==================== design 1
Fig. 1: design 1, register map, names as in the netlist
(1 px per um)
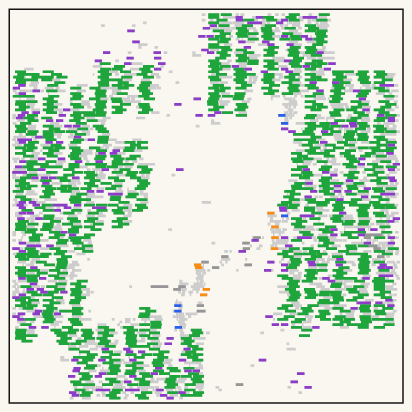

==> config.mk <==
export PLATFORM = sky130hd
export DESIGN_NAME = ofs_plat_prim_almfull_pipe
export DESIGN_NICKNAME = d
export VERILOG_FILES = /design/src/rtl/ofs_plat_prim_almfull_pipe_pkg.sv /design/src/rtl/ofs_plat_prim_almfull_pipe_fifo.sv /design/src/rtl/ofs_plat_prim_almfull_pipe.sv
export SDC_FILE = /design/constraint.sdc
export NUM_CORES = 1
export LEC_CHECK = 0
export ABC_CLOCK_PERIOD_IN_PS = 15000
export CAP_MARGIN = 20
export CORE_MARGIN = 2
export CORE_UTILIZATION = 30
export DETAILED_ROUTE_END_ITERATION = 10
export MAX_ROUTING_LAYER = met4
export SLEW_MARGIN = 5
export SYNTH_ARGS = -nofsm -noshare
export SYNTH_HDL_FRONTEND = slang
export SYNTH_SLANG_ARGS = --single-unit
==> constraint.sdc <==
create_clock -name clk -period 15 [get_ports clk]
set_clock_uncertainty 0.15 [all_clocks]
set_input_delay 4.5 -clock clk [delete_from_list [all_inputs] [get_ports clk]]
set_output_delay 4.5 -clock clk [all_outputs]
set_load 0.05 [all_outputs]
==> src/rtl/ofs_plat_prim_almfull_pipe_pkg.sv <==
// Shared sizing helpers for the almost-full absorption pipeline: the FIFO depth
// and threshold are derived from the forward+reverse round trip.
package ofs_plat_prim_almfull_pipe_pkg;

  // Worst case in flight once almost-full is asserted: the forward stages, the
  // reverse stages, upstream reaction slack, the registered compare and margin.
  function automatic int calc_fifo_depth(input int n_reg_stages, input int upstream_slack);
    return 1 << $clog2(2 * n_reg_stages + upstream_slack + 4);
  endfunction

  function automatic int calc_almfull_thresh(input int n_reg_stages, input int upstream_slack);
    return calc_fifo_depth(n_reg_stages, upstream_slack) - (2 * n_reg_stages + upstream_slack + 2);
  endfunction

  // One extra bit so a completely full FIFO is distinguishable from empty.
  function automatic int calc_count_width(input int depth);
    return $clog2(depth) + 1;
  endfunction

endpackage

==> src/rtl/ofs_plat_prim_almfull_pipe_fifo.sv <==
// Single-channel absorption FIFO: registered (non fall-through) output, occupancy
// count, and a sticky overflow flag for pushes that arrive while full.
module ofs_plat_prim_almfull_fifo
  import ofs_plat_prim_almfull_pipe_pkg::*;
#(
  parameter int DATA_WIDTH = 64,
  parameter int DEPTH = 8,
  parameter bit OVERFLOW_ASSERT_EN = 1'b1,
  localparam int CNT_W = calc_count_width(DEPTH)
)(
  input  logic                  clk,
  input  logic                  reset,
  input  logic                  wr_en,
  input  logic [DATA_WIDTH-1:0] wr_data,
  input  logic                  rd_en,
  output logic [DATA_WIDTH-1:0] rd_data,
  output logic [CNT_W-1:0]      count,
  output logic                  empty,
  output logic                  overflow
);

  localparam int PTR_W = CNT_W - 1;

  logic [DATA_WIDTH-1:0] mem [DEPTH];
  logic [PTR_W-1:0]      wr_ptr;
  logic [PTR_W-1:0]      rd_ptr;
  logic                  full;
  logic                  do_push;
  logic                  do_pop;

  assign empty   = (count == '0);
  assign full    = (count == CNT_W'(DEPTH));
  assign do_pop  = rd_en && !empty;
  // A push into a full FIFO is still legal when the head leaves in the same cycle.
  assign do_push = wr_en && (!full || do_pop);
  assign rd_data = mem[rd_ptr];

  // Pointers wrap naturally because DEPTH is always a power of two.
  always_ff @(posedge clk) begin
    if (reset) begin
      wr_ptr   <= '0;
      rd_ptr   <= '0;
      count    <= '0;
      overflow <= 1'b0;
    end else begin
      if (do_push) wr_ptr <= wr_ptr + 1'b1;
      if (do_pop)  rd_ptr <= rd_ptr + 1'b1;
      if (do_push && !do_pop) begin
        count <= count + 1'b1;
      end else if (do_pop && !do_push) begin
        count <= count - 1'b1;
      end
      if (wr_en && !do_push) overflow <= 1'b1;
    end
  end

  always_ff @(posedge clk) begin
    if (do_push) mem[wr_ptr] <= wr_data;
  end

  always_ff @(posedge clk) begin
    if (OVERFLOW_ASSERT_EN && !reset) begin
      assert (!(wr_en && !do_push))
        else $error("ofs_plat_prim_almfull_fifo: push while full, beat dropped");
    end
  end

endmodule

==> src/rtl/ofs_plat_prim_almfull_pipe.sv <==
// Multi-channel retiming pipeline that absorbs late almost-full: forward stages feed a
// per-channel FIFO whose occupancy is sent back through matching reverse stages.
module ofs_plat_prim_almfull_pipe
  import ofs_plat_prim_almfull_pipe_pkg::*;
#(
  parameter int N_CHANNELS = 2,
  parameter int DATA_WIDTH = 64,
  parameter int N_REG_STAGES = 2,
  parameter int UPSTREAM_SLACK = 0,
  parameter bit OVERFLOW_ASSERT_EN = 1'b1
)(
  input  logic                                 clk,
  input  logic                                 reset,
  input  logic [N_CHANNELS-1:0]                in_valid,
  input  logic [N_CHANNELS-1:0][DATA_WIDTH-1:0] in_data,
  output logic [N_CHANNELS-1:0]                in_almfull,
  output logic [N_CHANNELS-1:0]                out_valid,
  output logic [N_CHANNELS-1:0][DATA_WIDTH-1:0] out_data,
  input  logic [N_CHANNELS-1:0]                out_almfull,
  output logic [N_CHANNELS-1:0]                overflow
);

  localparam int FIFO_DEPTH     = calc_fifo_depth(N_REG_STAGES, UPSTREAM_SLACK);
  localparam int ALMFULL_THRESH = calc_almfull_thresh(N_REG_STAGES, UPSTREAM_SLACK);
  localparam int CNT_W          = calc_count_width(FIFO_DEPTH);

  typedef struct packed {
    logic                  valid;
    logic [DATA_WIDTH-1:0] data;
  } t_stage;

  for (genvar ch = 0; ch < N_CHANNELS; ch++) begin : g_ch
    t_stage           stage_in;
    t_stage           stage_out;
    logic [CNT_W-1:0] fifo_count;
    logic             fifo_empty;

    assign stage_in = '{valid: in_valid[ch], data: in_data[ch]};

    if (N_REG_STAGES == 0) begin : g_nostage
      assign stage_out = stage_in;
    end else begin : g_stage
      (* altera_attribute = "-name PRESERVE_REGISTER ON; -name AUTO_SHIFT_REGISTER_RECOGNITION OFF" *)
      t_stage stage_q [N_REG_STAGES];

      // Only the valid bits are reset; payload just follows along.
      always_ff @(posedge clk) begin
        stage_q[0].data <= stage_in.data;
        for (int s = 1; s < N_REG_STAGES; s++) begin
          stage_q[s].data <= stage_q[s-1].data;
        end
        if (reset) begin
          for (int s = 0; s < N_REG_STAGES; s++) begin
            stage_q[s].valid <= 1'b0;
          end
        end else begin
          stage_q[0].valid <= stage_in.valid;
          for (int s = 1; s < N_REG_STAGES; s++) begin
            stage_q[s].valid <= stage_q[s-1].valid;
          end
        end
      end

      assign stage_out = stage_q[N_REG_STAGES-1];
    end

    ofs_plat_prim_almfull_fifo #(
      .DATA_WIDTH         (DATA_WIDTH),
      .DEPTH              (FIFO_DEPTH),
      .OVERFLOW_ASSERT_EN (OVERFLOW_ASSERT_EN)
    ) fifo (
      .clk      (clk),
      .reset    (reset),
      .wr_en    (stage_out.valid),
      .wr_data  (stage_out.data),
      .rd_en    (out_valid[ch]),
      .rd_data  (out_data[ch]),
      .count    (fifo_count),
      .empty    (fifo_empty),
      .overflow (overflow[ch])
    );

    // Downstream takes whatever is presented, so its almost-full gates valid directly.
    assign out_valid[ch] = !fifo_empty && !out_almfull[ch];

    // Bit 0 is the registered threshold compare; the rest mirror the forward stages.
    // Everything resets to 1 so upstream stays throttled until real occupancy arrives.
    (* altera_attribute = "-name PRESERVE_REGISTER ON; -name AUTO_SHIFT_REGISTER_RECOGNITION OFF" *)
    logic [N_REG_STAGES:0] af_pipe;

    always_ff @(posedge clk) begin
      if (reset) begin
        af_pipe <= '1;
      end else begin
        af_pipe[0] <= (fifo_count >= CNT_W'(ALMFULL_THRESH));
        for (int s = 1; s <= N_REG_STAGES; s++) begin
          af_pipe[s] <= af_pipe[s-1];
        end
      end
    end

    assign in_almfull[ch] = af_pipe[N_REG_STAGES];
  end

endmodule

==================== design 2
`src/rtl/sandbox_pkg.sv`:
```
// Shared types for the two-copy commit-alignment sandbox: owner encoding,
// buffered commit entry and small helpers used by the scheduler.
package sandbox_pkg;

  localparam int unsigned DataLen = 32;

  typedef enum logic [1:0] {
    OwnerNone  = 2'd0,
    OwnerCopy1 = 2'd1,
    OwnerCopy2 = 2'd2
  } owner_t;

  typedef struct packed {
    logic               ismem;
    logic [DataLen-1:0] ldata;
  } commit_ent_t;

  // Misprediction or stall kills the whole cycle; encoding 3 saturates to 2.
  function automatic logic [1:0] eff_count(input logic [1:0] comnum, input logic kill);
    if (kill) return 2'd0;
    return (comnum == 2'd3) ? 2'd2 : comnum;
  endfunction

  function automatic logic ent_mismatch(input commit_ent_t a, input commit_ent_t b);
    return a.ismem && b.ismem && (a.ldata != b.ldata);
  endfunction

endpackage

```
`src/rtl/commit_fifo.sv`:
```
// Circular buffer of leader commits: up to two pops and two pushes per cycle,
// with flush-then-push for owner flips. Exposes the two head entries.
module commit_fifo
  import sandbox_pkg::*;
#(
  parameter int unsigned Depth = 4
) (
  input  logic                       clk,
  input  logic                       reset_x,
  input  logic                       flush,
  input  logic [1:0]                 pop_cnt,
  input  logic [1:0]                 push_cnt,
  input  commit_ent_t                push0,
  input  commit_ent_t                push1,
  output commit_ent_t                head0,
  output commit_ent_t                head1,
  output logic [$clog2(Depth+1)-1:0] count
);

  localparam int unsigned PtrW = $clog2(Depth);
  localparam int unsigned CntW = $clog2(Depth + 1);

  commit_ent_t     mem_q [Depth];
  logic [PtrW-1:0] rd_q, wr_q, rd_d, wr_d, wr_base;
  logic [CntW-1:0] cnt_q, cnt_d;

  function automatic logic [PtrW-1:0] ptr_add(input logic [PtrW-1:0] p, input logic [1:0] inc);
    logic [PtrW:0] s;
    s = (PtrW+1)'(p) + (PtrW+1)'(inc);
    if (s >= (PtrW+1)'(Depth)) s = s - (PtrW+1)'(Depth);
    return s[PtrW-1:0];
  endfunction

  always_comb begin
    rd_d    = flush ? '0 : ptr_add(rd_q, pop_cnt);
    wr_base = flush ? '0 : wr_q;
    wr_d    = ptr_add(wr_base, push_cnt);
    cnt_d   = (flush ? '0 : cnt_q - CntW'(pop_cnt)) + CntW'(push_cnt);
  end

  always_ff @(posedge clk or negedge reset_x) begin
    if (!reset_x) begin
      rd_q  <= '0;
      wr_q  <= '0;
      cnt_q <= '0;
    end else begin
      rd_q  <= rd_d;
      wr_q  <= wr_d;
      cnt_q <= cnt_d;
    end
  end

  always_ff @(posedge clk) begin
    if (push_cnt != 2'd0) mem_q[wr_base] <= push0;
    if (push_cnt == 2'd2) mem_q[ptr_add(wr_base, 2'd1)] <= push1;
  end

  assign head0 = mem_q[rd_q];
  assign head1 = mem_q[ptr_add(rd_q, 2'd1)];
  assign count = cnt_q;

endmodule

```
`src/rtl/two_copy_commit_sched.sv`:
```
// Aligns the commit streams of two core copies: buffers the leader's commits,
// pairs them in order against the lagger, and gates the leader when the buffer
// nears full. Optional ADDR_OBSV_EN adds data-address comparison.
module two_copy_commit_sched
  import sandbox_pkg::*;
#(
  parameter int unsigned DATA_LEN   = 32,
  parameter int unsigned FIFO_DEPTH = 4
) (
  input  logic                            clk,
  input  logic                            reset_x,
  input  logic [1:0]                      c1_comnum,
  input  logic                            c1_prmiss,
  input  logic [1:0]                      c1_ismem,
  input  logic [DATA_LEN-1:0]             c1_ldata0,
  input  logic [DATA_LEN-1:0]             c1_ldata1,
  input  logic [1:0]                      c2_comnum,
  input  logic                            c2_prmiss,
  input  logic [1:0]                      c2_ismem,
  input  logic [DATA_LEN-1:0]             c2_ldata0,
  input  logic [DATA_LEN-1:0]             c2_ldata1,
`ifdef ADDR_OBSV_EN
  input  logic [31:0]                     c1_dmem_addr,
  input  logic [31:0]                     c2_dmem_addr,
`endif
  output logic                            stall_1,
  output logic                            stall_2,
  output logic                            commit_deviation,
  output logic                            invalid_program,
  output logic                            deviation_found,
  output logic [1:0]                      owner,
  output logic [$clog2(FIFO_DEPTH+1)-1:0] occupancy
);

  localparam int unsigned OW = $clog2(FIFO_DEPTH + 1);
  // Sequence length reaches FIFO_DEPTH + 2 (full queue plus two new commits).
  localparam int unsigned LW = $clog2(FIFO_DEPTH + 3);

  owner_t owner_q, owner_d;
  logic   stall_1_q, stall_2_q, commit_dev_q, invalid_q;

  commit_ent_t new1 [2];
  commit_ent_t new2 [2];
  commit_ent_t s1 [2];
  commit_ent_t s2 [2];
  commit_ent_t win_new [2];
  commit_ent_t qh [2];
  commit_ent_t push0, push1;

  logic [1:0]    n1, n2, win_n, pop_cnt, push_cnt;
  logic [OW-1:0] fifo_cnt;
  logic [LW-1:0] occ1, occ2, len1, len2, k, win_occ, st, occ_d;
  logic          mismatch, flush;

  always_comb begin
    n1 = eff_count(c1_comnum, stall_1_q | c1_prmiss);
    n2 = eff_count(c2_comnum, stall_2_q | c2_prmiss);
    new1[0] = '{ismem: c1_ismem[0], ldata: c1_ldata0};
    new1[1] = '{ismem: c1_ismem[1], ldata: c1_ldata1};
    new2[0] = '{ismem: c2_ismem[0], ldata: c2_ldata0};
    new2[1] = '{ismem: c2_ismem[1], ldata: c2_ldata1};

    occ1 = (owner_q == OwnerCopy1) ? LW'(fifo_cnt) : '0;
    occ2 = (owner_q == OwnerCopy2) ? LW'(fifo_cnt) : '0;
    len1 = occ1 + LW'(n1);
    len2 = occ2 + LW'(n2);
    k    = (len1 < len2) ? len1 : len2;

    // Only the first two positions of each sequence can ever be paired.
    s1[0] = (occ1 != '0) ? qh[0] : new1[0];
    s1[1] = (occ1 >= LW'(2)) ? qh[1] : ((occ1 == LW'(1)) ? new1[0] : new1[1]);
    s2[0] = (occ2 != '0) ? qh[0] : new2[0];
    s2[1] = (occ2 >= LW'(2)) ? qh[1] : ((occ2 == LW'(1)) ? new2[0] : new2[1]);

    mismatch = 1'b0;
    if (k >= LW'(1) && ent_mismatch(s1[0], s2[0])) mismatch = 1'b1;
    if (k >= LW'(2) && ent_mismatch(s1[1], s2[1])) mismatch = 1'b1;

    owner_d    = OwnerNone;
    win_occ    = '0;
    win_n      = 2'd0;
    win_new[0] = new1[0];
    win_new[1] = new1[1];
    occ_d      = '0;
    if (len1 > len2) begin
      owner_d = OwnerCopy1;
      win_occ = occ1;
      win_n   = n1;
      occ_d   = len1 - k;
    end else if (len2 > len1) begin
      owner_d    = OwnerCopy2;
      win_occ    = occ2;
      win_n      = n2;
      win_new[0] = new2[0];
      win_new[1] = new2[1];
      occ_d      = len2 - k;
    end

    // A new owner always finds the old queue fully consumed, so flush is exact.
    flush    = (owner_d != owner_q);
    pop_cnt  = flush ? 2'd0 : ((k < win_occ) ? 2'(k) : 2'(win_occ));
    st       = (k > win_occ) ? (k - win_occ) : '0;
    push_cnt = (owner_d == OwnerNone) ? 2'd0 : (win_n - 2'(st));
    push0    = (st == '0) ? win_new[0] : win_new[1];
    push1    = win_new[1];
  end

  commit_fifo #(
    .Depth(FIFO_DEPTH)
  ) u_fifo (
    .clk     (clk),
    .reset_x (reset_x),
    .flush   (flush),
    .pop_cnt (pop_cnt),
    .push_cnt(push_cnt),
    .push0   (push0),
    .push1   (push1),
    .head0   (qh[0]),
    .head1   (qh[1]),
    .count   (fifo_cnt)
  );

  always_ff @(posedge clk or negedge reset_x) begin
    if (!reset_x) begin
      owner_q      <= OwnerNone;
      stall_1_q    <= 1'b0;
      stall_2_q    <= 1'b0;
      commit_dev_q <= 1'b0;
      invalid_q    <= 1'b0;
    end else begin
      owner_q      <= owner_d;
      stall_1_q    <= (owner_d == OwnerCopy1) && (occ_d > LW'(FIFO_DEPTH - 2));
      stall_2_q    <= (owner_d == OwnerCopy2) && (occ_d > LW'(FIFO_DEPTH - 2));
      commit_dev_q <= commit_dev_q | (occ_d != '0);
      invalid_q    <= invalid_q | mismatch;
    end
  end

  a_no_overflow: assert property (@(posedge clk) disable iff (!reset_x)
                                  occ_d <= LW'(FIFO_DEPTH));

`ifdef ADDR_OBSV_EN
  logic addr_dev_q;
  always_ff @(posedge clk or negedge reset_x) begin
    if (!reset_x) begin
      addr_dev_q <= 1'b0;
    end else if (!stall_1_q && !stall_2_q && (c1_dmem_addr != c2_dmem_addr)) begin
      addr_dev_q <= 1'b1;
    end
  end
  assign deviation_found = commit_dev_q | addr_dev_q;
`else
  assign deviation_found = commit_dev_q;
`endif

  assign stall_1          = stall_1_q;
  assign stall_2          = stall_2_q;
  assign commit_deviation = commit_dev_q;
  assign invalid_program  = invalid_q;
  assign owner            = owner_q;
  assign occupancy        = fifo_cnt;

endmodule

```
`config.mk`:
```
export PLATFORM = sky130hd
export DESIGN_NAME = two_copy_commit_sched
export DESIGN_NICKNAME = d
export VERILOG_FILES = /design/src/rtl/sandbox_pkg.sv /design/src/rtl/commit_fifo.sv /design/src/rtl/two_copy_commit_sched.sv
export SDC_FILE = /design/constraint.sdc
export NUM_CORES = 1
export LEC_CHECK = 0
export CAP_MARGIN = 10
export CORE_ASPECT_RATIO = 1.2
export CORE_MARGIN = 4
export CORE_UTILIZATION = 40
export CTS_BUF_LIST = sky130_fd_sc_hd__clkbuf_8
export DETAILED_ROUTE_END_ITERATION = 8
export GPL_ROUTABILITY_DRIVEN = 1
export PLACE_DENSITY = 0.71
export SKIP_LAST_GASP = 1
export SLEW_MARGIN = 15
export SYNTH_ARGS = -nofsm -noshare
export SYNTH_HDL_FRONTEND = slang
export SYNTH_SLANG_ARGS = --single-unit
```
`constraint.sdc`:
```
create_clock -name clk -period 7.65 [get_ports clk]
set_input_delay 1.53 -clock clk [delete_from_list [all_inputs] [get_ports clk]]
set_output_delay 1.53 -clock clk [all_outputs]
set_load 0.03 [all_outputs]
```
Fig. 2: design 1, zoomed window
Window x 184 to 209, y 105 to 130 um. Cells in grey, sequential cells in the stronger grey; small squares are vias.
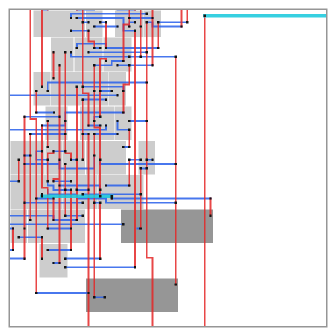
[blue] M1
[cyan] M3
[red] M2
most frequent: nor2_1 (7)
netlist names of flops here include: g_ch.fifo.count (2)
sequential cells in the window: 2
cells with their middle in the window: 26

## Picture notes: Fig. 1
[green] g_ch.fifo.mem | flops: 1024 | where: spread over the die
[purple] g_ch.g_stage.stage_q | flops: 260 | where: spread over the die
[orange] g_ch.fifo.count | flops: 8
[blue] g_ch.fifo.wr_ptr | flops: 6
not coloured: 20
Reg area: 0.0367 mm^2
Core Util, Final: 36.8%
Seq/total area: 66.6%
sequential group power: 4.14 mW

==> reports/qor.txt, design 1 <==
status -> completed
final cell count without fillers -> 4427
Worst-Margin Slew -> 1000 ps
inverters -> 7
Log Warnings -> 27
Int Power -> 6.65 mW
Crit path buffers/inverters -> 2
area fraction in xor and xnor cells -> 0.213%
placed cell count -> 4155
largest net degree at the start of global routing -> 67
clock latency on the worst-skew pair -> 770 ps
post-route cell area -> 0.0550 mm^2
vias in the first global route -> 21100
cell count in the Yosys report -> 1918
setup_tns -> 0 ps
row count -> 142
Comb power frac -> 15.7%
final net count -> 2429
#MultiIn Comb -> 511
final setup margin -> 3980 ps
total power draw -> 9.00 mW
initial antenna violation count -> 11
Port-buffer cells -> 267
period utilization -> 73.5%
flip-flops -> 1318
dpl ws -> 3930 ps
DR vias/cell -> 4.42
sequential fraction of the synthesis area -> 81.0%
fmax -> 90.8 MHz
largest cell class by area -> registers
LEAKAGE -> 17.4 nW
-- design 1: worst paths after layout --
| kind | from | end | slack [ps] | cells after the start |
|---|---|---|---|---|
| setup reg to reg | g_ch[1].fifo.count[3] | g_ch[1].fifo.mem[5][61] | 11520 | 6 |
| hold / removal | g_ch[1].g_stage.stage_q[0][59] | g_ch[1].g_stage.stage_q[0][124] | 160 | 0 |
| setup / recovery | out_almfull[0] | out_valid[0] | 3980 | 3 |
| hold reg to reg | g_ch[1].g_stage.stage_q[0][59] | g_ch[1].g_stage.stage_q[0][124] | 160 | 0 |
-- design 1: routing by layer --
metal  vias to the layer above  track usage, %  part of all wire [%]
met5                         -               -                     0
met4                         0            3.70                   1.8
met3                       132            4.32                   8.1
met2                       543            20.3                    49
met1                     10300            14.7                    41
li1                       8608               -                     -
-- design 1: flip-flops by register name (all words and copies together) (netlist names), named ones only --
signal / cells
g_ch.af_pipe: 6
g_ch.fifo.count: 8
g_ch.fifo.mem: 1024
g_ch.fifo.overflow: 2
g_ch.fifo.rd_ptr: 6
g_ch.fifo.wr_ptr: 6
g_ch.g_stage.stage_q: 260
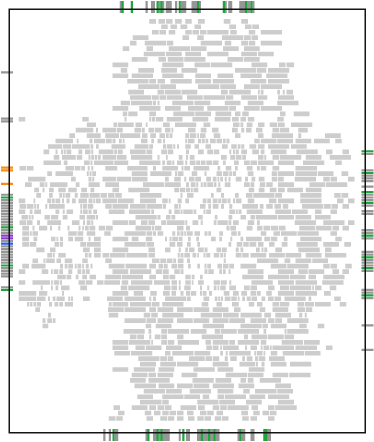
Fig. 3. Pin placement (design 2).
(2 px per um) Pins as bars across the die edge, other pins in grey.
[green] c1_ldata1 | pins: 32 | direction: input | edge: 11 bottom, 9 top, 8 right, 4 left
[orange] occupancy | pins: 3 | direction: output | edge: left
[blue] stall_1 | pins: 1 | direction: output | edge: left
[purple] c1_comnum | pins: 2 | direction: input | edge: left
all pins by edge: 42 bottom, 39 left, 35 top, 34 right
Die Ht: 211 um
Port-buffer cells: 149
Die Width: 177 um

==> reports/qor.txt, design 2 <==
met2 Use GR -> 41.9%
Commonest Layout Cell -> mux4_2
Max H-tree Level -> 4
I/O pin count -> 150
row count -> 74
synthesized area -> 0.0137 mm^2
initial antenna violation count -> 2
Worst R2R Start -> owner[0]
Final GP Congestion -> 0.957
mean post-synth cell area -> 12.8 um^2
most frequent cells in the layout -> 179 x mux4_2, 149 x clkdlybuf4s50_1, 132 x edfxtp_1, 101 x mux2i_1, 79 x xnor2_1
dpl ws -> 89.0 ps
Slew headroom -> 28.5%
status -> completed
net load switching power -> 4.12 mW
[design 2: critical path: stages]
cell	delay, ps
clkdlybuf4s50_1	420
nor4b_1	430
ha_1	220
inv_1	50
fa_1	420
xnor2_1	260
ha_1	360
a21oi_1	260
nand2_4	150
mux2_2	310
o22ai_2	140
nand3_1	100
ha_1	420
inv_1	80
or3_1	360
a31oi_1	210
o21ai_0	140
o2bb2ai_2	170
and2_1	300
a41oi_4	290
buf_12	300
mux4_2	360
[design 2: per-stage QoR]
stage / hold WS [ps] / power, mW
finish: 526 / 9.42
global route: 548 / 9.92
CTS: 528 / 9.41
detailed placement: 504 / 8.75
global placement: 495 / 8.58
floorplan: 654 / 6.96
[design 2: flip-flops by register name (all words and copies together), names as in the netlist]
signal and flops:
u_fifo.mem_q 132, u_fifo.count 3, owner 2, u_fifo.rd_q 2
u_fifo.wr_q 2, commit_deviation 1, invalid_program 1, stall_1 1
stall_2 1
[design 2: power by group through the flow]
stage               clock network, mW  registers (mW)  logic, mW
finish                          0.643            1.94       6.83
global route                    0.683            1.97       7.26
CTS                             0.650            1.93       6.83
detailed placement                  0            1.95       6.80
global placement                    0            1.92       6.66
floorplan                           0            1.88       5.08

==================== design 3
Fig. 4: design 3, pin placement
(4 px per um) Pins as bars across the die edge, other pins in grey.
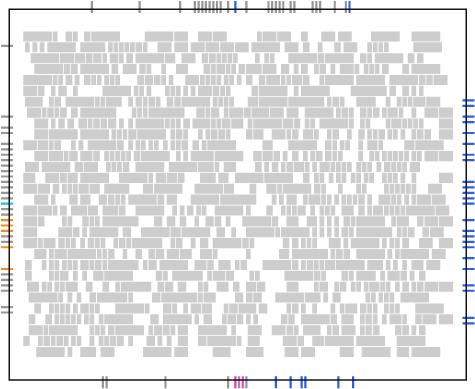

<file path="config.mk">
export PLATFORM = sky130hd
export DESIGN_NAME = hazard_ctrl
export DESIGN_NICKNAME = d
export VERILOG_FILES = /design/src/rtl/hazard_pkg.sv /design/src/rtl/fwd_select.sv /design/src/rtl/hazard_ctrl.sv
export SDC_FILE = /design/constraint.sdc
export NUM_CORES = 1
export LEC_CHECK = 0
export ABC_AREA = 1
export CAP_MARGIN = 20
export CORE_ASPECT_RATIO = 0.8
export CORE_MARGIN = 3
export CORE_UTILIZATION = 57
export DETAILED_ROUTE_END_ITERATION = 8
export GPL_ROUTABILITY_DRIVEN = 1
export PLACE_DENSITY_LB_ADDON = 0.2
export SETUP_SLACK_MARGIN = 0.4
export SYNTH_ARGS = -nofsm -noshare
export SYNTH_HDL_FRONTEND = slang
export SYNTH_SLANG_ARGS = --single-unit
</file>
<file path="constraint.sdc">
create_clock -name clk -period 3.1 [get_ports clk]
set_input_delay 0.775 -clock clk [delete_from_list [all_inputs] [get_ports clk]]
set_output_delay 0.775 -clock clk [all_outputs]
set_load 0.005 [all_outputs]
</file>
<file path="src/rtl/hazard_pkg.sv">
// Shared types and widths for the pipeline hazard controller.
package hazard_pkg;
  localparam int REG_ADDR_W = 5;

  typedef enum logic [1:0] {
    FWD_RF  = 2'd0,
    FWD_WB  = 2'd1,
    FWD_MEM = 2'd2
  } fwd_sel_e;

  typedef enum logic [0:0] {
    RUN    = 1'b0,
    FREEZE = 1'b1
  } state_e;
endpackage

</file>
<file path="src/rtl/fwd_select.sv">
// Forwarding select for one ALU-stage source operand.
module fwd_select #(
  parameter int REG_ADDR_W = 5
) (
  input  logic [REG_ADDR_W-1:0] i_src,
  input  logic [REG_ADDR_W-1:0] i_mem_rd,
  input  logic                  i_mem_rw,
  input  logic                  i_mem_mr,
  input  logic [REG_ADDR_W-1:0] i_wb_rd,
  input  logic                  i_wb_rw,
  output logic [1:0]            o_sel
);
  import hazard_pkg::*;

  // A load in MEM has no data yet; load-use stalling keeps it from being needed.
  always_comb begin
    o_sel = FWD_RF;
    if (i_mem_rw && i_mem_rd != '0 && i_mem_rd == i_src && !i_mem_mr)
      o_sel = FWD_MEM;
    else if (i_wb_rw && i_wb_rd != '0 && i_wb_rd == i_src)
      o_sel = FWD_WB;
  end
endmodule

</file>
<file path="src/rtl/hazard_ctrl.sv">
// Hazard controller: operand forwarding, load-use stalls, redirect flushes and
// memory-wait freezes, driven from a shadow scoreboard of in-flight destinations.
module hazard_ctrl #(
  parameter int REG_ADDR_W = hazard_pkg::REG_ADDR_W,
  parameter int CNT_W      = 32
) (
  input  logic                  clk,
  input  logic                  reset,
  input  logic                  id_valid,
  input  logic [REG_ADDR_W-1:0] id_rs1_num,
  input  logic [REG_ADDR_W-1:0] id_rs2_num,
  input  logic [REG_ADDR_W-1:0] id_rd_num,
  input  logic                  id_reg_write,
  input  logic                  id_mem_read,
  input  logic                  PCSrc,
  input  logic                  mem_busy,
  output logic [1:0]            R_1_solve,
  output logic [1:0]            R_2_solve,
  output logic                  fetch_en,
  output logic                  decode_en,
  output logic                  alu_en,
  output logic                  mem_en,
  output logic                  decode_flush,
  output logic                  alu_flush,
  output logic [CNT_W-1:0]      stall_cnt,
  output logic [CNT_W-1:0]      flush_cnt
);
  import hazard_pkg::*;

  state_e                r_state, w_state_nxt;
  logic [REG_ADDR_W-1:0] r_ex_rs1, r_ex_rs2, r_ex_rd, r_mem_rd, r_wb_rd;
  logic                  r_ex_rw, r_ex_mr, r_mem_rw, r_mem_mr, r_wb_rw;
  logic                  w_hold, w_lu, w_redirect, w_stall, w_bubble;
  logic [1:0]            w_sel1, w_sel2;

  fwd_select #(.REG_ADDR_W(REG_ADDR_W)) u_fwd1 (
    .i_src(r_ex_rs1), .i_mem_rd(r_mem_rd), .i_mem_rw(r_mem_rw), .i_mem_mr(r_mem_mr),
    .i_wb_rd(r_wb_rd), .i_wb_rw(r_wb_rw), .o_sel(w_sel1)
  );
  fwd_select #(.REG_ADDR_W(REG_ADDR_W)) u_fwd2 (
    .i_src(r_ex_rs2), .i_mem_rd(r_mem_rd), .i_mem_rw(r_mem_rw), .i_mem_mr(r_mem_mr),
    .i_wb_rd(r_wb_rd), .i_wb_rw(r_wb_rw), .o_sel(w_sel2)
  );

  // Leaving FREEZE is evaluated as RUN in the same cycle, so both states hold on mem_busy.
  always_comb begin
    w_hold      = 1'b0;
    w_state_nxt = r_state;
    case (r_state)
      RUN: begin
        w_hold      = mem_busy;
        w_state_nxt = mem_busy ? FREEZE : RUN;
      end
      FREEZE: begin
        w_hold      = mem_busy;
        w_state_nxt = mem_busy ? FREEZE : RUN;
      end
      default: w_state_nxt = RUN;
    endcase
  end

  assign w_lu = id_valid && r_ex_mr && r_ex_rw && r_ex_rd != '0 &&
                (r_ex_rd == id_rs1_num || r_ex_rd == id_rs2_num);
  // A redirect squashes the would-be stalled consumer, so it outranks load-use.
  assign w_redirect = !w_hold && PCSrc;
  assign w_stall    = !w_hold && !PCSrc && w_lu;
  assign w_bubble   = w_redirect || w_stall;

  always_comb begin
    R_1_solve    = w_sel1;
    R_2_solve    = w_sel2;
    fetch_en     = !w_hold && !w_stall;
    decode_en    = !w_hold && !w_stall;
    alu_en       = !w_hold;
    mem_en       = !w_hold;
    decode_flush = w_redirect;
    alu_flush    = w_bubble;
    if (reset) begin
      R_1_solve    = '0;
      R_2_solve    = '0;
      fetch_en     = 1'b1;
      decode_en    = 1'b1;
      alu_en       = 1'b1;
      mem_en       = 1'b1;
      decode_flush = 1'b0;
      alu_flush    = 1'b0;
    end
  end

  always_ff @(posedge clk) begin
    if (reset) begin
      r_state  <= RUN;
      r_ex_rs1 <= '0; r_ex_rs2 <= '0; r_ex_rd <= '0; r_ex_rw <= 1'b0; r_ex_mr <= 1'b0;
      r_mem_rd <= '0; r_mem_rw <= 1'b0; r_mem_mr <= 1'b0;
      r_wb_rd  <= '0; r_wb_rw  <= 1'b0;
      stall_cnt <= '0;
      flush_cnt <= '0;
    end else begin
      r_state <= w_state_nxt;
      if (!w_hold) begin
        r_wb_rd  <= r_mem_rd;
        r_wb_rw  <= r_mem_rw;
        r_mem_rd <= r_ex_rd;
        r_mem_rw <= r_ex_rw;
        r_mem_mr <= r_ex_mr;
        if (w_bubble || !id_valid) begin
          r_ex_rs1 <= '0; r_ex_rs2 <= '0; r_ex_rd <= '0; r_ex_rw <= 1'b0; r_ex_mr <= 1'b0;
        end else begin
          r_ex_rs1 <= id_rs1_num;
          r_ex_rs2 <= id_rs2_num;
          r_ex_rd  <= id_rd_num;
          r_ex_rw  <= id_reg_write;
          r_ex_mr  <= id_mem_read;
        end
      end
      if (w_hold || w_stall) stall_cnt <= stall_cnt + CNT_W'(1);
      if (w_redirect)        flush_cnt <= flush_cnt + CNT_W'(1);
    end
  end
endmodule
</file>
==================== design 4
File: src/rtl/vga_timing_if.sv
// Signal bundle for the VGA timing block: palette pixel data in, composer strobes and
// connector pins out. The master side is the timing generator itself.
interface vga_timing_if;
  logic        enable;
  logic [11:0] palette_rgb;
  logic        next_frame;
  logic        next_line;
  logic        next_pixel;
  logic        current_field;
  logic [3:0]  vga_r;
  logic [3:0]  vga_g;
  logic [3:0]  vga_b;
  logic        vga_hsync;
  logic        vga_vsync;

  modport master (
    input  enable,
    input  palette_rgb,
    output next_frame,
    output next_line,
    output next_pixel,
    output current_field,
    output vga_r,
    output vga_g,
    output vga_b,
    output vga_hsync,
    output vga_vsync
  );

  modport slave (
    output enable,
    output palette_rgb,
    input  next_frame,
    input  next_line,
    input  next_pixel,
    input  current_field,
    input  vga_r,
    input  vga_g,
    input  vga_b,
    input  vga_hsync,
    input  vga_vsync
  );
endinterface

File: src/rtl/vga_timing.sv
// 640x480@60 raster timing generator: counter strobes for the composer and
// delay-matched, blanked RGB plus negative-polarity syncs for the connector.
module vga_timing #(
  parameter int unsigned H_ACTIVE   = 640,
  parameter int unsigned H_FP       = 16,
  parameter int unsigned H_SYNC     = 96,
  parameter int unsigned H_BP       = 48,
  parameter int unsigned V_ACTIVE   = 480,
  parameter int unsigned V_FP       = 10,
  parameter int unsigned V_SYNC     = 2,
  parameter int unsigned V_BP       = 33,
  parameter int unsigned PIPE_DELAY = 2
) (
  input  logic         clk,
  input  logic         rst,
  vga_timing_if.master vga
);

  localparam int unsigned H_TOTAL = H_ACTIVE + H_FP + H_SYNC + H_BP;
  localparam int unsigned V_TOTAL = V_ACTIVE + V_FP + V_SYNC + V_BP;

  localparam logic [9:0] HActEnd  = 10'(H_ACTIVE);
  localparam logic [9:0] HSyncBeg = 10'(H_ACTIVE + H_FP);
  localparam logic [9:0] HSyncEnd = 10'(H_ACTIVE + H_FP + H_SYNC);
  localparam logic [9:0] HLast    = 10'(H_TOTAL - 1);
  localparam logic [9:0] VActEnd  = 10'(V_ACTIVE);
  localparam logic [9:0] VSyncBeg = 10'(V_ACTIVE + V_FP);
  localparam logic [9:0] VSyncEnd = 10'(V_ACTIVE + V_FP + V_SYNC);
  localparam logic [9:0] VLast    = 10'(V_TOTAL - 1);

  logic [9:0]            r_h_cnt;
  logic [9:0]            r_v_cnt;
  logic [PIPE_DELAY-1:0] r_hs_pipe;
  logic [PIPE_DELAY-1:0] r_vs_pipe;
  logic [11:0]           r_rgb;

  logic w_active;
  logic w_active_d;
  logic w_hs_n;
  logic w_vs_n;
  logic w_h_last;
  logic w_v_last;

  // Raster counters; disabling parks them at the origin so re-enable restarts a frame.
  always_ff @(posedge clk or posedge rst) begin
    if (rst) begin
      r_h_cnt <= '0;
      r_v_cnt <= '0;
    end else if (!vga.enable) begin
      r_h_cnt <= '0;
      r_v_cnt <= '0;
    end else if (w_h_last) begin
      r_h_cnt <= '0;
      r_v_cnt <= w_v_last ? 10'd0 : r_v_cnt + 10'd1;
    end else begin
      r_h_cnt <= r_h_cnt + 10'd1;
    end
  end

  always_comb begin
    w_h_last = (r_h_cnt == HLast);
    w_v_last = (r_v_cnt == VLast);
    w_active = (r_h_cnt < HActEnd) && (r_v_cnt < VActEnd);
    w_hs_n   = !((r_h_cnt >= HSyncBeg) && (r_h_cnt < HSyncEnd));
    w_vs_n   = !((r_v_cnt >= VSyncBeg) && (r_v_cnt < VSyncEnd));
  end

  assign vga.next_pixel    = vga.enable & w_active;
  assign vga.next_line     = vga.enable & w_h_last;
  assign vga.next_frame    = vga.enable & w_h_last & w_v_last;
  assign vga.current_field = 1'b0;

  // Sync delay line; its last stage is the pin flop.
  always_ff @(posedge clk or posedge rst) begin
    if (rst) begin
      r_hs_pipe <= '1;
      r_vs_pipe <= '1;
    end else if (!vga.enable) begin
      r_hs_pipe <= '1;
      r_vs_pipe <= '1;
    end else begin
      r_hs_pipe[0] <= w_hs_n;
      r_vs_pipe[0] <= w_vs_n;
      for (int i = 1; i < int'(PIPE_DELAY); i++) begin
        r_hs_pipe[i] <= r_hs_pipe[i-1];
        r_vs_pipe[i] <= r_vs_pipe[i-1];
      end
    end
  end

  // Active flag is one stage shorter because the RGB output register adds the last stage.
  if (PIPE_DELAY > 1) begin : g_act_pipe
    logic [PIPE_DELAY-2:0] r_act_pipe;

    always_ff @(posedge clk or posedge rst) begin
      if (rst) begin
        r_act_pipe <= '0;
      end else if (!vga.enable) begin
        r_act_pipe <= '0;
      end else begin
        r_act_pipe[0] <= w_active;
        for (int i = 1; i < int'(PIPE_DELAY) - 1; i++) begin
          r_act_pipe[i] <= r_act_pipe[i-1];
        end
      end
    end

    assign w_active_d = r_act_pipe[PIPE_DELAY-2];
  end else begin : g_act_wire
    assign w_active_d = w_active;
  end

  always_ff @(posedge clk or posedge rst) begin
    if (rst) begin
      r_rgb <= '0;
    end else if (!vga.enable) begin
      r_rgb <= '0;
    end else begin
      r_rgb <= w_active_d ? vga.palette_rgb : 12'h000;
    end
  end

  assign vga.vga_r     = r_rgb[11:8];
  assign vga.vga_g     = r_rgb[7:4];
  assign vga.vga_b     = r_rgb[3:0];
  assign vga.vga_hsync = r_hs_pipe[PIPE_DELAY-1];
  assign vga.vga_vsync = r_vs_pipe[PIPE_DELAY-1];

endmodule

File: src/flat_wrapper.sv
// flat-port wrapper written by rule: the top's interface ports become plain ports
module vga_timing_flat 
#(
  parameter int unsigned H_ACTIVE   = 640,
  parameter int unsigned H_FP       = 16,
  parameter int unsigned H_SYNC     = 96,
  parameter int unsigned H_BP       = 48,
  parameter int unsigned V_ACTIVE   = 480,
  parameter int unsigned V_FP       = 10,
  parameter int unsigned V_SYNC     = 2,
  parameter int unsigned V_BP       = 33,
  parameter int unsigned PIPE_DELAY = 2
)
  (clk, rst, vga_enable, vga_palette_rgb, vga_next_frame, vga_next_line, vga_next_pixel, vga_current_field, vga_vga_r, vga_vga_g, vga_vga_b, vga_vga_hsync, vga_vga_vsync);
  vga_timing_if vga_i ();
  input  logic clk;
  input  logic rst;
  input wire logic [$bits(vga_i.enable)-1:0] vga_enable;
  input wire logic [$bits(vga_i.palette_rgb)-1:0] vga_palette_rgb;
  output wire logic [$bits(vga_i.next_frame)-1:0] vga_next_frame;
  output wire logic [$bits(vga_i.next_line)-1:0] vga_next_line;
  output wire logic [$bits(vga_i.next_pixel)-1:0] vga_next_pixel;
  output wire logic [$bits(vga_i.current_field)-1:0] vga_current_field;
  output wire logic [$bits(vga_i.vga_r)-1:0] vga_vga_r;
  output wire logic [$bits(vga_i.vga_g)-1:0] vga_vga_g;
  output wire logic [$bits(vga_i.vga_b)-1:0] vga_vga_b;
  output wire logic [$bits(vga_i.vga_hsync)-1:0] vga_vga_hsync;
  output wire logic [$bits(vga_i.vga_vsync)-1:0] vga_vga_vsync;
  assign vga_i.enable = vga_enable;
  assign vga_i.palette_rgb = vga_palette_rgb;
  assign vga_next_frame = vga_i.next_frame;
  assign vga_next_line = vga_i.next_line;
  assign vga_next_pixel = vga_i.next_pixel;
  assign vga_current_field = vga_i.current_field;
  assign vga_vga_r = vga_i.vga_r;
  assign vga_vga_g = vga_i.vga_g;
  assign vga_vga_b = vga_i.vga_b;
  assign vga_vga_hsync = vga_i.vga_hsync;
  assign vga_vga_vsync = vga_i.vga_vsync;
  vga_timing #(.H_ACTIVE(H_ACTIVE), .H_FP(H_FP), .H_SYNC(H_SYNC), .H_BP(H_BP), .V_ACTIVE(V_ACTIVE), .V_FP(V_FP), .V_SYNC(V_SYNC), .V_BP(V_BP), .PIPE_DELAY(PIPE_DELAY)) u_core (.clk(clk), .rst(rst), .vga(vga_i));
endmodule
File: config.mk
export PLATFORM = sky130hd
export DESIGN_NAME = vga_timing_flat
export DESIGN_NICKNAME = d
export VERILOG_FILES = /design/src/rtl/vga_timing_if.sv /design/src/rtl/vga_timing.sv /design/src/flat_wrapper.sv
export SDC_FILE = /design/constraint.sdc
export NUM_CORES = 1
export LEC_CHECK = 0
export ABC_AREA = 1
export CAP_MARGIN = 20
export CELL_PAD_IN_SITES_DETAIL_PLACEMENT = 0
export CELL_PAD_IN_SITES_GLOBAL_PLACEMENT = 2
export CORE_MARGIN = 4
export CORE_UTILIZATION = 31
export CTS_BUF_LIST = sky130_fd_sc_hd__clkbuf_8
export CTS_CLUSTER_SIZE = 28
export DETAILED_ROUTE_END_ITERATION = 10
export MAX_ROUTING_LAYER = met4
export PLACE_DENSITY_LB_ADDON = 0.1
export SYNTH_ARGS = -nofsm -noshare
export SYNTH_HDL_FRONTEND = slang
export SYNTH_SLANG_ARGS = --single-unit
File: constraint.sdc
create_clock -name clk -period 1.7 [get_ports clk]
set_input_delay 0.425 -clock clk [delete_from_list [all_inputs] [get_ports clk]]
set_output_delay 0.425 -clock clk [all_outputs]
set_load 0.05 [all_outputs]
==================== design 5
File: src/rtl/acc_rr_scheduler_if.sv
// Handshake bundle between two operand requesters, the shared-adder scheduler and its result consumer.
// The slave modport is the scheduler's view; the master modport is the requester/consumer view.
interface acc_rr_scheduler_if #(
  parameter int W = 16
);
  logic         a0_valid;
  logic         a0_clr;
  logic [W-1:0] a0_data;
  logic         a0_ready;
  logic         a1_valid;
  logic         a1_clr;
  logic [W-1:0] a1_data;
  logic         a1_ready;
  logic         sum_valid;
  logic         sum_ready;
  logic [W-1:0] sum_data;
  logic         sum_id;
  logic         sum_ovf;

  modport slave (
    input  a0_valid, a0_clr, a0_data, a1_valid, a1_clr, a1_data, sum_ready,
    output a0_ready, a1_ready, sum_valid, sum_data, sum_id, sum_ovf
  );

  modport master (
    output a0_valid, a0_clr, a0_data, a1_valid, a1_clr, a1_data, sum_ready,
    input  a0_ready, a1_ready, sum_valid, sum_data, sum_id, sum_ovf
  );
endinterface

File: src/rtl/acc_rr_scheduler.sv
// Round-robin share of one W-bit adder between two running-sum contexts; accept -> sum_valid in 2 cycles.
// One transaction in flight: both readies drop from accept until the result is taken by sum_ready.
module acc_rr_scheduler #(
  parameter int W = 16
) (
  input  logic              clk,
  input  logic              rst_n,
  acc_rr_scheduler_if.slave bus
);

  typedef enum logic [1:0] {
    IDLE = 2'd0,
    ADD  = 2'd1,
    OUT  = 2'd2
  } state_t;

  state_t       state;
  state_t       state_nxt;
  logic [W-1:0] acc0;
  logic [W-1:0] acc1;
  logic [W-1:0] op_data;
  logic         op_clr;
  logic         op_id;
  logic         rr_ptr;
  logic         gnt_id;
  logic         take;
  logic [W-1:0] base;
  logic [W-1:0] res;
  logic [W-1:0] sum_data_q;
  logic         sum_id_q;
  logic         sum_ovf_q;

  // rr_ptr only breaks ties; a lone requester always wins.
  always_comb begin
    gnt_id = bus.a1_valid;
    if (bus.a0_valid && bus.a1_valid) gnt_id = rr_ptr;
  end

  // Gated by rst_n so readies fall the instant reset asserts.
  assign bus.a0_ready = rst_n && (state == IDLE) && bus.a0_valid && !gnt_id;
  assign bus.a1_ready = rst_n && (state == IDLE) && bus.a1_valid &&  gnt_id;
  assign take         = bus.a0_ready || bus.a1_ready;

  always_ff @(posedge clk or negedge rst_n) begin
    if (!rst_n) state <= IDLE;
    else        state <= state_nxt;
  end

  always_comb begin
    state_nxt = state;
    case (state)
      IDLE:    if (take) state_nxt = ADD;
      ADD:     state_nxt = OUT;
      OUT:     if (bus.sum_ready) state_nxt = IDLE;
      default: state_nxt = IDLE;
    endcase
  end

  always_comb begin
    base = op_id ? acc1 : acc0;
    if (op_clr) base = '0;
    res = base + op_data;
  end

  always_ff @(posedge clk or negedge rst_n) begin
    if (!rst_n) begin
      acc0       <= '0;
      acc1       <= '0;
      op_data    <= '0;
      op_clr     <= 1'b0;
      op_id      <= 1'b0;
      rr_ptr     <= 1'b0;
      sum_data_q <= '0;
      sum_id_q   <= 1'b0;
      sum_ovf_q  <= 1'b0;
    end else begin
      if (state == IDLE && take) begin
        op_data <= gnt_id ? bus.a1_data : bus.a0_data;
        op_clr  <= gnt_id ? bus.a1_clr  : bus.a0_clr;
        op_id   <= gnt_id;
      end
      if (state == ADD) begin
        if (op_id) acc1 <= res;
        else       acc0 <= res;
        sum_data_q <= res;
        sum_id_q   <= op_id;
        // Overflow: like-signed operands producing a result of the other sign.
        sum_ovf_q  <= (base[W-1] == op_data[W-1]) && (res[W-1] != base[W-1]);
      end
      if (state == OUT && bus.sum_ready) rr_ptr <= ~sum_id_q;
    end
  end

  assign bus.sum_valid = (state == OUT);
  assign bus.sum_data  = sum_data_q;
  assign bus.sum_id    = sum_id_q;
  assign bus.sum_ovf   = sum_ovf_q;

endmodule

File: src/flat_wrapper.sv
// flat-port wrapper written by rule: the top's interface ports become plain ports
module acc_rr_scheduler_flat 
#(
  parameter int W = 16
)
  (clk, rst_n, bus_a0_valid, bus_a0_clr, bus_a0_data, bus_a1_valid, bus_a1_clr, bus_a1_data, bus_sum_ready, bus_a0_ready, bus_a1_ready, bus_sum_valid, bus_sum_data, bus_sum_id, bus_sum_ovf);
  acc_rr_scheduler_if #(.W(W)) bus_i ();
  input  logic clk;
  input  logic rst_n;
  input wire logic [$bits(bus_i.a0_valid)-1:0] bus_a0_valid;
  input wire logic [$bits(bus_i.a0_clr)-1:0] bus_a0_clr;
  input wire logic [$bits(bus_i.a0_data)-1:0] bus_a0_data;
  input wire logic [$bits(bus_i.a1_valid)-1:0] bus_a1_valid;
  input wire logic [$bits(bus_i.a1_clr)-1:0] bus_a1_clr;
  input wire logic [$bits(bus_i.a1_data)-1:0] bus_a1_data;
  input wire logic [$bits(bus_i.sum_ready)-1:0] bus_sum_ready;
  output wire logic [$bits(bus_i.a0_ready)-1:0] bus_a0_ready;
  output wire logic [$bits(bus_i.a1_ready)-1:0] bus_a1_ready;
  output wire logic [$bits(bus_i.sum_valid)-1:0] bus_sum_valid;
  output wire logic [$bits(bus_i.sum_data)-1:0] bus_sum_data;
  output wire logic [$bits(bus_i.sum_id)-1:0] bus_sum_id;
  output wire logic [$bits(bus_i.sum_ovf)-1:0] bus_sum_ovf;
  assign bus_i.a0_valid = bus_a0_valid;
  assign bus_i.a0_clr = bus_a0_clr;
  assign bus_i.a0_data = bus_a0_data;
  assign bus_i.a1_valid = bus_a1_valid;
  assign bus_i.a1_clr = bus_a1_clr;
  assign bus_i.a1_data = bus_a1_data;
  assign bus_i.sum_ready = bus_sum_ready;
  assign bus_a0_ready = bus_i.a0_ready;
  assign bus_a1_ready = bus_i.a1_ready;
  assign bus_sum_valid = bus_i.sum_valid;
  assign bus_sum_data = bus_i.sum_data;
  assign bus_sum_id = bus_i.sum_id;
  assign bus_sum_ovf = bus_i.sum_ovf;
  acc_rr_scheduler #(.W(W)) u_core (.clk(clk), .rst_n(rst_n), .bus(bus_i));
endmodule
File: config.mk
export PLATFORM = sky130hd
export DESIGN_NAME = acc_rr_scheduler_flat
export DESIGN_NICKNAME = d
export VERILOG_FILES = /design/src/rtl/acc_rr_scheduler_if.sv /design/src/rtl/acc_rr_scheduler.sv /design/src/flat_wrapper.sv
export SDC_FILE = /design/constraint.sdc
export NUM_CORES = 1
export LEC_CHECK = 0
export CAP_MARGIN = 15
export CORE_ASPECT_RATIO = 1.75
export CORE_MARGIN = 8
export CORE_UTILIZATION = 55
export DETAILED_ROUTE_END_ITERATION = 8
export HOLD_SLACK_MARGIN = 0.15
export PLACE_DENSITY = 0.85
export SYNTH_ARGS = -nofsm -noshare
export SYNTH_HDL_FRONTEND = slang
export SYNTH_SLANG_ARGS = --single-unit
File: constraint.sdc
create_clock -name clk -period 4.1 [get_ports clk]
set_input_delay 0.82 -clock clk [delete_from_list [all_inputs] [get_ports clk]]
set_output_delay 0.82 -clock clk [all_outputs]
set_load 0.01 [all_outputs]
==================== design 6
===== config.mk =====
export PLATFORM = sky130hd
export DESIGN_NAME = mem_access_arbiter
export DESIGN_NICKNAME = d
export VERILOG_FILES = /design/src/rtl/mem_access_arbiter.sv
export SDC_FILE = /design/constraint.sdc
export NUM_CORES = 1
export LEC_CHECK = 0
export CAP_MARGIN = 25
export CORE_AREA = 5 5 204 206
export DETAILED_ROUTE_END_ITERATION = 16
export DIE_AREA = 0 0 209 211
export GPL_TIMING_DRIVEN = 0
export REMOVE_ABC_BUFFERS = 1
export SETUP_SLACK_MARGIN = 0.1
export SLEW_MARGIN = 20
export SYNTH_ARGS = -nofsm -noshare
export SYNTH_HDL_FRONTEND = slang
export SYNTH_SLANG_ARGS = --single-unit

===== constraint.sdc =====
create_clock -name clk -period 8.7 [get_ports clk]
set_clock_uncertainty 0.2 [all_clocks]
set_input_delay 2.61 -clock clk [delete_from_list [all_inputs] [get_ports clk]]
set_output_delay 2.61 -clock clk [all_outputs]
set_load 0.05 [all_outputs]

===== src/rtl/mem_access_arbiter.sv =====
// Round-robin arbiter and burst sequencer for the shared single-port packet
// buffer RAM. One requester is granted at a time; the arbiter then drives the
// RAM for BURST_LEN consecutive beats starting at the latched base address.
module mem_access_arbiter #(
    parameter int unsigned NUM_REQ    = 4,
    parameter int unsigned ADDR_WIDTH = 10,
    parameter int unsigned DATA_WIDTH = 64,
    parameter int unsigned BURST_LEN  = 19
) (
    input  logic                            clk,
    input  logic                            rst_n,
    input  logic [NUM_REQ-1:0]              req_rd,
    input  logic [NUM_REQ-1:0]              req_wr,
    input  logic [NUM_REQ*ADDR_WIDTH-1:0]   req_addr,
    input  logic [NUM_REQ*DATA_WIDTH-1:0]   req_wdata,
    output logic [NUM_REQ-1:0]              gnt,
    output logic [NUM_REQ-1:0]              wr_beat,
    output logic [NUM_REQ-1:0]              rd_valid,
    output logic [DATA_WIDTH-1:0]           rd_data,
    output logic [NUM_REQ-1:0]              done,
    output logic                            busy,
    output logic                            mem_en,
    output logic                            mem_we,
    output logic [ADDR_WIDTH-1:0]           mem_addr,
    output logic [DATA_WIDTH-1:0]           mem_wdata,
    input  logic [DATA_WIDTH-1:0]           mem_rdata
);

    localparam int unsigned IDX_W  = $clog2(NUM_REQ);
    localparam int unsigned BEAT_W = (BURST_LEN > 1) ? $clog2(BURST_LEN) : 1;

    typedef enum logic [1:0] {
        S_IDLE,
        S_GRANT,
        S_BURST,
        S_DONE
    } state_t;

    state_t                 state;
    state_t                 state_nxt;

    logic [IDX_W-1:0]       rr_ptr;
    logic [IDX_W-1:0]       win_idx;
    logic [ADDR_WIDTH-1:0]  base_addr;
    logic                   op_wr;
    logic [BEAT_W-1:0]      beat;
    logic                   last_beat;
    logic                   rd_beat;

    logic [NUM_REQ-1:0]     req_any;
    logic [NUM_REQ-1:0]     win_onehot;
    logic                   cand_found;
    logic [IDX_W-1:0]       cand_idx;
    logic [IDX_W-1:0]       pos_idx;
    int unsigned            pos;

    logic [ADDR_WIDTH-1:0]  addr_arr  [NUM_REQ];
    logic [DATA_WIDTH-1:0]  wdata_arr [NUM_REQ];

    assign req_any   = req_rd | req_wr;
    assign last_beat = (beat == BEAT_W'(BURST_LEN - 1));
    assign rd_beat   = (state == S_BURST) && !op_wr;

    // Unpack the flat per-requester address and write-data buses
    always_comb begin
        for (int unsigned i = 0; i < NUM_REQ; i++) begin
            addr_arr[i]  = req_addr[i*ADDR_WIDTH +: ADDR_WIDTH];
            wdata_arr[i] = req_wdata[i*DATA_WIDTH +: DATA_WIDTH];
        end
    end

    // Round-robin search: first requester at or above rr_ptr, with wrap
    always_comb begin
        cand_found = 1'b0;
        cand_idx   = '0;
        pos        = 0;
        pos_idx    = '0;
        for (int unsigned k = 0; k < NUM_REQ; k++) begin
            pos = 32'(rr_ptr) + k;
            if (pos >= NUM_REQ) begin
                pos = pos - NUM_REQ;
            end
            pos_idx = IDX_W'(pos);
            if (!cand_found && req_any[pos_idx]) begin
                cand_found = 1'b1;
                cand_idx   = pos_idx;
            end
        end
    end

    // One-hot form of the latched winner, shared by all per-requester outputs
    always_comb begin
        win_onehot          = '0;
        win_onehot[win_idx] = 1'b1;
    end

    // State register
    always_ff @(posedge clk or negedge rst_n) begin
        if (!rst_n) begin
            state <= S_IDLE;
        end else begin
            state <= state_nxt;
        end
    end

    // Next-state decode
    always_comb begin
        state_nxt = state;
        case (state)
            S_IDLE:  if (cand_found) state_nxt = S_GRANT;
            S_GRANT: state_nxt = S_BURST;
            S_BURST: if (last_beat) state_nxt = S_DONE;
            S_DONE:  state_nxt = S_IDLE;
            default: state_nxt = S_IDLE;
        endcase
    end

    // Transaction context: winner, base address, operation, pointer, beat count
    always_ff @(posedge clk or negedge rst_n) begin
        if (!rst_n) begin
            rr_ptr    <= '0;
            win_idx   <= '0;
            base_addr <= '0;
            op_wr     <= 1'b0;
            beat      <= '0;
        end else begin
            case (state)
                S_IDLE: begin
                    beat <= '0;
                    if (cand_found) begin
                        win_idx   <= cand_idx;
                        base_addr <= addr_arr[cand_idx];
                        // write wins when a requester raises both
                        op_wr     <= req_wr[cand_idx];
                    end
                end
                S_GRANT: begin
                    if (win_idx == IDX_W'(NUM_REQ - 1)) begin
                        rr_ptr <= '0;
                    end else begin
                        rr_ptr <= win_idx + 1'b1;
                    end
                end
                S_BURST: begin
                    if (last_beat) begin
                        beat <= '0;
                    end else begin
                        beat <= beat + 1'b1;
                    end
                end
                default: beat <= '0;
            endcase
        end
    end

    // Combinational handshake and RAM drive, all zero outside their states
    always_comb begin
        gnt       = '0;
        wr_beat   = '0;
        done      = '0;
        busy      = (state != S_IDLE);
        mem_en    = 1'b0;
        mem_we    = 1'b0;
        mem_addr  = '0;
        mem_wdata = '0;
        case (state)
            S_GRANT: gnt = win_onehot;
            S_BURST: begin
                mem_en   = 1'b1;
                // address add is truncated so bursts wrap at the top of RAM
                mem_addr = base_addr + ADDR_WIDTH'(beat);
                if (op_wr) begin
                    mem_we    = 1'b1;
                    mem_wdata = wdata_arr[win_idx];
                    wr_beat   = win_onehot;
                end
            end
            S_DONE:  done = win_onehot;
            default: ;
        endcase
    end

    // Read return: mem_rdata is captured on the edge that closes each read
    // beat, so rd_valid/rd_data follow the beat by exactly one cycle
    always_ff @(posedge clk or negedge rst_n) begin
        if (!rst_n) begin
            rd_valid <= '0;
            rd_data  <= '0;
        end else if (rd_beat) begin
            rd_valid <= win_onehot;
            rd_data  <= mem_rdata;
        end else begin
            rd_valid <= '0;
            rd_data  <= '0;
        end
    end

endmodule



==> gallery <==
Register map, names as in the netlist.
(a)
(3 px per um)
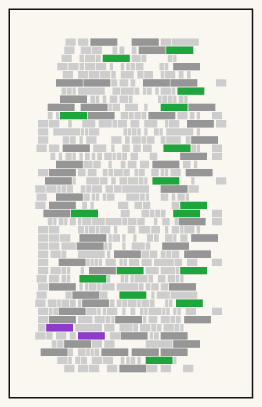
(b)
(2 px per um)
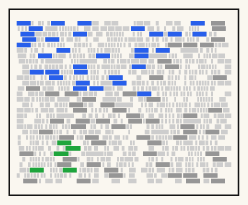
(c)
(1 px per um)
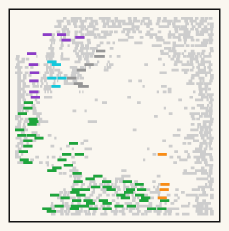
(d)
(3 px per um)
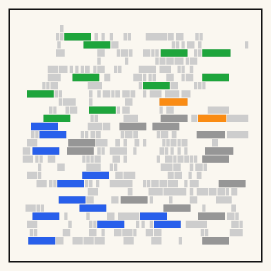
- design 4 = (d)
- design 6 = (c)
- design 5 = (a)
- design 3 = (b)
The one with the most cells is (c).

Key to (b):
[blue] flush_cnt | flops: 32
[green] r_ex_rs2 | flops: 5 | where: lower left
not coloured: 57

Fig. 5: design 6, cells coloured by class
(2 px per um)
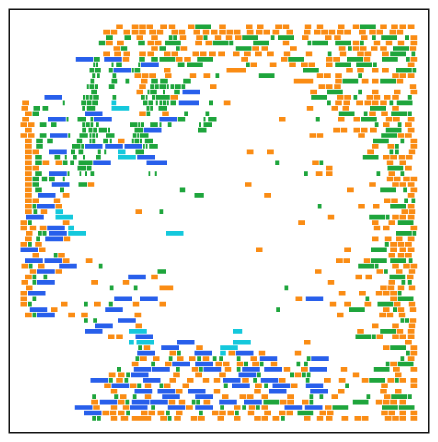
[cyan] clock drivers and dummy loads | cells: 16
[orange] remaining buffers and delay cells | cells: 531
[blue] sequential cells | cells: 90
[green] remaining logic cells | cells: 370
row count: 73
Core Util, Final: 30.9%
Seq/total area: 18.6%
post-route cell area: 0.0122 mm^2

==> reports/qor.txt, design 6 <==
Slew headroom -> 50.3%
inverters -> 11
total power draw -> 3.36 mW
Core Util at FP -> 15.1%
mean post-synth cell area -> 12.1 um^2
M1 WL -> 12.4 mm
worst-path fanout max -> 1
buffers outside the clock class -> 531
n_taps -> 525
Final GP Congestion -> 0.927
Die Ht -> 211 um
TritonCTS clock tree -> built
GRT busiest layer -> met2
Worst Setup Start Kind -> input pin
period utilization -> 84.1%
Worst VDD drop -> 0.125 mV
status -> completed
Reg area -> 0.00226 mm^2
M3 GR Usage -> 4.71%
CP dominant cell by count -> clkdlybuf4s50_1
-- design 6: critical path: cells and delay by family --
family / cells / cell delay (ps)
and+or+nand+nor: 1 / 180
muxes: 1 / 520
buffers and inverters: 2 / 1200
-- design 6: logic make-up (layout without fill, tap and decap cells) --
family,Yosys count,count (layout)
fa+ha+maj,17,17
compound gates,49,49
flops,90,90
simple gates,201,201
buf+inv,46,558
xor+xnor,5,5
mux,87,87
other cells,0,11
-- design 6: flip-flops by register name, indices dropped and copies added (netlist names) --
name / cells
beat: 5
state: 2
rd_data: 64
rd_valid: 4
op_wr: 1
base_addr: 10
rr_ptr: 2
win_idx: 2
-- design 6: worst paths after layout --
path | from | end | cells after the start
setup reg to reg | state[0] | rd_data[15] | 5
min in group asynchronous | rst_n | rd_data[48] | 1
hold reg to reg | base_addr[2] | base_addr[2] | 2
max in group asynchronous | rst_n | win_idx[1] | 2
setup / recovery | req_wdata[153] | mem_wdata[25] | 4
hold / removal | base_addr[2] | base_addr[2] | 2
-- design 6: power by group --
group	switching, mW	internal [mW]
Sequential	0.143	0.544
Combinational	1.30	0.973
Clock	0.186	0.208
Total	1.63	1.72
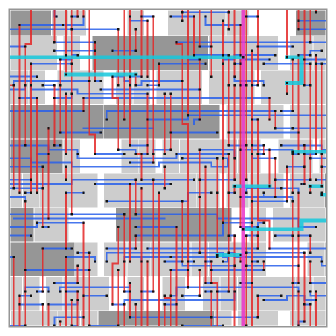
Fig. 6. Zoomed window (design 5).
Window x 28 to 53, y 26 to 51 um. Cells in grey, sequential cells in the stronger grey; small squares are vias.
[cyan] M3
[red] M2
[magenta] M4
[blue] M1
sequential cells in the window: 5
most frequent: nand2_1 (13), nor2_1 (8), a21oi_1 (6)
netlist names of flops here include: u_core.acc0 (2), u_core.acc1 (2)
cells with their middle in the window: 60

==> reports/qor.txt, design 5 <==
Pins Over Slew Limit -> 0
AO/OA Area Share -> 19.4%
share of layout cells above drive strength 1 -> 6.30%
Worst Path Required -> 3280 ps
Top FF cell, synth -> dfrtp_1
Worst Setup EP -> bus_a0_ready
clock skew -> 5.73 ps
Max H-tree Level -> 3
status -> completed
Die Width -> 80.6 um
row count -> 41
crit-path leading delay family -> buffers and inverters
RSZ-0062 raised after global routing -> no
Max-area cell share -> 44.3%
clk root buf -> clkbuf_16
crit path kind -> in2out
reg-to-reg endpoint -> u_core.acc1[11]
Setup Fix Bufs, Post-CTS -> 0
Synth warnings -> 0
Max Used Layer -> met4
Worst Setup Start Kind -> input pin
mux share -> 8.97%
WL/cell -> 16.5 um
critical path depth -> 5
#MultiIn Comb -> 333
initial antenna violation count -> 0
largest cell class by area -> combinational gates
Hold Slack -> 471 ps
vias in the first global route -> 3464
Core Util, Final -> 69.2%
DR vias/cell -> 5.80
flip-flops -> 71
fa+ha+maj area frac -> 5.17%
DR iter-0 viols -> 205
max-cap violations -> 0
Final Hold Vio Count -> 0
mean post-synth cell area -> 9.15 um^2
Core Util at FP -> 56.3%
largest net degree at the start of global routing -> 72
antenna-violating nets left -> 0
design 5: report_power, final:
group | switching (mW) | total [mW] | internal (mW)
Sequential | 0.236 | 1.26 | 1.02
Clock | 0.283 | 0.758 | 0.474
Combinational | 1.31 | 2.30 | 0.986
Total | 1.83 | 4.32 | 2.48
design 5: state kept, by name (all words and copies together) (netlist names), 2 cells and up:
signal               cells
u_core.acc1             16
u_core.op_data          16
u_core.acc0             16
u_core.bus.sum_data     16
u_core.state             2
design 5: cells in the mapped netlist, types with 3 or more instances:
| library cell | number |
|---|---|
| o211ai_1 | 3 |
| nor2_1 | 50 |
| dfrtp_1 | 71 |
| inv_1 | 8 |
| ha_1 | 15 |
| xnor2_1 | 5 |
| o21bai_1 | 3 |
| mux2i_1 | 36 |
| a21o_1 | 7 |
| nor3_1 | 5 |
| clkbuf_1 | 19 |
| buf_2 | 5 |
| nand3_1 | 14 |
| o31ai_1 | 13 |
| nand2_1 | 61 |
| o21a_1 | 4 |
| a31oi_1 | 9 |
| nand2b_1 | 5 |
| a21oi_1 | 36 |
| nor3b_1 | 5 |
| o21ai_0 | 27 |
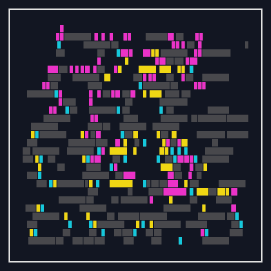
Fig. 7. Gate families picked out (design 4).
(3 px per um)
[magenta] nand cells | cells: 75
[cyan] inv cells | cells: 38
[yellow] nor cells | cells: 44
final cell count without fillers: 355
Commonest Layout Cell: nand2_1
fraction of area in multi-input gates: 29.1%

==> reports/qor.txt, design 4 <==
status -> finished, violations left
failing checks -> negative setup slack
Post-synth regs -> 37
fa+ha+maj area frac -> 2.82%
Final GP Congestion -> 0.777
sequential fraction of the synthesis area -> 52.4%
Clock Path Buffers -> 2
cell type with the largest total area -> dfrtp_1
Overflow after GRT -> 0
Worst Path Required -> 1270 ps
Hold WC Path Type -> in2reg
Core Util, Final -> 46.8%
final setup margin -> -255 ps
TritonCTS clock tree -> built
I/O pin count -> 33
DR vias/cell -> 4.16
Final clock-cell share -> 3.48%
Worst R2R Start -> u_core.r_h_cnt[0]
M1 WL -> 2.05 mm
dpl ws -> -339 ps
Worst EP arrival -> 1530 ps
LEAKAGE -> 1.35 nW
Floorplan Nets -> 234
mux share -> 0%
Post-synth EDFFs -> 0
row count -> 27
DR iter-0 viols -> 74
Port-buffer cells -> 31
setup_tns -> -539 ps
number of fill cells -> 547
Die Ht -> 83.7 um
Max-area cell share -> 46.5%
global-route wire length before repair -> 7.22 mm
WL/cell -> 11.5 um
Setup-failing EPs final -> 3
share of layout cells above drive strength 1 -> 31.1%
Log Warnings -> 32
CTS Hold Bufs -> 0
M3 GR Usage -> 3.55%
Worst VDD drop -> 0.344 mV
clock latency on the worst-skew pair -> 290 ps
Setup crit start -> u_core.r_h_cnt[1]
Power Dens Cells -> 662 mW/mm^2
CTS Sinks -> 37
Antenna Cells -> 0
design 4: sequential cells by signal, summed over array words and instances, names as in the netlist:
register and cells:
u_core.r_h_cnt 10, u_core.r_hs_pipe 2, u_core.r_v_cnt 10, u_core.r_vs_pipe 2, u_core.r_rgb 12, u_core.g_act_pipe.r_act_pipe 1
design 4: critical path: cells and delay by family, from the launching register on:
family / cells / cell delay, ps
buf+inv: 1 / 160
simple gates: 4 / 530
fa+ha+maj: 1 / 190
flops: 1 / 360
design 4: metrics by stage:
step | area [um^2] | total power, mW
6_report | 2590 | 1.72
5_1_grt | 2590 | 1.81
4_1_cts | 2520 | 1.74
3_5_place_dp | 2390 | 1.11
3_3_place_gp | 2390 | 1.11
2_1_floorplan | 1800 | 1.02
design 4: repair_timing:
item / in CTS / in global routing
endpoints found under the setup margin: 3 / 3
gates resized: 8 / 14
setup buffers: 4 / 6
pin swaps: 2 / 5
endpoints found under the hold margin: 0 / 0
gates cloned: 0 / 0
design 4: power by group:
group | internal [mW] | total (mW) | switching [mW]
clock | 0.319 | 0.625 | 0.306
combinational | 0.0741 | 0.185 | 0.111
sequential | 0.898 | 0.905 | 0.00720
total | 1.29 | 1.72 | 0.425
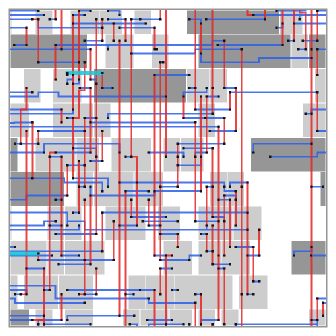
Fig. 8. Zoomed window (design 3).
Window x 44 to 69, y 15 to 40 um. Cells in grey, sequential cells in the stronger grey; small squares are vias.
[cyan] M3
[blue] M1
[red] M2
cells with their middle in the window: 49
most frequent: nand2_1 (8), inv_1 (6), dfxtp_1 (5)
netlist names of flops here include: stall_cnt (3), r_wb_rd (2)
sequential cells in the window: 6

About Fig. 4:
[blue] stall_cnt | pins: 32 | direction: output | edge: 24 right, 6 bottom, 2 top
[orange] id_rd_num | pins: 5 | direction: input | edge: left
[cyan] mem_busy | pins: 1 | direction: input | edge: left
[magenta] R_1_solve | pins: 2 | direction: output | edge: bottom
all pins by edge: 31 left, 27 top, 24 right, 14 bottom
Die Ht: 92.3 um
Die Width: 114 um
Port-buffer cells: 95

==> reports/qor.txt, design 3 <==
area grow syn2layout -> 26.2%
Clock Path Buffers -> 2
Synth warnings -> 0
initial antenna violation count -> 0
Sequential Power Share -> 50.3%
LEAKAGE -> 2.52 nW
core area -> 0.00878 mm^2
status -> completed
synthesized area -> 0.00531 mm^2
Max H-tree Level -> 3
GR Util All Layers -> 29.3%
Worst-Margin Slew -> 399 ps
Power Dens Cells -> 368 mW/mm^2
Setup-failing EPs final -> 0
Unique cell types -> 38
mux share -> 0%
cell type with the largest total area -> dfxtp_1
vias in the first global route -> 5494
yosys synthesis chip area -> 0.00531 mm^2
Post-synth regs -> 94
clock latency on the worst-skew pair -> 340 ps
row count -> 30
clock buffer count from CTS -> 9
most frequent cells after synthesis -> 247 x nand2_1, 110 x nor2_1, 94 x dfxtp_1, 71 x inv_1
Final GP Congestion -> 0.926
Sw Ratio -> 23.7%
via count -> 5778
Worst VDD drop -> 0.382 mV
CP cell instances -> clkdlybuf4s15_1, nor2_2, nand4_1, nor2_2, nand2_4, a21oi_4, clkdlybuf4s15_2
clk slew on worst S/H paths -> 70 ps
hold_sp -> r_wb_rw
Setup Fix Bufs, Post-CTS -> 2
WL/cell -> 14.6 um
count leader, synth -> nand2_1
global-route wire length before repair -> 25.4 mm
post-route cell area -> 0.00669 mm^2
==> design 3: cell type report <==
cell class	instances	area (um^2)	area share [%]
Multi-Input combinational cell	621	3010	45.0
Sequential cell	94	1890	28.2
Timing Repair Buffer	116	1080	16.1
Inverter	78	298	4.45
Clock buffer	12	256	3.83
Tap cell	112	140	2.09
Clock inverter	3	20.0	0.299
==> design 3: flip-flops by register name, indices dropped and copies added (netlist names) <==
name	count
r_ex_rd	5
r_ex_rs1	5
r_ex_rs2	5
r_wb_rd	5
r_ex_mr	1
r_mem_rd	5
r_wb_rw	1
r_mem_rw	1
r_mem_mr	1
r_ex_rw	1
stall_cnt	32
flush_cnt	32
==> design 3: power by group through the flow <==
| stage | sequential [mW] | combinational, mW | clock, mW |
|---|---|---|---|
| 5_1_grt | 1.24 | 0.205 | 1.09 |
| 2_1_floorplan | 1.26 | 0.108 | 0 |
| 4_1_cts | 1.24 | 0.182 | 1.05 |
| 3_3_place_gp | 1.26 | 0.179 | 0 |
| 3_5_place_dp | 1.27 | 0.184 | 0 |
| 6_report | 1.24 | 0.187 | 1.04 |


==> notes/layouts.md <==
Pictures saved along the way, in no particular order.

Routing congestion.
picture 1
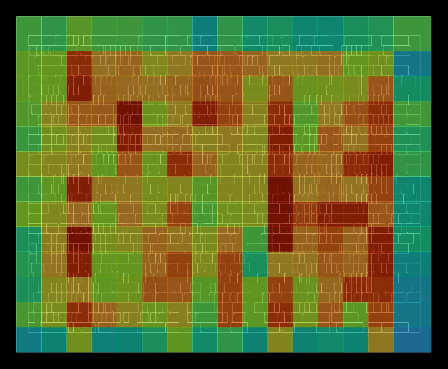
picture 2
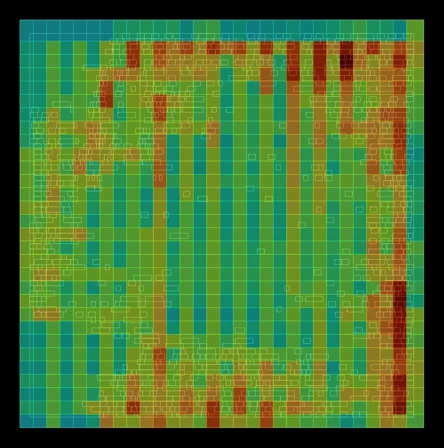
picture 3
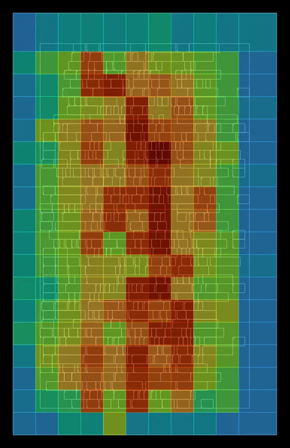
picture 4
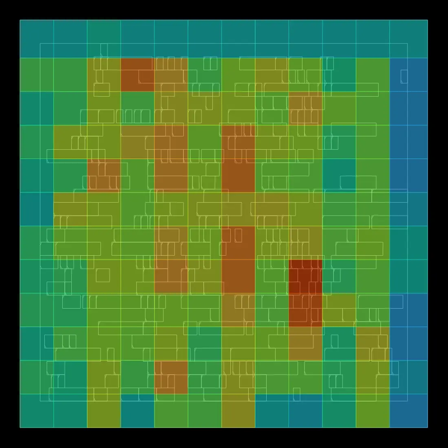
picture 5
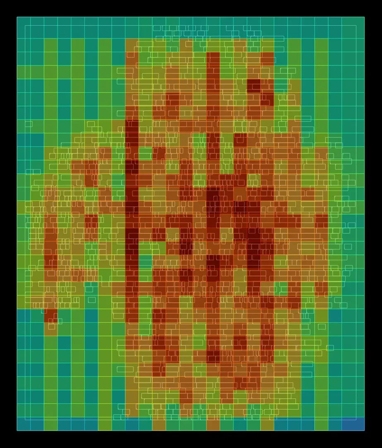
picture 6
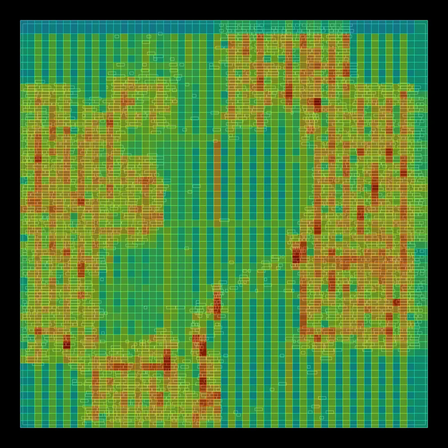
The one with the most wire per cell is picture 5.
design 4 -> picture 4
design 1 -> picture 6
design 6 -> picture 2
design 2 -> picture 5
design 5 -> picture 3
design 3 -> picture 1


==> notes/layouts.md <==
Pictures saved along the way, in no particular order.

Pin placement.
panel A
(2 px per um) Pins as bars across the die edge, other pins in grey.
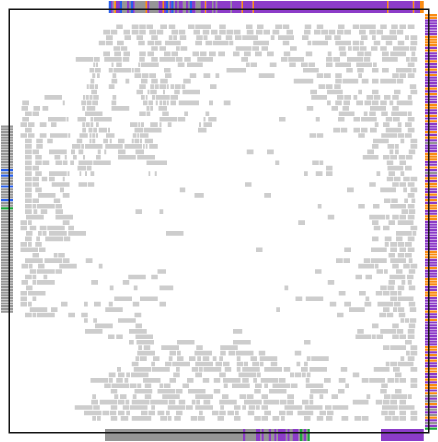
panel B
(1 px per um) Pins as bars across the die edge, other pins in grey.
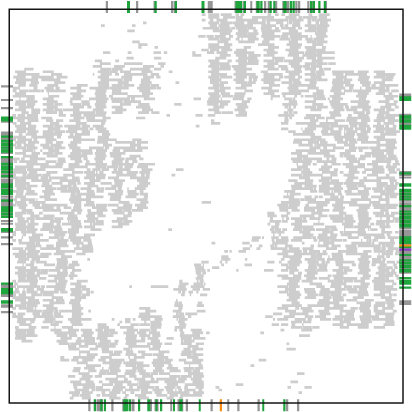
panel C
(4 px per um) Pins as bars across the die edge, other pins in grey.
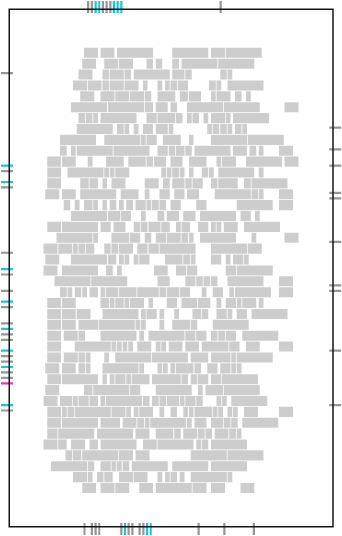
panel D
(6 px per um) Pins as bars across the die edge, other pins in grey.
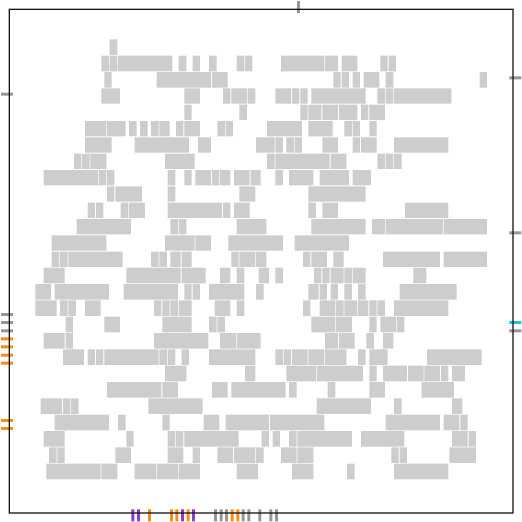
| picture | from |
|---|---|
| panel B | design 1 |
| panel A | design 6 |
| panel D | design 4 |
| panel C | design 5 |
- smallest die: panel D
- fewest pins: panel D

Key to panel A:
[green] done | pins: 4 | direction: output | edge: 2 bottom, 1 right, 1 left
[purple] req_wdata | pins: 256 | direction: input | edge: 127 top, 91 right, 38 bottom
[blue] mem_addr | pins: 10 | direction: output | edge: 6 top, 4 left
[orange] mem_wdata | pins: 64 | direction: output | edge: 54 right, 10 top
all pins by edge: 171 top, 153 right, 134 bottom, 69 left

Power and IR drop assume default switching activity.
